==================== block 1
==> block_1/placed.png <==
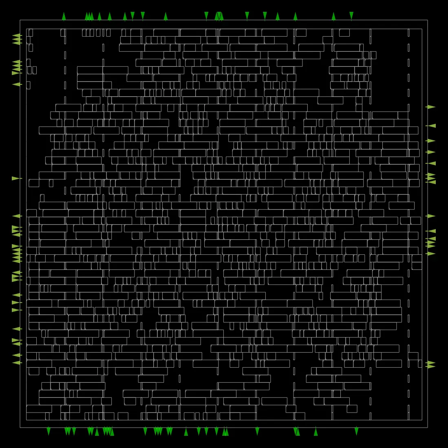

$ cat config.mk
export PLATFORM = sky130hd
export DESIGN_NAME = board_input_conditioner_flat
export DESIGN_NICKNAME = d
export VERILOG_FILES = /design/src/rtl/board_input_conditioner_pkg.sv /design/src/rtl/board_input_conditioner_if.sv /design/src/rtl/board_input_conditioner_io_debouncer.sv /design/src/rtl/board_input_conditioner.sv /design/src/flat_wrapper.sv
export SDC_FILE = /design/constraint.sdc
export NUM_CORES = 1
export LEC_CHECK = 0
export CAP_MARGIN = 30
export CORE_MARGIN = 2
export CORE_UTILIZATION = 50
export DETAILED_ROUTE_END_ITERATION = 10
export PLACE_DENSITY = 0.71
export SYNTH_ARGS = -nofsm -noshare
export SYNTH_HDL_FRONTEND = slang
export SYNTH_SLANG_ARGS = --single-unit
export TNS_END_PERCENT = 10
$ cat constraint.sdc
create_clock -name clk_clk -period 21.4 [get_ports clk_clk]
set_input_delay 4.28 -clock clk_clk [delete_from_list [all_inputs] [get_ports clk_clk]]
set_output_delay 4.28 -clock clk_clk [all_outputs]
set_load 0.005 [all_outputs]
$ cat src/rtl/board_input_conditioner_pkg.sv
// board_io_pkg - shared field positions, widths and helpers for the board input conditioner (rev 1.0)
`timescale 1ns/1ps
`default_nettype none

package board_io_pkg;
    localparam int NUM_KEYS       = 4;
    localparam int NUM_SW         = 18;
    localparam int SEQ_W          = 8;
    localparam int CLR_W          = NUM_KEYS + 1;

    localparam int KEY_LVL_LSB    = 0;
    localparam int KEY_STICKY_LSB = 4;
    localparam int KEY_SEQ_LSB    = 8;
    localparam int KEY_OVF_BIT    = 31;
    localparam int SW_CHG_BIT     = 31;
    localparam int CLR_SW_BIT     = 4;

    typedef logic [NUM_KEYS-1:0] key_vec_t;
    typedef logic [NUM_SW-1:0]   sw_vec_t;

    function automatic logic [SEQ_W-1:0] popcount_keys(input key_vec_t v);
        logic [SEQ_W-1:0] n;
        n = '0;
        for (int i = 0; i < NUM_KEYS; i++) begin
            n = n + SEQ_W'(v[i]);
        end
        return n;
    endfunction
endpackage

`default_nettype wire

$ cat src/rtl/board_input_conditioner_if.sv
// board_input_conditioner_if - pin, host-clear and PIO export bundle (rev 1.0)
`timescale 1ns/1ps
`default_nettype none

interface board_input_conditioner_if;
    import board_io_pkg::*;

    key_vec_t           key_n_pin;
    sw_vec_t            sw_pin;
    logic [CLR_W-1:0]   evt_clear;
    logic [31:0]        keys_export;
    logic [31:0]        switchs_export;

    modport master (
        output key_n_pin, sw_pin, evt_clear,
        input  keys_export, switchs_export
    );

    modport slave (
        input  key_n_pin, sw_pin, evt_clear,
        output keys_export, switchs_export
    );
endinterface

`default_nettype wire

$ cat src/rtl/board_input_conditioner_io_debouncer.sv
// io_debouncer - per-bit 2-FF synchroniser and tick-sampled stable counter (rev 1.0)
`timescale 1ns/1ps
`default_nettype none

module io_debouncer #(
    parameter int WIDTH          = 4,
    parameter int STABLE_SAMPLES = 10,
    parameter int CNT_W          = 4
) (
    input  logic             clk,
    input  logic             rst,
    input  logic             tick,
    input  logic [WIDTH-1:0] pin,
    output logic [WIDTH-1:0] level,
    output logic [WIDTH-1:0] flip
);
    localparam logic [CNT_W-1:0] LAST = CNT_W'(STABLE_SAMPLES - 1);

    logic [WIDTH-1:0] meta;
    logic [WIDTH-1:0] sync;

    always_ff @(posedge clk or posedge rst) begin
        if (rst) begin
            meta <= '0;
            sync <= '0;
        end else begin
            meta <= pin;
            sync <= meta;
        end
    end

    for (genvar i = 0; i < WIDTH; i++) begin : g_bit
        logic [CNT_W-1:0] cnt;
        logic             lvl;

        // flip is the combinational "this tick accepts a new level" strobe
        assign flip[i]  = tick && (sync[i] != lvl) && (cnt == LAST);
        assign level[i] = lvl;

        always_ff @(posedge clk or posedge rst) begin
            if (rst) begin
                cnt <= '0;
                lvl <= 1'b0;
            end else if (tick) begin
                if (sync[i] == lvl) begin
                    cnt <= '0;
                end else if (cnt == LAST) begin
                    cnt <= '0;
                    lvl <= sync[i];
                end else begin
                    cnt <= cnt + 1'b1;
                end
            end
        end
    end
endmodule

`default_nettype wire

$ cat src/rtl/board_input_conditioner.sv
// board_input_conditioner - debounced KEY/SW levels with sticky host-clearable events (rev 1.0)
`timescale 1ns/1ps
`default_nettype none

module board_input_conditioner
    import board_io_pkg::*;
#(
    parameter int TICK_CYCLES    = 125000,
    parameter int STABLE_SAMPLES = 10
) (
    input  logic                       clk_clk,
    input  logic                       reset_reset,
    board_input_conditioner_if.slave   io
);
    localparam int PRE_W = (TICK_CYCLES > 1) ? $clog2(TICK_CYCLES) : 1;
    localparam int CNT_W = $clog2(STABLE_SAMPLES);
    localparam logic [PRE_W-1:0] PRE_LAST   = PRE_W'(TICK_CYCLES - 1);
    localparam logic [CNT_W-1:0] PRIME_LAST = CNT_W'(STABLE_SAMPLES - 1);

    logic [PRE_W-1:0] presc;
    logic             tick;
    logic [CNT_W-1:0] prime_cnt;
    logic             primed;

    key_vec_t         key_level, key_flip, press, sticky;
    sw_vec_t          sw_level, sw_flip;
    logic             sw_change, ovf_set, overflow, sw_changed;
    logic [SEQ_W-1:0] press_seq;
    logic [CLR_W-1:0] clr_q, clr_prev, clr_pulse;
    logic [31:0]      keys_next, sw_next, keys_q, sw_q;

    assign tick = (presc == PRE_LAST);

    always_ff @(posedge clk_clk or posedge reset_reset) begin
        if (reset_reset) begin
            presc     <= '0;
            prime_cnt <= '0;
            primed    <= 1'b0;
        end else begin
            presc <= tick ? '0 : presc + 1'b1;
            if (tick && !primed) begin
                if (prime_cnt == PRIME_LAST) primed <= 1'b1;
                else                         prime_cnt <= prime_cnt + 1'b1;
            end
        end
    end

    // keys are active-low on the board; inverted so 1 = pressed downstream
    io_debouncer #(.WIDTH(NUM_KEYS), .STABLE_SAMPLES(STABLE_SAMPLES), .CNT_W(CNT_W)) u_keys (
        .clk(clk_clk), .rst(reset_reset), .tick(tick),
        .pin(~io.key_n_pin), .level(key_level), .flip(key_flip)
    );

    io_debouncer #(.WIDTH(NUM_SW), .STABLE_SAMPLES(STABLE_SAMPLES), .CNT_W(CNT_W)) u_sw (
        .clk(clk_clk), .rst(reset_reset), .tick(tick),
        .pin(io.sw_pin), .level(sw_level), .flip(sw_flip)
    );

    // events are taken at the flip edge with the pre-update primed value, so power-up levels never count
    assign press     = primed ? (key_flip & ~key_level) : '0;
    assign sw_change = primed & (|sw_flip);
    assign ovf_set   = |(press & sticky);
    assign clr_pulse = clr_q & ~clr_prev;

    always_ff @(posedge clk_clk or posedge reset_reset) begin
        if (reset_reset) begin
            clr_q      <= '0;
            clr_prev   <= '0;
            sticky     <= '0;
            overflow   <= 1'b0;
            sw_changed <= 1'b0;
            press_seq  <= '0;
        end else begin
            clr_q      <= io.evt_clear;
            clr_prev   <= clr_q;
            sticky     <= (sticky & ~clr_pulse[NUM_KEYS-1:0]) | press;
            overflow   <= (overflow & ~clr_pulse[CLR_SW_BIT]) | ovf_set;
            sw_changed <= (sw_changed & ~clr_pulse[CLR_SW_BIT]) | sw_change;
            press_seq  <= press_seq + popcount_keys(press);
        end
    end

    always_comb begin
        keys_next = '0;
        keys_next[KEY_LVL_LSB +: NUM_KEYS]    = key_level;
        keys_next[KEY_STICKY_LSB +: NUM_KEYS] = sticky;
        keys_next[KEY_SEQ_LSB +: SEQ_W]       = press_seq;
        keys_next[KEY_OVF_BIT]                = overflow;
        sw_next = '0;
        sw_next[0 +: NUM_SW]                  = sw_level;
        sw_next[SW_CHG_BIT]                   = sw_changed;
    end

    always_ff @(posedge clk_clk or posedge reset_reset) begin
        if (reset_reset) begin
            keys_q <= '0;
            sw_q   <= '0;
        end else begin
            keys_q <= keys_next;
            sw_q   <= sw_next;
        end
    end

    assign io.keys_export    = keys_q;
    assign io.switchs_export = sw_q;
endmodule

`default_nettype wire

$ cat src/flat_wrapper.sv
// flat-port wrapper written by rule: the top's interface ports become plain ports
module board_input_conditioner_flat import board_io_pkg::*;
#(
    parameter int TICK_CYCLES    = 125000,
    parameter int STABLE_SAMPLES = 10
)
  (clk_clk, reset_reset, io_key_n_pin, io_sw_pin, io_evt_clear, io_keys_export, io_switchs_export);
  board_input_conditioner_if io_i ();
  input  logic clk_clk;
  input  logic reset_reset;
  input wire logic [$bits(io_i.key_n_pin)-1:0] io_key_n_pin;
  input wire logic [$bits(io_i.sw_pin)-1:0] io_sw_pin;
  input wire logic [$bits(io_i.evt_clear)-1:0] io_evt_clear;
  output wire logic [$bits(io_i.keys_export)-1:0] io_keys_export;
  output wire logic [$bits(io_i.switchs_export)-1:0] io_switchs_export;
  assign io_i.key_n_pin = io_key_n_pin;
  assign io_i.sw_pin = io_sw_pin;
  assign io_i.evt_clear = io_evt_clear;
  assign io_keys_export = io_i.keys_export;
  assign io_switchs_export = io_i.switchs_export;
  board_input_conditioner #(.TICK_CYCLES(TICK_CYCLES), .STABLE_SAMPLES(STABLE_SAMPLES)) u_core (.clk_clk(clk_clk), .reset_reset(reset_reset), .io(io_i));
endmodule
==================== block 2
File: config.mk
export PLATFORM = sky130hd
export DESIGN_NAME = muldiv_unit
export DESIGN_NICKNAME = d
export VERILOG_FILES = /design/src/rtl/muldiv_unit.sv
export SDC_FILE = /design/constraint.sdc
export NUM_CORES = 1
export LEC_CHECK = 0
export CORE_MARGIN = 8
export CORE_UTILIZATION = 53
export CTS_CLUSTER_DIAMETER = 60
export DETAILED_ROUTE_END_ITERATION = 12
export HOLD_SLACK_MARGIN = 0.1
export PLACE_DENSITY = 0.82
export SYNTH_ARGS = -nofsm -noshare
export SYNTH_HDL_FRONTEND = slang
export SYNTH_SLANG_ARGS = --single-unit
File: constraint.sdc
create_clock -name CLK -period 6.56 [get_ports CLK]
set_clock_uncertainty 0.2 [all_clocks]
set_input_delay 1.968 -clock CLK [delete_from_list [all_inputs] [get_ports CLK]]
set_output_delay 1.968 -clock CLK [all_outputs]
set_load 0.03 [all_outputs]
File: src/rtl/muldiv_unit.sv
// Radix-2 iterative multiply/divide unit holding the architectural HI/LO registers.
// One product/quotient bit per cycle in CALC, then a single sign-fix cycle that commits HI/LO.
module muldiv_unit #(
    parameter int WIDTH = 32
) (
    input  logic             CLK,
    input  logic             RST,
    input  logic             start,
    input  logic [1:0]       op,
    input  logic [WIDTH-1:0] rs_dat,
    input  logic [WIDTH-1:0] rt_dat,
    input  logic             abort,
    input  logic             mthi,
    input  logic             mtlo,
    input  logic [WIDTH-1:0] wdat,
    output logic             busy,
    output logic             done,
    output logic [WIDTH-1:0] hi,
    output logic [WIDTH-1:0] lo
);

    localparam int CW = $clog2(WIDTH) + 1;

    typedef enum logic [1:0] {IDLE, CALC, FIX} state_t;

    state_t             state_q, state_d;
    logic [CW-1:0]      cnt_q, cnt_d;
    logic               is_div_q, is_div_d;
    logic               neg_q, neg_d;
    logic               rneg_q, rneg_d;
    logic               divz_q, divz_d;
    logic [WIDTH-1:0]   opb_q, opb_d;
    logic [WIDTH:0]     acc_q, acc_d;
    logic [WIDTH-1:0]   low_q, low_d;
    logic [WIDTH-1:0]   hi_q, hi_d;
    logic [WIDTH-1:0]   lo_q, lo_d;
    logic               busy_q, busy_d;
    logic               done_q, done_d;

    logic               is_signed;
    logic               rs_neg, rt_neg;
    logic [WIDTH-1:0]   rs_mag, rt_mag;
    logic [WIDTH:0]     sum;
    logic [WIDTH:0]     shifted;
    logic [WIDTH+1:0]   trial;
    logic [2*WIDTH-1:0] prod, prod_fix;
    logic [WIDTH-1:0]   quot_fix, rem_fix;

    assign is_signed = ~op[0];
    assign rs_neg    = is_signed & rs_dat[WIDTH-1];
    assign rt_neg    = is_signed & rt_dat[WIDTH-1];
    assign rs_mag    = rs_neg ? -rs_dat : rs_dat;
    assign rt_mag    = rt_neg ? -rt_dat : rt_dat;

    // Multiply: acc holds the running upper half, low shifts multiplier out and product in.
    assign sum      = {1'b0, acc_q[WIDTH-1:0]} + {1'b0, opb_q};
    // Divide: acc is the partial remainder, low shifts dividend out and quotient in.
    assign shifted  = {acc_q[WIDTH-1:0], low_q[WIDTH-1]};
    assign trial    = {1'b0, shifted} - {2'b00, opb_q};

    assign prod     = {acc_q[WIDTH-1:0], low_q};
    assign prod_fix = neg_q ? -prod : prod;
    // With a zero divisor the remainder magnitude equals the dividend magnitude, so
    // re-applying the dividend sign returns rs unchanged.
    assign quot_fix = divz_q ? {WIDTH{1'b1}} : (neg_q ? -low_q : low_q);
    assign rem_fix  = rneg_q ? -acc_q[WIDTH-1:0] : acc_q[WIDTH-1:0];

    always_comb begin
        state_d  = state_q;
        cnt_d    = cnt_q;
        is_div_d = is_div_q;
        neg_d    = neg_q;
        rneg_d   = rneg_q;
        divz_d   = divz_q;
        opb_d    = opb_q;
        acc_d    = acc_q;
        low_d    = low_q;
        hi_d     = hi_q;
        lo_d     = lo_q;
        done_d   = 1'b0;

        case (state_q)
            IDLE: begin
                if (start && !abort) begin
                    state_d  = CALC;
                    cnt_d    = '0;
                    is_div_d = op[1];
                    acc_d    = '0;
                    neg_d    = rs_neg ^ rt_neg;
                    if (op[1]) begin
                        low_d  = rs_mag;
                        opb_d  = rt_mag;
                        rneg_d = rs_neg;
                        divz_d = (rt_dat == '0);
                    end else begin
                        low_d  = rt_mag;
                        opb_d  = rs_mag;
                        rneg_d = 1'b0;
                        divz_d = 1'b0;
                    end
                end else if (!start) begin
                    if (mthi) hi_d = wdat;
                    if (mtlo) lo_d = wdat;
                end
            end
            CALC: begin
                if (abort) begin
                    state_d = IDLE;
                end else begin
                    cnt_d = cnt_q + CW'(1);
                    if (is_div_q) begin
                        if (!trial[WIDTH+1]) begin
                            acc_d = trial[WIDTH:0];
                            low_d = {low_q[WIDTH-2:0], 1'b1};
                        end else begin
                            acc_d = shifted;
                            low_d = {low_q[WIDTH-2:0], 1'b0};
                        end
                    end else if (low_q[0]) begin
                        acc_d = {1'b0, sum[WIDTH:1]};
                        low_d = {sum[0], low_q[WIDTH-1:1]};
                    end else begin
                        acc_d = {1'b0, acc_q[WIDTH:1]};
                        low_d = {acc_q[0], low_q[WIDTH-1:1]};
                    end
                    if (cnt_q == CW'(WIDTH - 1)) state_d = FIX;
                end
            end
            FIX: begin
                state_d = IDLE;
                if (!abort) begin
                    done_d = 1'b1;
                    if (is_div_q) begin
                        hi_d = rem_fix;
                        lo_d = quot_fix;
                    end else begin
                        hi_d = prod_fix[2*WIDTH-1:WIDTH];
                        lo_d = prod_fix[WIDTH-1:0];
                    end
                end
            end
            default: state_d = IDLE;
        endcase

        busy_d = (state_d != IDLE);
    end

    always_ff @(posedge CLK or posedge RST) begin
        if (RST) begin
            state_q  <= IDLE;
            cnt_q    <= '0;
            is_div_q <= 1'b0;
            neg_q    <= 1'b0;
            rneg_q   <= 1'b0;
            divz_q   <= 1'b0;
            opb_q    <= '0;
            acc_q    <= '0;
            low_q    <= '0;
            hi_q     <= '0;
            lo_q     <= '0;
            busy_q   <= 1'b0;
            done_q   <= 1'b0;
        end else begin
            state_q  <= state_d;
            cnt_q    <= cnt_d;
            is_div_q <= is_div_d;
            neg_q    <= neg_d;
            rneg_q   <= rneg_d;
            divz_q   <= divz_d;
            opb_q    <= opb_d;
            acc_q    <= acc_d;
            low_q    <= low_d;
            hi_q     <= hi_d;
            lo_q     <= lo_d;
            busy_q   <= busy_d;
            done_q   <= done_d;
        end
    end

    assign busy = busy_q;
    assign done = done_q;
    assign hi   = hi_q;
    assign lo   = lo_q;

endmodule

==================== block 3
### src/rtl/alu_cmd_sequencer.sv
// Queues ALU commands in a FIFO, issues them one at a time to an external
// registered ALU and returns each result (or a rejection) in acceptance order.
package tb_pkg;
    typedef logic [2:0] opcode_t;
    localparam opcode_t OP_ADD = 3'd0;
    localparam opcode_t OP_SUB = 3'd1;
    localparam opcode_t OP_MUL = 3'd2;
    localparam opcode_t OP_DIV = 3'd3;
    localparam opcode_t OP_MOD = 3'd4;

    typedef struct packed {
        logic [7:0] a;
        logic [7:0] b;
        opcode_t    op;
    } cmd_t;
endpackage

module alu_cmd_sequencer
    import tb_pkg::*;
#(
    parameter int FIFO_DEPTH = 4    // power of two, >= 2
) (
    input logic                 clock,
    input logic                 reset,
    alu_cmd_sequencer_if.slave  bus
);
    localparam int AW = $clog2(FIFO_DEPTH);
    localparam logic [AW:0] DEPTH_CNT = (AW+1)'(FIFO_DEPTH);

    localparam logic [1:0] S_IDLE    = 2'd0;
    localparam logic [1:0] S_ISSUE   = 2'd1;
    localparam logic [1:0] S_CAPTURE = 2'd2;
    localparam logic [1:0] S_RESPOND = 2'd3;

    cmd_t          mem [FIFO_DEPTH];
    logic [AW-1:0] wr_ptr, rd_ptr;
    logic [AW:0]   count;
    logic [1:0]    state;

    cmd_t          cmd_in, head;
    logic          push, pop, head_bad, fifo_empty;

    logic          alu_start_q;
    logic [7:0]    alu_a_q, alu_b_q;
    opcode_t       alu_mode_q;
    logic          rsp_valid_q, rsp_err_q;
    logic [7:0]    rsp_result_q;
    opcode_t       rsp_op_q;

    assign cmd_in     = '{a: bus.cmd_a, b: bus.cmd_b, op: bus.cmd_op};
    assign head       = mem[rd_ptr];
    assign fifo_empty = (count == '0);

    // Divide-by-zero and unknown opcodes never reach the ALU.
    assign head_bad = (head.op > OP_MOD) ||
                      (((head.op == OP_DIV) || (head.op == OP_MOD)) && (head.b == 8'd0));

    // cmd_ready is purely not-full; a same-cycle pop does not open a slot.
    assign bus.cmd_ready = (count != DEPTH_CNT);
    assign push = bus.cmd_valid && bus.cmd_ready;
    assign pop  = (state == S_ISSUE) ||
                  ((state == S_IDLE) && !fifo_empty && head_bad);

    always_ff @(posedge clock) begin
        if (push) mem[wr_ptr] <= cmd_in;
    end

    always_ff @(posedge clock) begin
        if (reset) begin
            wr_ptr <= '0;
            rd_ptr <= '0;
            count  <= '0;
        end else begin
            if (push) wr_ptr <= wr_ptr + AW'(1);
            if (pop)  rd_ptr <= rd_ptr + AW'(1);
            case ({push, pop})
                2'b10:   count <= count + (AW+1)'(1);
                2'b01:   count <= count - (AW+1)'(1);
                default: count <= count;
            endcase
        end
    end

    always_ff @(posedge clock) begin
        if (reset) begin
            state        <= S_IDLE;
            alu_start_q  <= 1'b0;
            alu_a_q      <= 8'd0;
            alu_b_q      <= 8'd0;
            alu_mode_q   <= OP_ADD;
            rsp_valid_q  <= 1'b0;
            rsp_result_q <= 8'd0;
            rsp_op_q     <= OP_ADD;
            rsp_err_q    <= 1'b0;
        end else begin
            alu_start_q <= 1'b0;
            case (state)
                S_IDLE: begin
                    if (!fifo_empty) begin
                        if (head_bad) begin
                            rsp_valid_q  <= 1'b1;
                            rsp_result_q <= 8'd0;
                            rsp_op_q     <= head.op;
                            rsp_err_q    <= 1'b1;
                            state        <= S_RESPOND;
                        end else begin
                            // Strobe is registered so it lines up with the ISSUE cycle.
                            alu_a_q     <= head.a;
                            alu_b_q     <= head.b;
                            alu_mode_q  <= head.op;
                            alu_start_q <= 1'b1;
                            state       <= S_ISSUE;
                        end
                    end
                end
                S_ISSUE: state <= S_CAPTURE;
                S_CAPTURE: begin
                    rsp_valid_q  <= 1'b1;
                    rsp_result_q <= bus.alu_c;
                    rsp_op_q     <= alu_mode_q;
                    rsp_err_q    <= 1'b0;
                    state        <= S_RESPOND;
                end
                S_RESPOND: begin
                    if (bus.rsp_ready) begin
                        rsp_valid_q <= 1'b0;
                        state       <= S_IDLE;
                    end
                end
                default: state <= S_IDLE;
            endcase
        end
    end

    assign bus.alu_start       = alu_start_q;
    assign bus.alu_a           = alu_a_q;
    assign bus.alu_b           = alu_b_q;
    assign bus.alu_mode_select = alu_mode_q;
    assign bus.rsp_valid       = rsp_valid_q;
    assign bus.rsp_result      = rsp_result_q;
    assign bus.rsp_op          = rsp_op_q;
    assign bus.rsp_err         = rsp_err_q;
    assign bus.busy            = (state != S_IDLE) || !fifo_empty;
endmodule

### src/rtl/alu_cmd_sequencer_if.sv
// Command / ALU / response bus of the ALU command sequencer.
// Opcodes are 3-bit: ADD=0 SUB=1 MUL=2 DIV=3 MOD=4; codes 5..7 are invalid.
interface alu_cmd_sequencer_if;
    logic       cmd_valid;
    logic       cmd_ready;
    logic [7:0] cmd_a;
    logic [7:0] cmd_b;
    logic [2:0] cmd_op;

    logic       alu_start;
    logic [7:0] alu_a;
    logic [7:0] alu_b;
    logic [2:0] alu_mode_select;
    logic [7:0] alu_c;

    logic       rsp_valid;
    logic       rsp_ready;
    logic [7:0] rsp_result;
    logic [2:0] rsp_op;
    logic       rsp_err;
    logic       busy;

    modport master (
        output cmd_valid, cmd_a, cmd_b, cmd_op, alu_c, rsp_ready,
        input  cmd_ready, alu_start, alu_a, alu_b, alu_mode_select,
               rsp_valid, rsp_result, rsp_op, rsp_err, busy
    );

    modport slave (
        input  cmd_valid, cmd_a, cmd_b, cmd_op, alu_c, rsp_ready,
        output cmd_ready, alu_start, alu_a, alu_b, alu_mode_select,
               rsp_valid, rsp_result, rsp_op, rsp_err, busy
    );
endinterface

### src/flat_wrapper.sv
// flat-port wrapper written by rule: the top's interface ports become plain ports
module alu_cmd_sequencer_flat import tb_pkg::*;
#(
    parameter int FIFO_DEPTH = 4                         
)
  (clock, reset, bus_cmd_valid, bus_cmd_a, bus_cmd_b, bus_cmd_op, bus_alu_c, bus_rsp_ready, bus_cmd_ready, bus_alu_start, bus_alu_a, bus_alu_b, bus_alu_mode_select, bus_rsp_valid, bus_rsp_result, bus_rsp_op, bus_rsp_err, bus_busy);
  alu_cmd_sequencer_if bus_i ();
  input logic clock;
  input logic reset;
  input wire logic [$bits(bus_i.cmd_valid)-1:0] bus_cmd_valid;
  input wire logic [$bits(bus_i.cmd_a)-1:0] bus_cmd_a;
  input wire logic [$bits(bus_i.cmd_b)-1:0] bus_cmd_b;
  input wire logic [$bits(bus_i.cmd_op)-1:0] bus_cmd_op;
  input wire logic [$bits(bus_i.alu_c)-1:0] bus_alu_c;
  input wire logic [$bits(bus_i.rsp_ready)-1:0] bus_rsp_ready;
  output wire logic [$bits(bus_i.cmd_ready)-1:0] bus_cmd_ready;
  output wire logic [$bits(bus_i.alu_start)-1:0] bus_alu_start;
  output wire logic [$bits(bus_i.alu_a)-1:0] bus_alu_a;
  output wire logic [$bits(bus_i.alu_b)-1:0] bus_alu_b;
  output wire logic [$bits(bus_i.alu_mode_select)-1:0] bus_alu_mode_select;
  output wire logic [$bits(bus_i.rsp_valid)-1:0] bus_rsp_valid;
  output wire logic [$bits(bus_i.rsp_result)-1:0] bus_rsp_result;
  output wire logic [$bits(bus_i.rsp_op)-1:0] bus_rsp_op;
  output wire logic [$bits(bus_i.rsp_err)-1:0] bus_rsp_err;
  output wire logic [$bits(bus_i.busy)-1:0] bus_busy;
  assign bus_i.cmd_valid = bus_cmd_valid;
  assign bus_i.cmd_a = bus_cmd_a;
  assign bus_i.cmd_b = bus_cmd_b;
  assign bus_i.cmd_op = bus_cmd_op;
  assign bus_i.alu_c = bus_alu_c;
  assign bus_i.rsp_ready = bus_rsp_ready;
  assign bus_cmd_ready = bus_i.cmd_ready;
  assign bus_alu_start = bus_i.alu_start;
  assign bus_alu_a = bus_i.alu_a;
  assign bus_alu_b = bus_i.alu_b;
  assign bus_alu_mode_select = bus_i.alu_mode_select;
  assign bus_rsp_valid = bus_i.rsp_valid;
  assign bus_rsp_result = bus_i.rsp_result;
  assign bus_rsp_op = bus_i.rsp_op;
  assign bus_rsp_err = bus_i.rsp_err;
  assign bus_busy = bus_i.busy;
  alu_cmd_sequencer #(.FIFO_DEPTH(FIFO_DEPTH)) u_core (.clock(clock), .reset(reset), .bus(bus_i));
endmodule
### config.mk
export PLATFORM = sky130hd
export DESIGN_NAME = alu_cmd_sequencer_flat
export DESIGN_NICKNAME = d
export VERILOG_FILES = /design/src/rtl/alu_cmd_sequencer.sv /design/src/rtl/alu_cmd_sequencer_if.sv /design/src/flat_wrapper.sv
export SDC_FILE = /design/constraint.sdc
export NUM_CORES = 1
export LEC_CHECK = 0
export CAP_MARGIN = 40
export CORE_MARGIN = 2
export CORE_UTILIZATION = 60
export CTS_CLUSTER_DIAMETER = 150
export CTS_CLUSTER_SIZE = 30
export DETAILED_ROUTE_END_ITERATION = 10
export DONT_BUFFER_PORTS = 1
export PLACE_DENSITY = 0.73
export SYNTH_ARGS = -nofsm -noshare
export SYNTH_HDL_FRONTEND = slang
export SYNTH_SLANG_ARGS = --single-unit
### constraint.sdc
create_clock -name clock -period 8.5 [get_ports clock]
set_clock_uncertainty 0.1 [all_clocks]
set_input_delay 0.85 -clock clock [delete_from_list [all_inputs] [get_ports clock]]
set_output_delay 0.85 -clock clock [all_outputs]
set_load 0.02 [all_outputs]
==================== block 4
--- config.mk ---
export PLATFORM = sky130hd
export DESIGN_NAME = mc_main_control
export DESIGN_NICKNAME = d
export VERILOG_FILES = /design/src/rtl/mc_main_control.sv
export SDC_FILE = /design/constraint.sdc
export NUM_CORES = 1
export LEC_CHECK = 0
export CAP_MARGIN = 40
export CELL_PAD_IN_SITES_DETAIL_PLACEMENT = 1
export CELL_PAD_IN_SITES_GLOBAL_PLACEMENT = 1
export CORE_MARGIN = 2
export CORE_UTILIZATION = 32
export DETAILED_ROUTE_END_ITERATION = 16
export MAX_ROUTING_LAYER = met4
export PLACE_DENSITY_LB_ADDON = 0.12
export SLEW_MARGIN = 5
export SYNTH_ARGS = -nofsm -noshare
export SYNTH_HDL_FRONTEND = slang
export SYNTH_SLANG_ARGS = --single-unit
--- constraint.sdc ---
create_clock -name clk -period 1.95 [get_ports clk]
set_input_delay 0.195 -clock clk [delete_from_list [all_inputs] [get_ports clk]]
set_output_delay 0.195 -clock clk [all_outputs]
set_load 0.1 [all_outputs]
--- src/rtl/mc_main_control.sv ---
// Multicycle MIPS main control FSM: Moore decode of state (plus mem_ready) with a memory-wait timeout.
// Optional addi support is enabled by defining MC_ADDI_EN.
module mc_main_control #(
  parameter int unsigned MEM_WAIT_MAX = 255
) (
  input  logic       clk,
  input  logic       rst_n,
  input  logic [5:0] opcode,
  input  logic       zero,
  input  logic       mem_ready,
  output logic       PCWrite,
  output logic       PCWriteCond,
  output logic       IorD,
  output logic       MemRead,
  output logic       MemWrite,
  output logic       MemtoReg,
  output logic       IRWrite,
  output logic       ALUSrcA,
  output logic       RegWrite,
  output logic       RegDst,
  output logic [1:0] PCSource,
  output logic [1:0] ALUSrcB,
  output logic [1:0] ALUop,
  output logic       illegal_op,
  output logic       mem_timeout,
  output logic [3:0] state
);

  typedef enum logic [3:0] {
    S_FETCH     = 4'd0,
    S_DECODE    = 4'd1,
    S_MEMADR    = 4'd2,
    S_MEMRD     = 4'd3,
    S_MEMWB     = 4'd4,
    S_MEMWR     = 4'd5,
    S_EXEC      = 4'd6,
    S_RTYPE_WB  = 4'd7,
    S_BRANCH    = 4'd8,
    S_JUMP      = 4'd9,
    S_ADDI_EXEC = 4'd10,
    S_ADDI_WB   = 4'd11,
    S_RESET     = 4'd15
  } state_e;

  localparam logic [5:0] OP_RTYPE = 6'b000000;
  localparam logic [5:0] OP_LW    = 6'b100011;
  localparam logic [5:0] OP_SW    = 6'b101011;
  localparam logic [5:0] OP_BEQ   = 6'b000100;
  localparam logic [5:0] OP_J     = 6'b000010;
  localparam logic [5:0] OP_ADDI  = 6'b001000;

`ifdef MC_ADDI_EN
  localparam logic ADDI_EN = 1'b1;
`else
  localparam logic ADDI_EN = 1'b0;
`endif

  localparam logic       TMO_EN    = (MEM_WAIT_MAX != 0);
  localparam logic [7:0] WAIT_LAST = 8'(MEM_WAIT_MAX - 1);

  state_e     state_q, state_d;
  logic [7:0] wait_cnt_q, wait_cnt_d;
  logic       in_wait;
  logic       timeout;
  logic       unused_zero;

  assign unused_zero = zero;
  assign state       = state_q;

  always_ff @(posedge clk or negedge rst_n) begin
    if (!rst_n) begin
      state_q    <= S_RESET;
      wait_cnt_q <= '0;
    end else begin
      state_q    <= state_d;
      wait_cnt_q <= wait_cnt_d;
    end
  end

  always_comb begin
    PCWrite     = 1'b0;
    PCWriteCond = 1'b0;
    IorD        = 1'b0;
    MemRead     = 1'b0;
    MemWrite    = 1'b0;
    MemtoReg    = 1'b0;
    IRWrite     = 1'b0;
    ALUSrcA     = 1'b0;
    RegWrite    = 1'b0;
    RegDst      = 1'b0;
    PCSource    = 2'b00;
    ALUSrcB     = 2'b00;
    ALUop       = 2'b00;
    illegal_op  = 1'b0;
    mem_timeout = 1'b0;
    state_d     = S_FETCH;

    in_wait = (state_q == S_FETCH) || (state_q == S_MEMRD) || (state_q == S_MEMWR);
    // mem_ready has priority: a completing access never times out
    timeout = TMO_EN && in_wait && !mem_ready && (wait_cnt_q == WAIT_LAST);

    case (state_q)
      S_FETCH: begin
        MemRead = 1'b1;
        ALUSrcB = 2'b01;
        IRWrite = mem_ready;
        PCWrite = mem_ready;
        state_d = mem_ready ? S_DECODE : S_FETCH;
      end
      S_DECODE: begin
        ALUSrcB = 2'b11;
        case (opcode)
          OP_RTYPE:     state_d = S_EXEC;
          OP_LW, OP_SW: state_d = S_MEMADR;
          OP_BEQ:       state_d = S_BRANCH;
          OP_J:         state_d = S_JUMP;
          OP_ADDI: begin
            if (ADDI_EN) state_d = S_ADDI_EXEC;
            else         illegal_op = 1'b1;
          end
          default:      illegal_op = 1'b1;
        endcase
      end
      S_MEMADR: begin
        ALUSrcA = 1'b1;
        ALUSrcB = 2'b10;
        state_d = (opcode == OP_SW) ? S_MEMWR : S_MEMRD;
      end
      S_MEMRD: begin
        MemRead = 1'b1;
        IorD    = 1'b1;
        state_d = mem_ready ? S_MEMWB : S_MEMRD;
      end
      S_MEMWB: begin
        MemtoReg = 1'b1;
        RegWrite = 1'b1;
      end
      S_MEMWR: begin
        MemWrite = 1'b1;
        IorD     = 1'b1;
        state_d  = mem_ready ? S_FETCH : S_MEMWR;
      end
      S_EXEC: begin
        ALUSrcA = 1'b1;
        ALUop   = 2'b10;
        state_d = S_RTYPE_WB;
      end
      S_RTYPE_WB: begin
        RegDst   = 1'b1;
        RegWrite = 1'b1;
      end
      S_BRANCH: begin
        ALUSrcA     = 1'b1;
        ALUop       = 2'b01;
        PCWriteCond = 1'b1;
        PCSource    = 2'b01;
      end
      S_JUMP: begin
        PCWrite  = 1'b1;
        PCSource = 2'b10;
      end
      S_ADDI_EXEC: begin
        if (ADDI_EN) begin
          ALUSrcA = 1'b1;
          ALUSrcB = 2'b10;
          state_d = S_ADDI_WB;
        end
      end
      S_ADDI_WB: begin
        if (ADDI_EN) RegWrite = 1'b1;
      end
      default: state_d = S_FETCH;
    endcase

    if (timeout) begin
      mem_timeout = 1'b1;
      state_d     = S_FETCH;
    end

    // explicit timeout clear matters in FETCH, where the retry keeps the same state
    if ((state_d != state_q) || mem_ready || timeout || !in_wait)
      wait_cnt_d = '0;
    else
      wait_cnt_d = wait_cnt_q + 8'd1;
  end

endmodule


==> layout pictures side by side <==
Metal 4.
image #1
The bar under the picture is 50 um long.
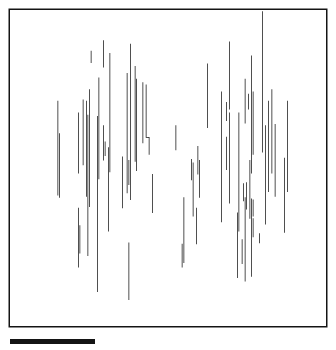
image #2
The bar under the picture is 50 um long.
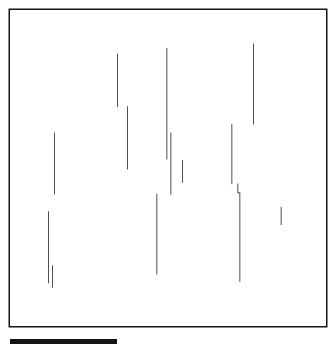
image #3
The bar under the picture is 20 um long.
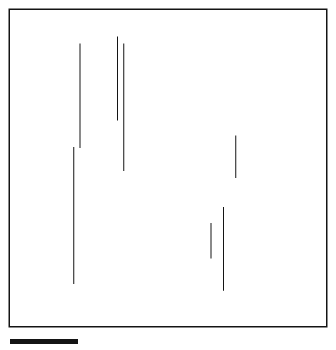
- block 2 = image #1
- block 3 = image #3
- block 1 = image #2
The one with the largest die is image #1.

Key to image #1:
The wires run mostly vertical. The longest straight run is 103 um. 53 nets have wire on it. The layer holds 4.5% of the routed length.

==> block_2/class_map.png <==
The bar under the picture is 50 um long. Fill, decap, tap and diode cells in grey.
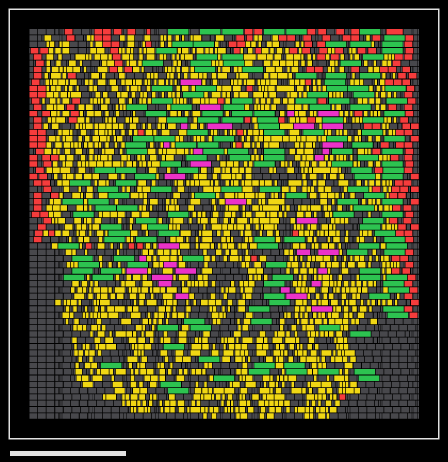
Key: yellow = remaining logic cells [cells 1653, share of their area 60%]; green = registers [cells 175, share of their area 26%]; magenta = clock drivers and dummy loads [cells 32, share of their area 3.6%]; red = remaining buffers and delay cells [cells 189, share of their area 11%]

==> block_2/layers.png <==
The bar under the picture is 50 um long.
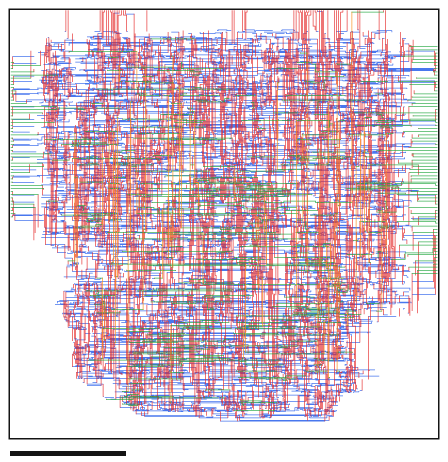
Key: orange = M4 [wire length 2430 um]; blue = M1 [wire length 23.1 mm]; red = M2 [wire length 23.2 mm]; green = M3 [wire length 5580 um]

==> impl_metrics.toml, block 2 <==
# flow metrics
[power_and_ir_drop]
ir_drop_mv = 0.235
p_int_uw = 3620
maxPowerGroup = "combinational cells"

[finish]
final_area_sq_um = 17600
finalCoreUtilization_pct = 62.0

[timing]
post-route-period-util_pct = 74.9
finalSetupTns_ns = 0
worst_slack_ns = 1.65
finalSetupViolations = 0
grt_setup_unrepaired = "false"

[global_route]
grt.met2_usage_pct = 46.9

[cts]
cts_tree = "built"
cts_max_path_buffers = 2
htreeDepth = 4
cts_setup_buffers = 0

[yosys]
synthArstFlopShare_pct = 100
ys_sh_simple_pct = 20.0
ff_type = "dfrtp_1"
ys_types = 81
mux_area_share_pct = 3.31

[routing]
viasPerCell = 6.47
met1_length_mm = 23.1
wirelength_mm = 54.3

[placement]
dp.cells = 2401
dpl.hpwl_mm = 41.1

[outcome]
run_status = "complete, no violations"

[worst_setup_path]
worst-path-buf-inv = 2
crit_family = "simple AND/OR/NAND/NOR gates"
crit_path_end = "low_q[30]"
worstSetupPathType = "in2reg"
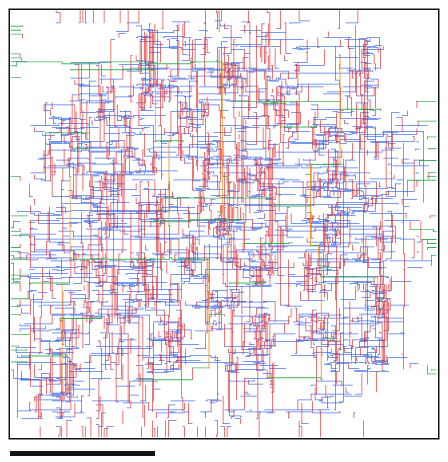
(block_1/layers.png)
The bar under the picture is 50 um long.
Key: green = M3 [wire length 672 um]; blue = M1 [wire length 7890 um]; red = M2 [wire length 8310 um]; orange = M4 [wire length 374 um]

Notes on block_1/placed.png above:
# Taps: 270
post-route insts no fill: 1267

==> impl_metrics.toml, block 1 <==
# flow metrics
[outcome]
run_status = "complete, no violations"

[timing]
grt_setup_unrepaired = "false"

[worst_hold_path]
hold_depth = 0

[finish]
antenna_cells = 0
comb_area_share_pct = 33.4
final_cell_mix = "236 x dfrtp_1, 67 x nand2_1, 64 x clkdlybuf4s50_1"
largestClassByArea = "sequential cells"

[yosys]
synth_chip_area_sq_um = 10300
synth-seq-cells = 236

[cts]
clk_pin_slew_ns = 0.06

[floorplan]
num_rows = 52
die_w_um = 147

[worst_setup_path]
regToRegSetupSlack_ns = 17.80

[job]
warning_count = 51

[power_and_ir_drop]
pwr-share-clk_pct = 50.8
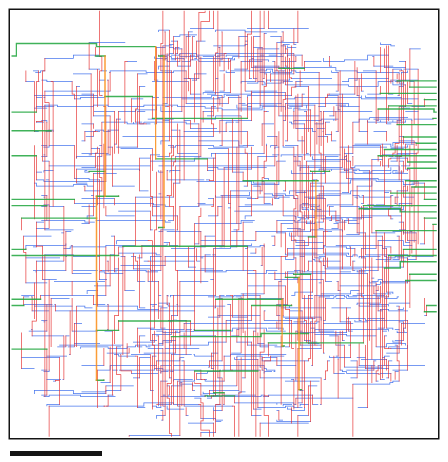
(block_3/layers.png)
The bar under the picture is 20 um long.
Key: blue = M1 [wire length 3950 um]; red = M2 [wire length 4660 um]; orange = M4 [wire length 180 um]; green = M3 [wire length 608 um]

==> impl_metrics.toml, block 3 <==
# flow metrics
[cts]
cts_resized = 0
htreeDepth = 4

[yosys]
yosys_cells = 332
synth-seq-cells = 120
ys_sh_xor_pct = 0.549
syn_inst = 332
mux_area_share_pct = 9.80

[worst_hold_path]
hold_depth = 1

[global_route]
grt_pass1_vias = 2923

[power_and_ir_drop]
p_int_uw = 1420
p_seq_uw = 857
maxPowerGroup = "sequential cells"

[worst_setup_path]
worstPathMaxFanout = 19

[routing]
met1_length_mm = 3.95
highest_layer = "met4"
num_vias = 2820
drtIter0Drc = 122

[finish]
nClkBuffers = 18
flop_area_sq_um = 3160
drive_above_1_share_pct = 17.5
clkCellAreaFrac_pct = 10.5
comb_area_share_pct = 27.0

[placement]
dpl.hpwl_mm = 6.16

[floorplan]
n_tap_cell = 102

[outcome]
run_status = "complete, no violations"
==> block_4/gates.png <==
The bar under the picture is 20 um long.
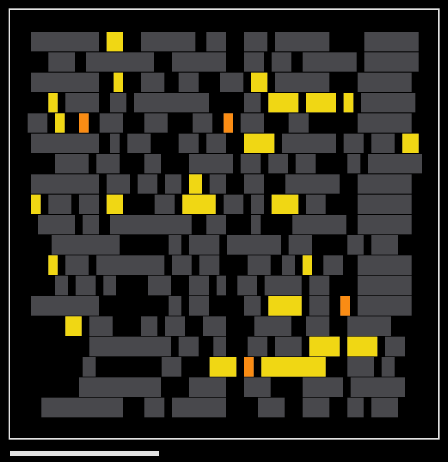
Key: orange = inv cells [cells 4, most used inv_1]; yellow = nor cells [cells 23, most used nor2_1, where widely spread]

==> impl_metrics.toml, block 4 <==
# flow metrics
[outcome]
run_status = "finished with violations"
violations = "setup timing"

[worst_setup_path]
slowest_delay_ns = 0.54
setup.worst_path.end_class = "output pin"

[finish]
n_all_inverters = 4
largestClassByArea = "non-clock buffers"
comb_area_share_pct = 38.1

[power_and_ir_drop]
p_int_uw = 1220
ir_drop_mv = 1.35

[yosys]
aoi_share_pct = 15.2
syn_nets = 116

[global_route]
met1_usage_pct = 21.5
use_met3_pct = 1.36

[cts]
cts_inserted_buffers = 3

[timing]
worst_slack_ns = -0.0480
finalSetupViolations = 6

[routing]
viasPerCell = 5.29
num_vias = 995

==================== block 5
==> block_5/placed.png <==
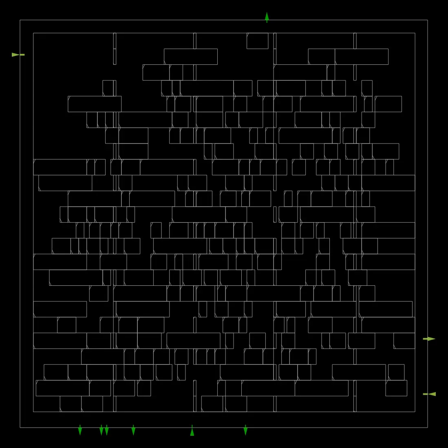

$ cat src/rtl/pulse_stretcher_sat_updown_counter.sv
// rtl/pulse_stretcher_sat_updown_counter.sv - saturating up/down event counter
module sat_updown_counter #(
  parameter int W = 4
) (
  input  logic         clk,
  input  logic         reset,
  input  logic         inc,
  input  logic         dec,
  output logic [W-1:0] count,
  output logic         sat_drop
);

  localparam logic [W-1:0] CNT_MAX = '1;

  logic up_only;
  logic down_only;

  assign up_only   = inc & ~dec;
  assign down_only = dec & ~inc;

  // An increment that cannot be stored is reported so the caller can flag it.
  assign sat_drop  = up_only & (count == CNT_MAX);

  always_ff @(posedge clk or negedge reset) begin
    if (!reset) begin
      count <= '0;
    end else if (up_only && (count != CNT_MAX)) begin
      count <= count + W'(1);
    end else if (down_only && (count != '0)) begin
      count <= count - W'(1);
    end
  end

endmodule

$ cat src/rtl/pulse_stretcher.sv
// rtl/pulse_stretcher.sv - one visible blink per event pulse, with queued backlog
module pulse_stretcher #(
  parameter int HOLD_CYCLES = 25_000_000,
  parameter int GAP_CYCLES  = 12_500_000,
  parameter int PEND_W      = 4
) (
  input  logic              clk,
  input  logic              reset,
  input  logic              pulse_in,
  output logic              led_out,
  output logic              busy,
  output logic [PEND_W-1:0] pending,
  output logic              overflow
);

  localparam logic [1:0] IDLE = 2'd0;
  localparam logic [1:0] ON   = 2'd1;
  localparam logic [1:0] GAP  = 2'd2;

  localparam int MAX_CYC = (HOLD_CYCLES > GAP_CYCLES) ? HOLD_CYCLES : GAP_CYCLES;
  localparam int TW      = $clog2(MAX_CYC + 1);

  localparam logic [TW-1:0] HOLD_LOAD = TW'(HOLD_CYCLES - 1);
  localparam logic [TW-1:0] GAP_LOAD  = TW'(GAP_CYCLES - 1);

  logic [1:0]    state;
  logic [1:0]    state_next;
  logic [TW-1:0] timer;
  logic [TW-1:0] timer_next;
  logic          ev_avail;
  logic          consume;
  logic          cnt_inc;
  logic          cnt_dec;
  logic          sat_drop;

  assign ev_avail = pulse_in | (pending != '0);

  // A live pulse is spent first; only without one does the backlog shrink.
  assign cnt_inc  = pulse_in & ~consume;
  assign cnt_dec  = consume & ~pulse_in;

  assign busy     = (state != IDLE);

  always_comb begin
    state_next = state;
    timer_next = timer;
    consume    = 1'b0;
    case (state)
      IDLE: begin
        if (ev_avail) begin
          state_next = ON;
          timer_next = HOLD_LOAD;
          consume    = 1'b1;
        end
      end
      ON: begin
        if (timer == '0) begin
          state_next = GAP;
          timer_next = GAP_LOAD;
        end else begin
          timer_next = timer - TW'(1);
        end
      end
      GAP: begin
        // Chaining straight into ON keeps the backlog period at HOLD+GAP.
        if (timer == '0) begin
          if (ev_avail) begin
            state_next = ON;
            timer_next = HOLD_LOAD;
            consume    = 1'b1;
          end else begin
            state_next = IDLE;
            timer_next = '0;
          end
        end else begin
          timer_next = timer - TW'(1);
        end
      end
      default: begin
        state_next = IDLE;
        timer_next = '0;
      end
    endcase
  end

  always_ff @(posedge clk or negedge reset) begin
    if (!reset) begin
      state    <= IDLE;
      timer    <= '0;
      led_out  <= 1'b0;
      overflow <= 1'b0;
    end else begin
      state    <= state_next;
      timer    <= timer_next;
      led_out  <= (state_next == ON);
      overflow <= sat_drop;
    end
  end

  sat_updown_counter #(
    .W(PEND_W)
  ) u_pend_cnt (
    .clk      (clk),
    .reset    (reset),
    .inc      (cnt_inc),
    .dec      (cnt_dec),
    .count    (pending),
    .sat_drop (sat_drop)
  );

endmodule

$ cat config.mk
export PLATFORM = sky130hd
export DESIGN_NAME = pulse_stretcher
export DESIGN_NICKNAME = d
export VERILOG_FILES = /design/src/rtl/pulse_stretcher_sat_updown_counter.sv /design/src/rtl/pulse_stretcher.sv
export SDC_FILE = /design/constraint.sdc
export NUM_CORES = 1
export LEC_CHECK = 0
export CAP_MARGIN = 20
export CORE_MARGIN = 2
export CORE_UTILIZATION = 50
export DETAILED_ROUTE_END_ITERATION = 6
export PLACE_DENSITY = 0.68
export SLEW_MARGIN = 20
export SYNTH_ARGS = -nofsm -noshare
export SYNTH_HDL_FRONTEND = slang
export SYNTH_HIERARCHICAL = 1
export SYNTH_SLANG_ARGS = --single-unit
$ cat constraint.sdc
create_clock -name clk -period 4.35 [get_ports clk]
set_input_delay 0.435 -clock clk [delete_from_list [all_inputs] [get_ports clk]]
set_output_delay 0.435 -clock clk [all_outputs]
set_load 0.05 [all_outputs]
==================== block 6
==> config.mk <==
export PLATFORM = sky130hd
export DESIGN_NAME = can_bit_timing_flat
export DESIGN_NICKNAME = d
export VERILOG_FILES = /design/src/rtl/can_bit_timing_pkg.sv /design/src/rtl/can_bit_timing_if.sv /design/src/rtl/can_tq_prescaler.sv /design/src/rtl/can_bit_timing.sv /design/src/flat_wrapper.sv
export SDC_FILE = /design/constraint.sdc
export NUM_CORES = 1
export LEC_CHECK = 0
export ABC_AREA = 0
export CORE_ASPECT_RATIO = 2
export CORE_MARGIN = 3
export CORE_UTILIZATION = 55
export DETAILED_ROUTE_END_ITERATION = 10
export GPL_TIMING_DRIVEN = 0
export PLACE_DENSITY = 0.75
export SLEW_MARGIN = 20
export SYNTH_ARGS = -nofsm -noshare
export SYNTH_HDL_FRONTEND = slang
export SYNTH_SLANG_ARGS = --single-unit
==> constraint.sdc <==
create_clock -name clk -period 3.6 [get_ports clk]
set_input_delay 0.72 -clock clk [delete_from_list [all_inputs] [get_ports clk]]
set_output_delay 0.72 -clock clk [all_outputs]
set_load 0.01 [all_outputs]
==> src/rtl/can_bit_timing_pkg.sv <==
// Shared definitions for the CAN bit-timing block: segment encoding,
// tq counter width and the default bit-timing constants.
package can_timing_pkg;

    // Width of the prescaler and tq-index counters.
    localparam int TQ_CNT_W = 5;

    // Segment encoding as seen on the seg output.
    typedef enum logic [1:0] {
        SEG_SYNC  = 2'd0,
        SEG_TSEG1 = 2'd1,
        SEG_TSEG2 = 2'd2
    } seg_e;

    // Default bit timing: 4 clk per tq, 1+2+3+3 = 9 tq per bit.
    localparam int DEF_BRP      = 4;
    localparam int DEF_PROP_SEG = 2;
    localparam int DEF_PHASE1   = 3;
    localparam int DEF_PHASE2   = 3;
    localparam int DEF_SJW      = 2;

endpackage

==> src/rtl/can_bit_timing_if.sv <==
// Signal bundle between the bit-timing block and the frame layer.
// The master side (frame layer / raw pin) drives RX and bus_idle;
// the slave side (bit timer) returns timing strobes and the sampled bit.
interface can_bit_timing_if;
    logic       RX;
    logic       bus_idle;
    logic       SP;
    logic       TP;
    logic       rx_bit;
    logic       tq_tick;
    logic [1:0] seg;
    logic       phase_err;

    modport master (
        output RX, bus_idle,
        input  SP, TP, rx_bit, tq_tick, seg, phase_err
    );

    modport slave (
        input  RX, bus_idle,
        output SP, TP, rx_bit, tq_tick, seg, phase_err
    );
endinterface

==> src/rtl/can_tq_prescaler.sv <==
// Time-quantum prescaler: divides clk by BRP, flags the last clk of each
// tq and the first clk of each tq. restart_i forces the count back to 0
// on the next clk (used for hard synchronisation).
module can_tq_prescaler
    import can_timing_pkg::*;
#(
    parameter int BRP = DEF_BRP
) (
    input  logic clk,
    input  logic reset,
    input  logic restart_i,
    output logic tick_o,
    output logic first_o
);

    localparam logic [TQ_CNT_W-1:0] LAST = TQ_CNT_W'(BRP - 1);
    localparam logic [TQ_CNT_W-1:0] ONE  = TQ_CNT_W'(1);

    logic [TQ_CNT_W-1:0] cnt_q;
    logic [TQ_CNT_W-1:0] cnt_d;

    // Next count: wrap at BRP-1, or restart from 0 on request.
    always_comb begin
        cnt_d = cnt_q + ONE;
        if (restart_i || (cnt_q == LAST)) begin
            cnt_d = '0;
        end
    end

    // Count register.
    always_ff @(posedge clk) begin
        if (reset) begin
            cnt_q <= '0;
        end else begin
            cnt_q <= cnt_d;
        end
    end

    assign tick_o  = (cnt_q == LAST);
    assign first_o = (cnt_q == '0);

endmodule

==> src/rtl/can_bit_timing.sv <==
// CAN bit-timing controller. Sequences every bit through SYNC, TSEG1 and
// TSEG2 in units of tq, samples the synchronised RX line at the sample
// point, and re-aligns to recessive-to-dominant edges: hard sync while the
// bus is idle, SJW-limited resync inside a frame (at most once per bit).
module can_bit_timing
    import can_timing_pkg::*;
#(
    parameter int BRP      = DEF_BRP,
    parameter int PROP_SEG = DEF_PROP_SEG,
    parameter int PHASE1   = DEF_PHASE1,
    parameter int PHASE2   = DEF_PHASE2,
    parameter int SJW      = DEF_SJW
) (
    input  logic              clk,
    input  logic              reset,
    can_bit_timing_if.slave   bt
);

    localparam int W = TQ_CNT_W;
    localparam logic [W-1:0] ONE       = W'(1);
    localparam logic [W-1:0] TSEG1_NOM = W'(PROP_SEG + PHASE1);
    localparam logic [W-1:0] PH2_W     = W'(PHASE2);
    localparam logic [W-1:0] SJW_W     = W'(SJW);

    // Synchroniser and edge-detect history.
    logic sync1_q;
    logic rx_s_q;
    logic rx_prev_q;

    // Segment state.
    seg_e         seg_q,       seg_d;
    logic [W-1:0] idx_q,       idx_d;
    logic [W-1:0] adj_q,       adj_d;
    logic [W-1:0] shrink_q,    shrink_d;
    logic         sync_done_q, sync_done_d;

    // Registered outputs.
    logic sp_q,     sp_d;
    logic rx_bit_q, rx_bit_d;
    logic perr_q,   perr_d;

    logic         tq_tick;
    logic         first_tq;
    logic         hard_sync;
    logic         rx_fall;
    logic         sync_open;
    logic [W-1:0] e_val;
    logic [W-1:0] r_val;

    can_tq_prescaler #(
        .BRP (BRP)
    ) u_presc (
        .clk       (clk),
        .reset     (reset),
        .restart_i (hard_sync),
        .tick_o    (tq_tick),
        .first_o   (first_tq)
    );

    // Two-flop synchroniser for the raw pin, plus one more stage for edges.
    always_ff @(posedge clk) begin
        if (reset) begin
            sync1_q   <= 1'b1;
            rx_s_q    <= 1'b1;
            rx_prev_q <= 1'b1;
        end else begin
            sync1_q   <= bt.RX;
            rx_s_q    <= sync1_q;
            rx_prev_q <= rx_s_q;
        end
    end

    // Only recessive-to-dominant transitions synchronise.
    assign rx_fall = rx_prev_q & ~rx_s_q;

    // The SP clk reopens the sync window before the edge is looked at, so an
    // edge coinciding with SP counts as TSEG2 index 0 of the current bit.
    assign sync_open = ~sync_done_q | sp_q;

    // Phase error of a late edge (TSEG1) and tq left in TSEG2 for an early one.
    assign e_val = idx_q + ONE;
    assign r_val = PH2_W - idx_q;

    // Next-state logic: SP clear, synchronisation decision, segment advance.
    always_comb begin
        seg_d       = seg_q;
        idx_d       = idx_q;
        adj_d       = adj_q;
        shrink_d    = shrink_q;
        sync_done_d = sync_done_q;
        sp_d        = 1'b0;
        rx_bit_d    = rx_bit_q;
        perr_d      = 1'b0;
        hard_sync   = 1'b0;

        if (sp_q) begin
            sync_done_d = 1'b0;
            adj_d       = '0;
            shrink_d    = '0;
        end

        if (rx_fall && sync_open) begin
            sync_done_d = 1'b1;
            if (bt.bus_idle) begin
                hard_sync = 1'b1;
            end else begin
                case (seg_q)
                    SEG_TSEG1: begin
                        if (e_val > SJW_W) begin
                            adj_d  = SJW_W;
                            perr_d = 1'b1;
                        end else begin
                            adj_d  = e_val;
                        end
                    end
                    SEG_TSEG2: begin
                        if (r_val <= SJW_W) begin
                            hard_sync = 1'b1;
                        end else begin
                            shrink_d = SJW_W;
                            perr_d   = 1'b1;
                        end
                    end
                    default: ;  // edge in SYNC: already aligned
                endcase
            end
        end

        if (hard_sync) begin
            // The edge clk itself stands in for SYNC; continue straight into TSEG1.
            seg_d    = SEG_TSEG1;
            idx_d    = '0;
            adj_d    = '0;
            shrink_d = '0;
        end else if (tq_tick) begin
            case (seg_q)
                SEG_SYNC: begin
                    seg_d = SEG_TSEG1;
                    idx_d = '0;
                end
                SEG_TSEG1: begin
                    if (e_val >= TSEG1_NOM + adj_d) begin
                        seg_d    = SEG_TSEG2;
                        idx_d    = '0;
                        sp_d     = 1'b1;
                        // sync1 becomes rx_s on this edge, so rx_bit matches
                        // rx_s during the SP clk.
                        rx_bit_d = sync1_q;
                    end else begin
                        idx_d = e_val;
                    end
                end
                SEG_TSEG2: begin
                    if (e_val >= PH2_W - shrink_d) begin
                        seg_d = SEG_SYNC;
                        idx_d = '0;
                    end else begin
                        idx_d = e_val;
                    end
                end
                default: begin
                    seg_d = SEG_SYNC;
                    idx_d = '0;
                end
            endcase
        end
    end

    // Segment FSM state and registered strobes.
    always_ff @(posedge clk) begin
        if (reset) begin
            seg_q       <= SEG_SYNC;
            idx_q       <= '0;
            adj_q       <= '0;
            shrink_q    <= '0;
            sync_done_q <= 1'b0;
            sp_q        <= 1'b0;
            rx_bit_q    <= 1'b1;
            perr_q      <= 1'b0;
        end else begin
            seg_q       <= seg_d;
            idx_q       <= idx_d;
            adj_q       <= adj_d;
            shrink_q    <= shrink_d;
            sync_done_q <= sync_done_d;
            sp_q        <= sp_d;
            rx_bit_q    <= rx_bit_d;
            perr_q      <= perr_d;
        end
    end

    assign bt.SP        = sp_q;
    assign bt.rx_bit    = rx_bit_q;
    assign bt.phase_err = perr_q;
    assign bt.tq_tick   = tq_tick;
    assign bt.seg       = seg_q;
    // The reset state already reads as bit start; hold TP low while reset
    // is asserted so the first TP lands in the first clk after release.
    assign bt.TP        = ~reset & (seg_q == SEG_SYNC) & first_tq;

endmodule

==> src/flat_wrapper.sv <==
// flat-port wrapper written by rule: the top's interface ports become plain ports
module can_bit_timing_flat import can_timing_pkg::*;
#(
    parameter int BRP      = DEF_BRP,
    parameter int PROP_SEG = DEF_PROP_SEG,
    parameter int PHASE1   = DEF_PHASE1,
    parameter int PHASE2   = DEF_PHASE2,
    parameter int SJW      = DEF_SJW
)
  (clk, reset, bt_RX, bt_bus_idle, bt_SP, bt_TP, bt_rx_bit, bt_tq_tick, bt_seg, bt_phase_err);
  can_bit_timing_if bt_i ();
  input  logic clk;
  input  logic reset;
  input wire logic [$bits(bt_i.RX)-1:0] bt_RX;
  input wire logic [$bits(bt_i.bus_idle)-1:0] bt_bus_idle;
  output wire logic [$bits(bt_i.SP)-1:0] bt_SP;
  output wire logic [$bits(bt_i.TP)-1:0] bt_TP;
  output wire logic [$bits(bt_i.rx_bit)-1:0] bt_rx_bit;
  output wire logic [$bits(bt_i.tq_tick)-1:0] bt_tq_tick;
  output wire logic [$bits(bt_i.seg)-1:0] bt_seg;
  output wire logic [$bits(bt_i.phase_err)-1:0] bt_phase_err;
  assign bt_i.RX = bt_RX;
  assign bt_i.bus_idle = bt_bus_idle;
  assign bt_SP = bt_i.SP;
  assign bt_TP = bt_i.TP;
  assign bt_rx_bit = bt_i.rx_bit;
  assign bt_tq_tick = bt_i.tq_tick;
  assign bt_seg = bt_i.seg;
  assign bt_phase_err = bt_i.phase_err;
  can_bit_timing #(.BRP(BRP), .PROP_SEG(PROP_SEG), .PHASE1(PHASE1), .PHASE2(PHASE2), .SJW(SJW)) u_core (.clk(clk), .reset(reset), .bt(bt_i));
endmodule
==================== block 7
`src/rtl/pipe_mult_csa.sv`:
```
// Pipelined WxW multiplier: Baugh-Wooley partial products, Wallace CSA reduction, valid/ready flow control.
// Optional accumulate stage compiled in with `define PIPE_MULT_ACC_EN (adds the in_acc port).
module pipe_mult_csa #(
    parameter int W     = 8,
    parameter int TAG_W = 4
) (
    input  logic             clk,
    input  logic             rst,
    input  logic             in_valid,
    output logic             in_ready,
    input  logic [W-1:0]     in_a,
    input  logic [W-1:0]     in_b,
    input  logic             in_sgn,
    input  logic [TAG_W-1:0] in_tag,
`ifdef PIPE_MULT_ACC_EN
    input  logic             in_acc,
`endif
    output logic             out_valid,
    input  logic             out_ready,
    output logic [2*W-1:0]   out_p,
    output logic [TAG_W-1:0] out_tag
);

    typedef logic [W-1:0][2*W-1:0] rows_t;

    function automatic int unsigned next_rows(input int unsigned n);
        return (n > 2) ? 2 * (n / 3) + n % 3 : n;
    endfunction

    function automatic int unsigned tree_levels(input int unsigned n);
        int unsigned k = n;
        int unsigned l = 0;
        for (int unsigned i = 0; i < 32; i++) begin
            if (k > 2) begin
                k = next_rows(k);
                l = l + 1;
            end
        end
        return l;
    endfunction

    function automatic int unsigned rows_after(input int unsigned n, input int unsigned lv);
        int unsigned k = n;
        for (int unsigned i = 0; i < 32; i++) begin
            if (i < lv) k = next_rows(k);
        end
        return k;
    endfunction

    // One Wallace level: every full group of three rows becomes sum + shifted carry.
    function automatic rows_t csa_level(input rows_t r, input int unsigned n);
        rows_t       o;
        int unsigned m;
        o = '0;
        m = 0;
        for (int unsigned g = 0; g < W / 3; g++) begin
            if (g < n / 3) begin
                o[m]   = r[3*g] ^ r[3*g+1] ^ r[3*g+2];
                o[m+1] = ((r[3*g] & r[3*g+1]) | (r[3*g] & r[3*g+2]) | (r[3*g+1] & r[3*g+2])) << 1;
                m = m + 2;
            end
        end
        for (int unsigned k = 0; k < 2; k++) begin
            if (k < n % 3) begin
                o[m] = r[3*(n/3)+k];
                m = m + 1;
            end
        end
        return o;
    endfunction

    function automatic rows_t csa_reduce(input rows_t r, input int unsigned n, input int unsigned lv);
        rows_t       t = r;
        int unsigned k = n;
        for (int unsigned i = 0; i < 32; i++) begin
            if (i < lv) begin
                t = csa_level(t, k);
                k = next_rows(k);
            end
        end
        return t;
    endfunction

    function automatic logic [4*W-1:0] csa_pair(input rows_t r, input int unsigned n, input int unsigned lv);
        rows_t t = csa_reduce(r, n, lv);
        return {t[1], t[0]};
    endfunction

    localparam int unsigned LVLS  = tree_levels(W);
    localparam int unsigned LV_A  = (LVLS + 1) / 2;
    localparam int unsigned LV_B  = LVLS - LV_A;
    localparam int unsigned N_MID = rows_after(W, LV_A);

    logic             adv;
    logic             s1_v, s2_v, s3a_v, s3b_v;
    logic [W-1:0]     s1_a, s1_b;
    logic             s1_sgn;
    logic [TAG_W-1:0] s1_tag, s2_tag, s3a_tag, s3b_tag;
    rows_t            pp, s2_pp, tree_a, s3a_rows;
    logic [2*W-1:0]   sum_d, carry_d, s3b_sum, s3b_carry;
    logic [2*W-1:0]   prod, res;

    assign adv      = !out_valid | out_ready;
    assign in_ready = adv;

    // Signed rows invert only the terms where exactly one operand bit is the MSB.
    always_comb begin
        pp = '0;
        for (int unsigned i = 0; i < W; i++) begin
            for (int unsigned j = 0; j < W; j++) begin
                pp[i][i+j] = (s1_a[j] & s1_b[i]) ^ (s1_sgn & ((i == W - 1) != (j == W - 1)));
            end
        end
        if (s1_sgn) begin
            pp[0][W]     = 1'b1;
            pp[0][2*W-1] = 1'b1;
        end
    end

    // The CSA tree is split over two register slices (s3a/s3b), giving four edges from transfer to out_valid.
    assign tree_a           = csa_reduce(s2_pp, W, LV_A);
    assign {carry_d, sum_d} = csa_pair(s3a_rows, N_MID, LV_B);
    assign prod             = s3b_sum + s3b_carry;

    always_ff @(posedge clk or negedge rst) begin
        if (!rst) begin
            s1_v      <= 1'b0;
            s1_a      <= '0;
            s1_b      <= '0;
            s1_sgn    <= 1'b0;
            s1_tag    <= '0;
            s2_v      <= 1'b0;
            s2_pp     <= '0;
            s2_tag    <= '0;
            s3a_v     <= 1'b0;
            s3a_rows  <= '0;
            s3a_tag   <= '0;
            s3b_v     <= 1'b0;
            s3b_sum   <= '0;
            s3b_carry <= '0;
            s3b_tag   <= '0;
            out_valid <= 1'b0;
            out_p     <= '0;
            out_tag   <= '0;
        end else if (adv) begin
            s1_v      <= in_valid;
            s1_a      <= in_a;
            s1_b      <= in_b;
            s1_sgn    <= in_sgn;
            s1_tag    <= in_tag;
            s2_v      <= s1_v;
            s2_pp     <= pp;
            s2_tag    <= s1_tag;
            s3a_v     <= s2_v;
            s3a_rows  <= tree_a;
            s3a_tag   <= s2_tag;
            s3b_v     <= s3a_v;
            s3b_sum   <= sum_d;
            s3b_carry <= carry_d;
            s3b_tag   <= s3a_tag;
            out_valid <= s3b_v;
            if (s3b_v) begin
                out_p   <= res;
                out_tag <= s3b_tag;
            end
        end
    end

`ifdef PIPE_MULT_ACC_EN
    logic           s1_acc, s2_acc, s3a_acc, s3b_acc;
    logic [2*W-1:0] acc_q;

    always_ff @(posedge clk or negedge rst) begin
        if (!rst) begin
            s1_acc  <= 1'b0;
            s2_acc  <= 1'b0;
            s3a_acc <= 1'b0;
            s3b_acc <= 1'b0;
            acc_q   <= '0;
        end else if (adv) begin
            s1_acc  <= in_acc;
            s2_acc  <= s1_acc;
            s3a_acc <= s2_acc;
            s3b_acc <= s3a_acc;
            if (s3b_v) acc_q <= res;
        end
    end

    assign res = s3b_acc ? prod + acc_q : prod;
`else
    assign res = prod;
`endif

endmodule

```
`config.mk`:
```
export PLATFORM = sky130hd
export DESIGN_NAME = pipe_mult_csa
export DESIGN_NICKNAME = d
export VERILOG_FILES = /design/src/rtl/pipe_mult_csa.sv
export SDC_FILE = /design/constraint.sdc
export NUM_CORES = 1
export LEC_CHECK = 0
export CORE_ASPECT_RATIO = 0.75
export CORE_MARGIN = 3
export CORE_UTILIZATION = 45
export DETAILED_ROUTE_END_ITERATION = 12
export HOLD_SLACK_MARGIN = 0.15
export PLACE_DENSITY_LB_ADDON = 0.05
export SLEW_MARGIN = 0
export SYNTH_ARGS = -nofsm -noshare
export SYNTH_HDL_FRONTEND = slang
export SYNTH_SLANG_ARGS = --single-unit
```
`constraint.sdc`:
```
create_clock -name clk -period 3 [get_ports clk]
set_input_delay 0.9 -clock clk [delete_from_list [all_inputs] [get_ports clk]]
set_output_delay 0.9 -clock clk [all_outputs]
set_load 0.02 [all_outputs]
```
==================== block 8
### src/rtl/spi_pkg.sv
// Shared frame geometry and FSM state encoding for the SPI write-frame controller.
package spi_pkg;
  localparam int FRAME_W = 16;
  localparam int ADDR_W  = 7;
  localparam int DATA_W  = 8;
  localparam logic WRITE_BIT = 1'b1;

  typedef enum logic [2:0] {
    IDLE,
    LEAD,
    SHIFT_HI,
    SHIFT_LO,
    TRAIL,
    GAP
  } state_t;
endpackage

### src/rtl/spi_controller_tx_if.sv
// Valid/ready command channel feeding the SPI write-frame controller.
interface spi_controller_tx_if;
  import spi_pkg::*;

  logic              cmd_valid;
  logic              cmd_ready;
  logic [ADDR_W-1:0] cmd_addr;
  logic [DATA_W-1:0] cmd_data;

  modport master (output cmd_valid, output cmd_addr, output cmd_data, input cmd_ready);
  modport slave  (input cmd_valid, input cmd_addr, input cmd_data, output cmd_ready);
endinterface

### src/rtl/spi_tick_gen.sv
// Emits a one-cycle tick every CLK_DIV cycles while run is high; the count restarts whenever run drops.
module spi_tick_gen #(
  parameter int CLK_DIV = 4
) (
  input  logic clk,
  input  logic rst,
  input  logic run,
  output logic tick
);
  localparam logic [7:0] TERM = 8'(CLK_DIV - 1);

  logic [7:0] r_div_cnt;

  always_ff @(posedge clk) begin
    if (rst || !run) begin
      r_div_cnt <= '0;
    end else if (r_div_cnt == TERM) begin
      r_div_cnt <= '0;
    end else begin
      r_div_cnt <= r_div_cnt + 8'd1;
    end
  end

  assign tick = run && (r_div_cnt == TERM);
endmodule

### src/rtl/spi_controller_tx.sv
// SPI mode-0 initiator: serializes {1, addr, data} as a 16-bit MSB-first write frame.
module spi_controller_tx
  import spi_pkg::*;
#(
  parameter int CLK_DIV = 4
) (
  input  logic                clk,
  input  logic                rst,
  spi_controller_tx_if.slave  cmd,
  output logic                busy,
  output logic                done,
  output logic                sclk,
  output logic                copi,
  output logic                ncs
);
  state_t             r_state, w_state_next;
  logic [FRAME_W-1:0] r_shift, w_shift_next;
  logic [3:0]         r_bit_cnt, w_bit_cnt_next;
  logic               r_sclk, w_sclk_next;
  logic               r_ncs, w_ncs_next;
  logic               r_ready, w_ready_next;
  logic               r_busy, w_busy_next;
  logic               r_done, w_done_next;
  logic               w_tick;
  logic               w_accept;

  spi_tick_gen #(.CLK_DIV(CLK_DIV)) u_tick (
    .clk  (clk),
    .rst  (rst),
    .run  (r_state != IDLE),
    .tick (w_tick)
  );

  assign w_accept = (r_state == IDLE) && cmd.cmd_valid && r_ready;

  always_ff @(posedge clk) begin
    if (rst) begin
      r_state   <= IDLE;
      r_shift   <= '0;
      r_bit_cnt <= '0;
      r_sclk    <= 1'b0;
      r_ncs     <= 1'b1;
      r_ready   <= 1'b1;
      r_busy    <= 1'b0;
      r_done    <= 1'b0;
    end else begin
      r_state   <= w_state_next;
      r_shift   <= w_shift_next;
      r_bit_cnt <= w_bit_cnt_next;
      r_sclk    <= w_sclk_next;
      r_ncs     <= w_ncs_next;
      r_ready   <= w_ready_next;
      r_busy    <= w_busy_next;
      r_done    <= w_done_next;
    end
  end

  always_comb begin
    w_state_next = r_state;
    unique case (r_state)
      IDLE:     if (w_accept) w_state_next = LEAD;
      LEAD:     if (w_tick) w_state_next = SHIFT_HI;
      SHIFT_HI: if (w_tick) w_state_next = (r_bit_cnt == 4'd15) ? TRAIL : SHIFT_LO;
      SHIFT_LO: if (w_tick) w_state_next = SHIFT_HI;
      TRAIL:    if (w_tick) w_state_next = GAP;
      GAP:      if (w_tick) w_state_next = IDLE;
      default:  w_state_next = IDLE;
    endcase
  end

  // COPI is the shift register MSB, so it only moves on the edge that drops SCLK.
  always_comb begin
    w_shift_next   = r_shift;
    w_bit_cnt_next = r_bit_cnt;
    w_sclk_next    = r_sclk;
    w_ncs_next     = r_ncs;
    w_ready_next   = r_ready;
    w_busy_next    = r_busy;
    w_done_next    = 1'b0;
    unique case (r_state)
      IDLE: begin
        if (w_accept) begin
          w_shift_next   = {WRITE_BIT, cmd.cmd_addr, cmd.cmd_data};
          w_bit_cnt_next = '0;
          w_ncs_next     = 1'b0;
          w_ready_next   = 1'b0;
          w_busy_next    = 1'b1;
        end
      end
      LEAD: if (w_tick) w_sclk_next = 1'b1;
      SHIFT_HI: begin
        if (w_tick) begin
          w_sclk_next = 1'b0;
          if (r_bit_cnt != 4'd15) begin
            w_shift_next   = {r_shift[FRAME_W-2:0], 1'b0};
            w_bit_cnt_next = r_bit_cnt + 4'd1;
          end
        end
      end
      SHIFT_LO: if (w_tick) w_sclk_next = 1'b1;
      TRAIL: begin
        if (w_tick) begin
          w_ncs_next   = 1'b1;
          w_shift_next = '0;
        end
      end
      GAP: begin
        if (w_tick) begin
          w_done_next  = 1'b1;
          w_ready_next = 1'b1;
          w_busy_next  = 1'b0;
        end
      end
      default: ;
    endcase
  end

  assign cmd.cmd_ready = r_ready;
  assign busy          = r_busy;
  assign done          = r_done;
  assign sclk          = r_sclk;
  assign copi          = r_shift[FRAME_W-1];
  assign ncs           = r_ncs;
endmodule

### src/flat_wrapper.sv
// flat-port wrapper written by rule: the top's interface ports become plain ports
module spi_controller_tx_flat import spi_pkg::*;
#(
  parameter int CLK_DIV = 4
)
  (clk, rst, busy, done, sclk, copi, ncs, cmd_cmd_valid, cmd_cmd_addr, cmd_cmd_data, cmd_cmd_ready);
  spi_controller_tx_if cmd_i ();
  input  logic clk;
  input  logic rst;
  output logic busy;
  output logic done;
  output logic sclk;
  output logic copi;
  output logic ncs;
  input wire logic [$bits(cmd_i.cmd_valid)-1:0] cmd_cmd_valid;
  input wire logic [$bits(cmd_i.cmd_addr)-1:0] cmd_cmd_addr;
  input wire logic [$bits(cmd_i.cmd_data)-1:0] cmd_cmd_data;
  output wire logic [$bits(cmd_i.cmd_ready)-1:0] cmd_cmd_ready;
  assign cmd_i.cmd_valid = cmd_cmd_valid;
  assign cmd_i.cmd_addr = cmd_cmd_addr;
  assign cmd_i.cmd_data = cmd_cmd_data;
  assign cmd_cmd_ready = cmd_i.cmd_ready;
  spi_controller_tx #(.CLK_DIV(CLK_DIV)) u_core (.clk(clk), .rst(rst), .cmd(cmd_i), .busy(busy), .done(done), .sclk(sclk), .copi(copi), .ncs(ncs));
endmodule
### config.mk
export PLATFORM = sky130hd
export DESIGN_NAME = spi_controller_tx_flat
export DESIGN_NICKNAME = d
export VERILOG_FILES = /design/src/rtl/spi_pkg.sv /design/src/rtl/spi_controller_tx_if.sv /design/src/rtl/spi_tick_gen.sv /design/src/rtl/spi_controller_tx.sv /design/src/flat_wrapper.sv
export SDC_FILE = /design/constraint.sdc
export NUM_CORES = 1
export LEC_CHECK = 0
export ABC_AREA = 1
export CORE_ASPECT_RATIO = 1.4
export CORE_MARGIN = 1
export CORE_UTILIZATION = 59
export DETAILED_ROUTE_END_ITERATION = 6
export PLACE_DENSITY = 0.88
export SYNTH_ARGS = -nofsm -noshare
export SYNTH_HDL_FRONTEND = slang
export SYNTH_HIERARCHICAL = 1
export SYNTH_SLANG_ARGS = --single-unit
### constraint.sdc
create_clock -name clk -period 3.2 [get_ports clk]
set_input_delay 0.64 -clock clk [delete_from_list [all_inputs] [get_ports clk]]
set_output_delay 0.64 -clock clk [all_outputs]
set_load 0.02 [all_outputs]
==> block_6/class_map.png <==
The bar under the picture is 10 um long. Fill, decap, tap and diode cells in grey.
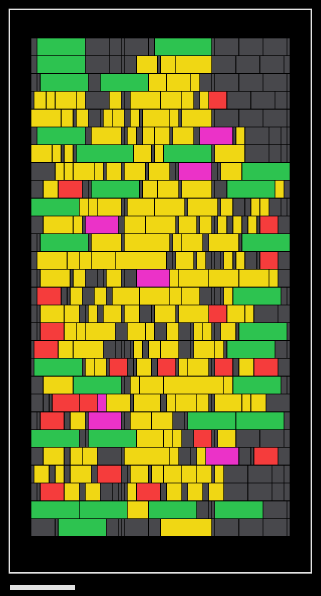
Key: green = registers [cells 29, share of their area 28%]; yellow = remaining logic cells [cells 170, share of their area 59%]; magenta = clock drivers and dummy loads [cells 7, share of their area 4.1%]; red = remaining buffers and delay cells [cells 20, share of their area 8.5%]

==> impl_metrics.toml, block 6 <==
# flow metrics
[yosys]
ys_types = 57
syn_area_per_cell_sq_um = 8.68
edf_count = 0
mux_area_share_pct = 0.571
synthTopLogicFamily = "simple AND/OR/NAND/NOR gates"

[power_and_ir_drop]
pwr-share-clk_pct = 40.4
powerDensity_nw_per_um2 = 314
p_sw_uw = 163

[routing]
drtIter0Drc = 45
wirelength_mm = 4.37
num_vias = 1549
met1_length_mm = 1.59

[cts]
cts-root-buf = "clkbuf_8"

[finish]
buf_share_pct = 8.37
logic_gate_count = 151
lay_top_count = "dfxtp_1"
largestClassByArea = "multi-input combinational cells"

[global_route]
top_usage_layer = "met2"

[worst_setup_path]
r2r_start = "u_core.idx_q[0]"
worstPathMaxFanout = 9
regToRegSetupSlack_ns = 0.12
crit_path_end = "u_core.bt.seg[0]"

[placement]
dpl.hpwl_mm = 3.06
dp_slack_ns = -0.612

[outcome]
run_status = "complete, no violations"

[floorplan]
die_height_um = 85.9
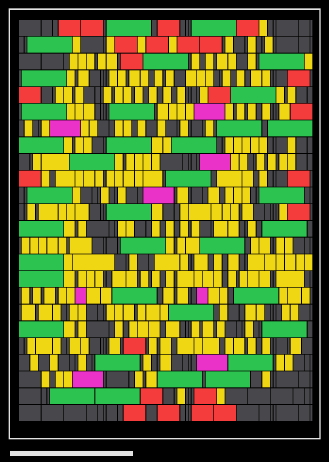
(block_8/class_map.png)
The bar under the picture is 20 um long. Fill, decap, tap and diode cells in grey.
Key: magenta = clock drivers and dummy loads [cells 8, share of their area 4.2%]; yellow = remaining logic cells [cells 255, share of their area 52%]; green = registers [cells 36, share of their area 33%]; red = remaining buffers and delay cells [cells 23, share of their area 11%]

==> block_8/placed.png <==
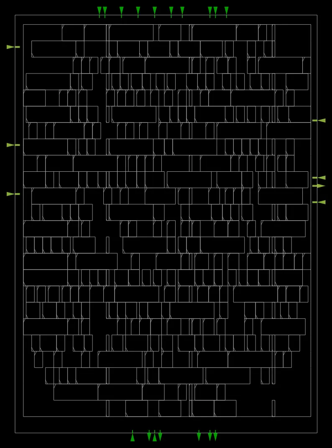
core area: 3120 sq um
# Taps: 39
Filler Cell Count: 303
sequential share of cell area: 32.3%
final core utilization: 71.4%

==> impl_metrics.toml, block 8 <==
# flow metrics
[outcome]
run_status = "complete, no violations"

[timing]
hold_viol = 0
finalSetupViolations = 0
drv_slew = 0

[finish]
n_all_inverters = 41
final.signal_buffer_count = 23
drive_above_1_share_pct = 7.45
final_area_sq_um = 2230
largest_register_ffs = 16
ff_count = 36

[worst_setup_path]
ff2ff_path_depth = 12
crit_required_ns = 3.43
regToRegSetupSlack_ns = 0.76
crit_path_top_delay_cell = "dfxtp_1"
cp-start-kind = "register"

[cts]
cts_setup_buffers = 0
cts_max_path_buffers = 2

[yosys]
syn_nets = 320
ys_seq_share_pct = 37.5
yosysTopAreaCell = "dfxtp_1"
syn_area_per_cell_sq_um = 6.41

[routing]
viasPerCell = 4.94
met1_length_mm = 1.65

[floorplan]
dieArea_sq_um = 3500

[power_and_ir_drop]
p_int_uw = 1150
p_leak_uw = 0.00105

[global_route]
grt_pass1_vias = 1665
grt_overflow = 0
grt.met2_usage_pct = 45.0

[placement]
dp_slack_ns = 0.809
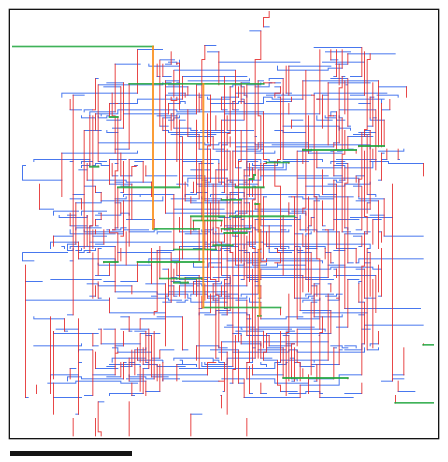
(block_5/layers.png)
The bar under the picture is 20 um long.
Key: orange = M4 [wire length 85.0 um]; green = M3 [wire length 185 um]; blue = M1 [wire length 2280 um]; red = M2 [wire length 2380 um]

## Picture notes: block_5/placed.png
flop count: 33
core area: 4290 sq um
Filler Cell Count: 392
# Taps: 52

==> impl_metrics.toml, block 5 <==
# flow metrics
[power_and_ir_drop]
seqPwrFrac_pct = 44.5
p_seq_uw = 362
combPwrFrac_pct = 26.5
swShare_pct = 33.8

[routing]
drtIter0Drc = 168
remaining_drc_errors = 0

[outcome]
run_status = "complete, no violations"

[finish]
drive_above_1_share_pct = 12.7
nClkBuffers = 7
largest_register_ffs = 25
clkCellAreaFrac_pct = 3.61
sh_seq_area_pct = 34.5

[global_route]
grt.met2_usage_pct = 34.2
antenna_found_initial = 0
grt_use_total_pct = 21.8

[yosys]
ff_type = "dfrtp_1"

[placement]
dp.cells = 290

[worst_setup_path]
cp-startpoint = "timer[0]"
ff2ff_path_depth = 13

[cts]
cts_tree = "built"

[job]
drv_cap = 0
==> block_7/ff_map.png <==
The bar under the picture is 50 um long.
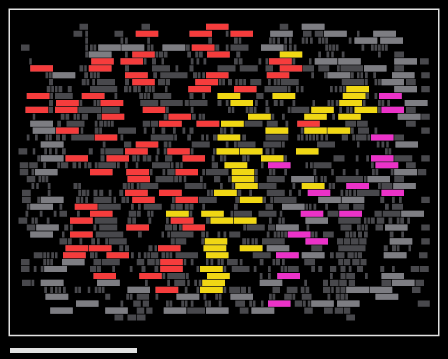
Key: yellow = s3a_rows [placed flops 40]; magenta = s3b_sum [placed flops 16]; red = s2_pp [placed flops 65]
Another 69 sequential cells are not coloured.

==> impl_metrics.toml, block 7 <==
# flow metrics
[power_and_ir_drop]
p_seq_uw = 4450
pg_clk_uw = 2510
p_comb_uw = 4470

[worst_setup_path]
crit_path_end = "in_ready"
crit_family = "buffers and inverters"

[global_route]
grt_pass1_vias = 6005

[yosys]
syn_area_per_cell_sq_um = 9.52
aoi_share_pct = 5.37
ff_type = "dfrtp_1"
yosysMostFrequentCell = "nand2_1"

[cts]
clk_latency_ns = 0.43

[routing]
highest_layer = "met4"
met3_length_um = 736

[outcome]
run_status = "complete, no violations"

[timing]
post-route-period-util_pct = 92.1

[job]
drv_cap = 0

[finish]
regMostFlops = "s2_pp"
largestClassByArea = "sequential cells"

[floorplan]
die_height_um = 128


==> layout pictures side by side <==
Cell outlines without signal wires.
(a)
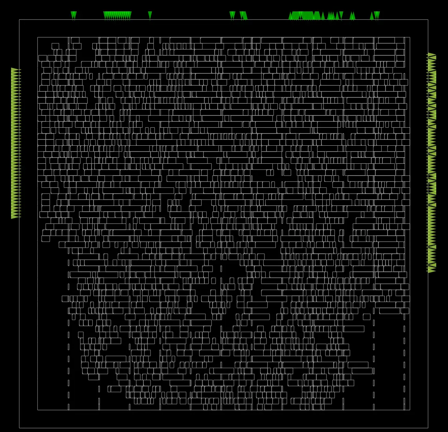
(b)
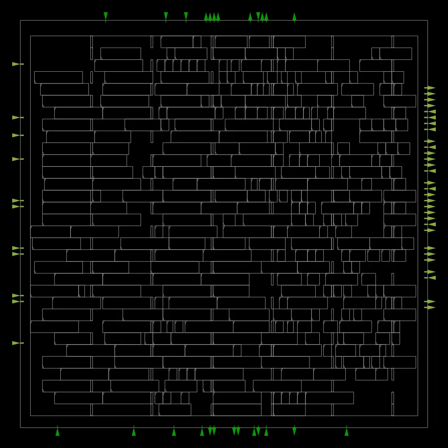
(c)
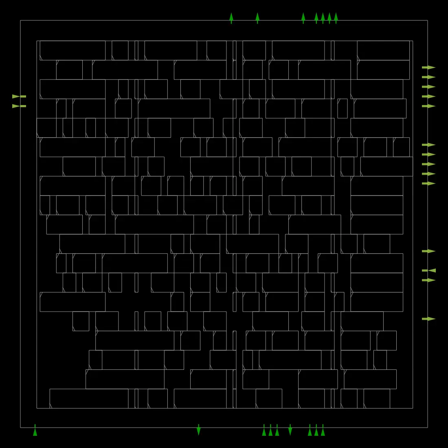
(d)
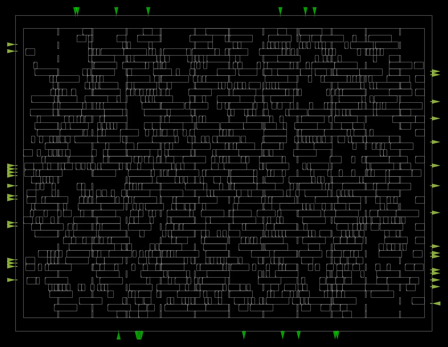
| picture | from |
|---|---|
| (a) | block 2 |
| (c) | block 4 |
| (b) | block 3 |
| (d) | block 7 |


## Gallery

Cell classes on the final placement.
Plate I
The bar under the picture is 20 um long. Fill, decap, tap and diode cells in grey.
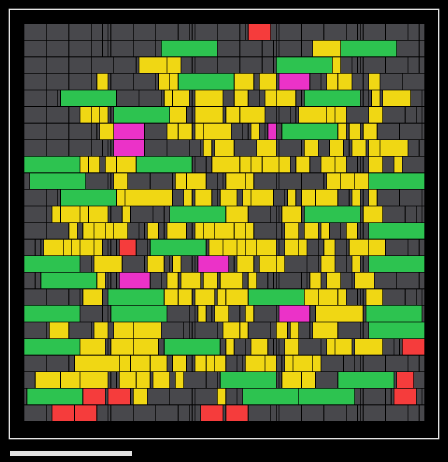
Plate II
The bar under the picture is 20 um long. Fill, decap, tap and diode cells in grey.
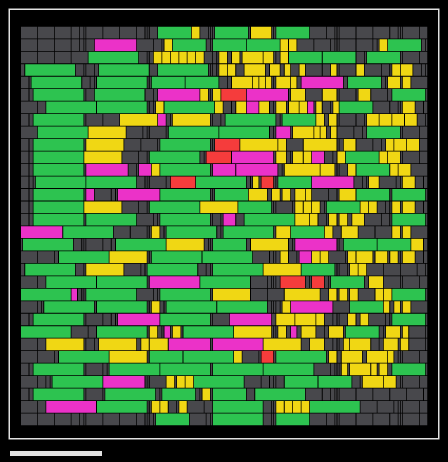
Plate III
The bar under the picture is 20 um long. Fill, decap, tap and diode cells in grey.
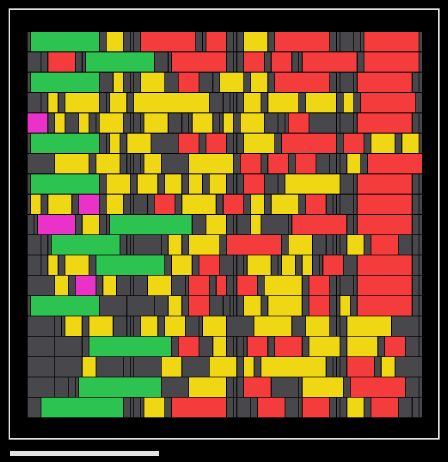
Plate IV
The bar under the picture is 50 um long. Fill, decap, tap and diode cells in grey.
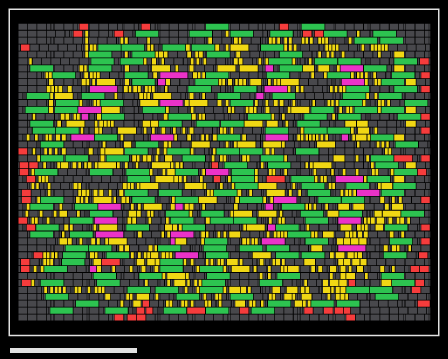
Plate V
The bar under the picture is 50 um long. Fill, decap, tap and diode cells in grey.
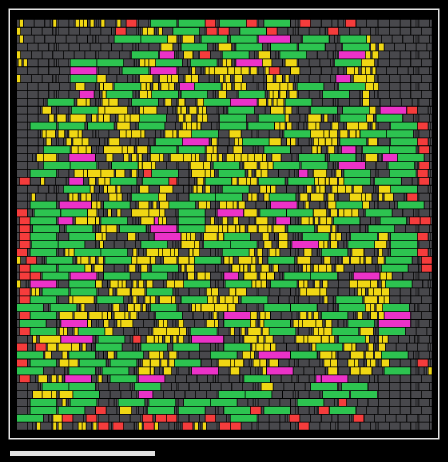
Plate I is block 5.
Plate III is block 4.
Plate IV is block 7.
Plate II is block 3.
Plate V is block 1.

Key to Plate II:
Key: yellow = remaining logic cells [cells 188, share of their area 28%]; magenta = clock drivers and dummy loads [cells 32, share of their area 11%]; red = remaining buffers and delay cells [cells 8, share of their area 1.8%]; green = registers [cells 120, share of their area 59%]

Power is estimated from default activity; no workload was simulated.
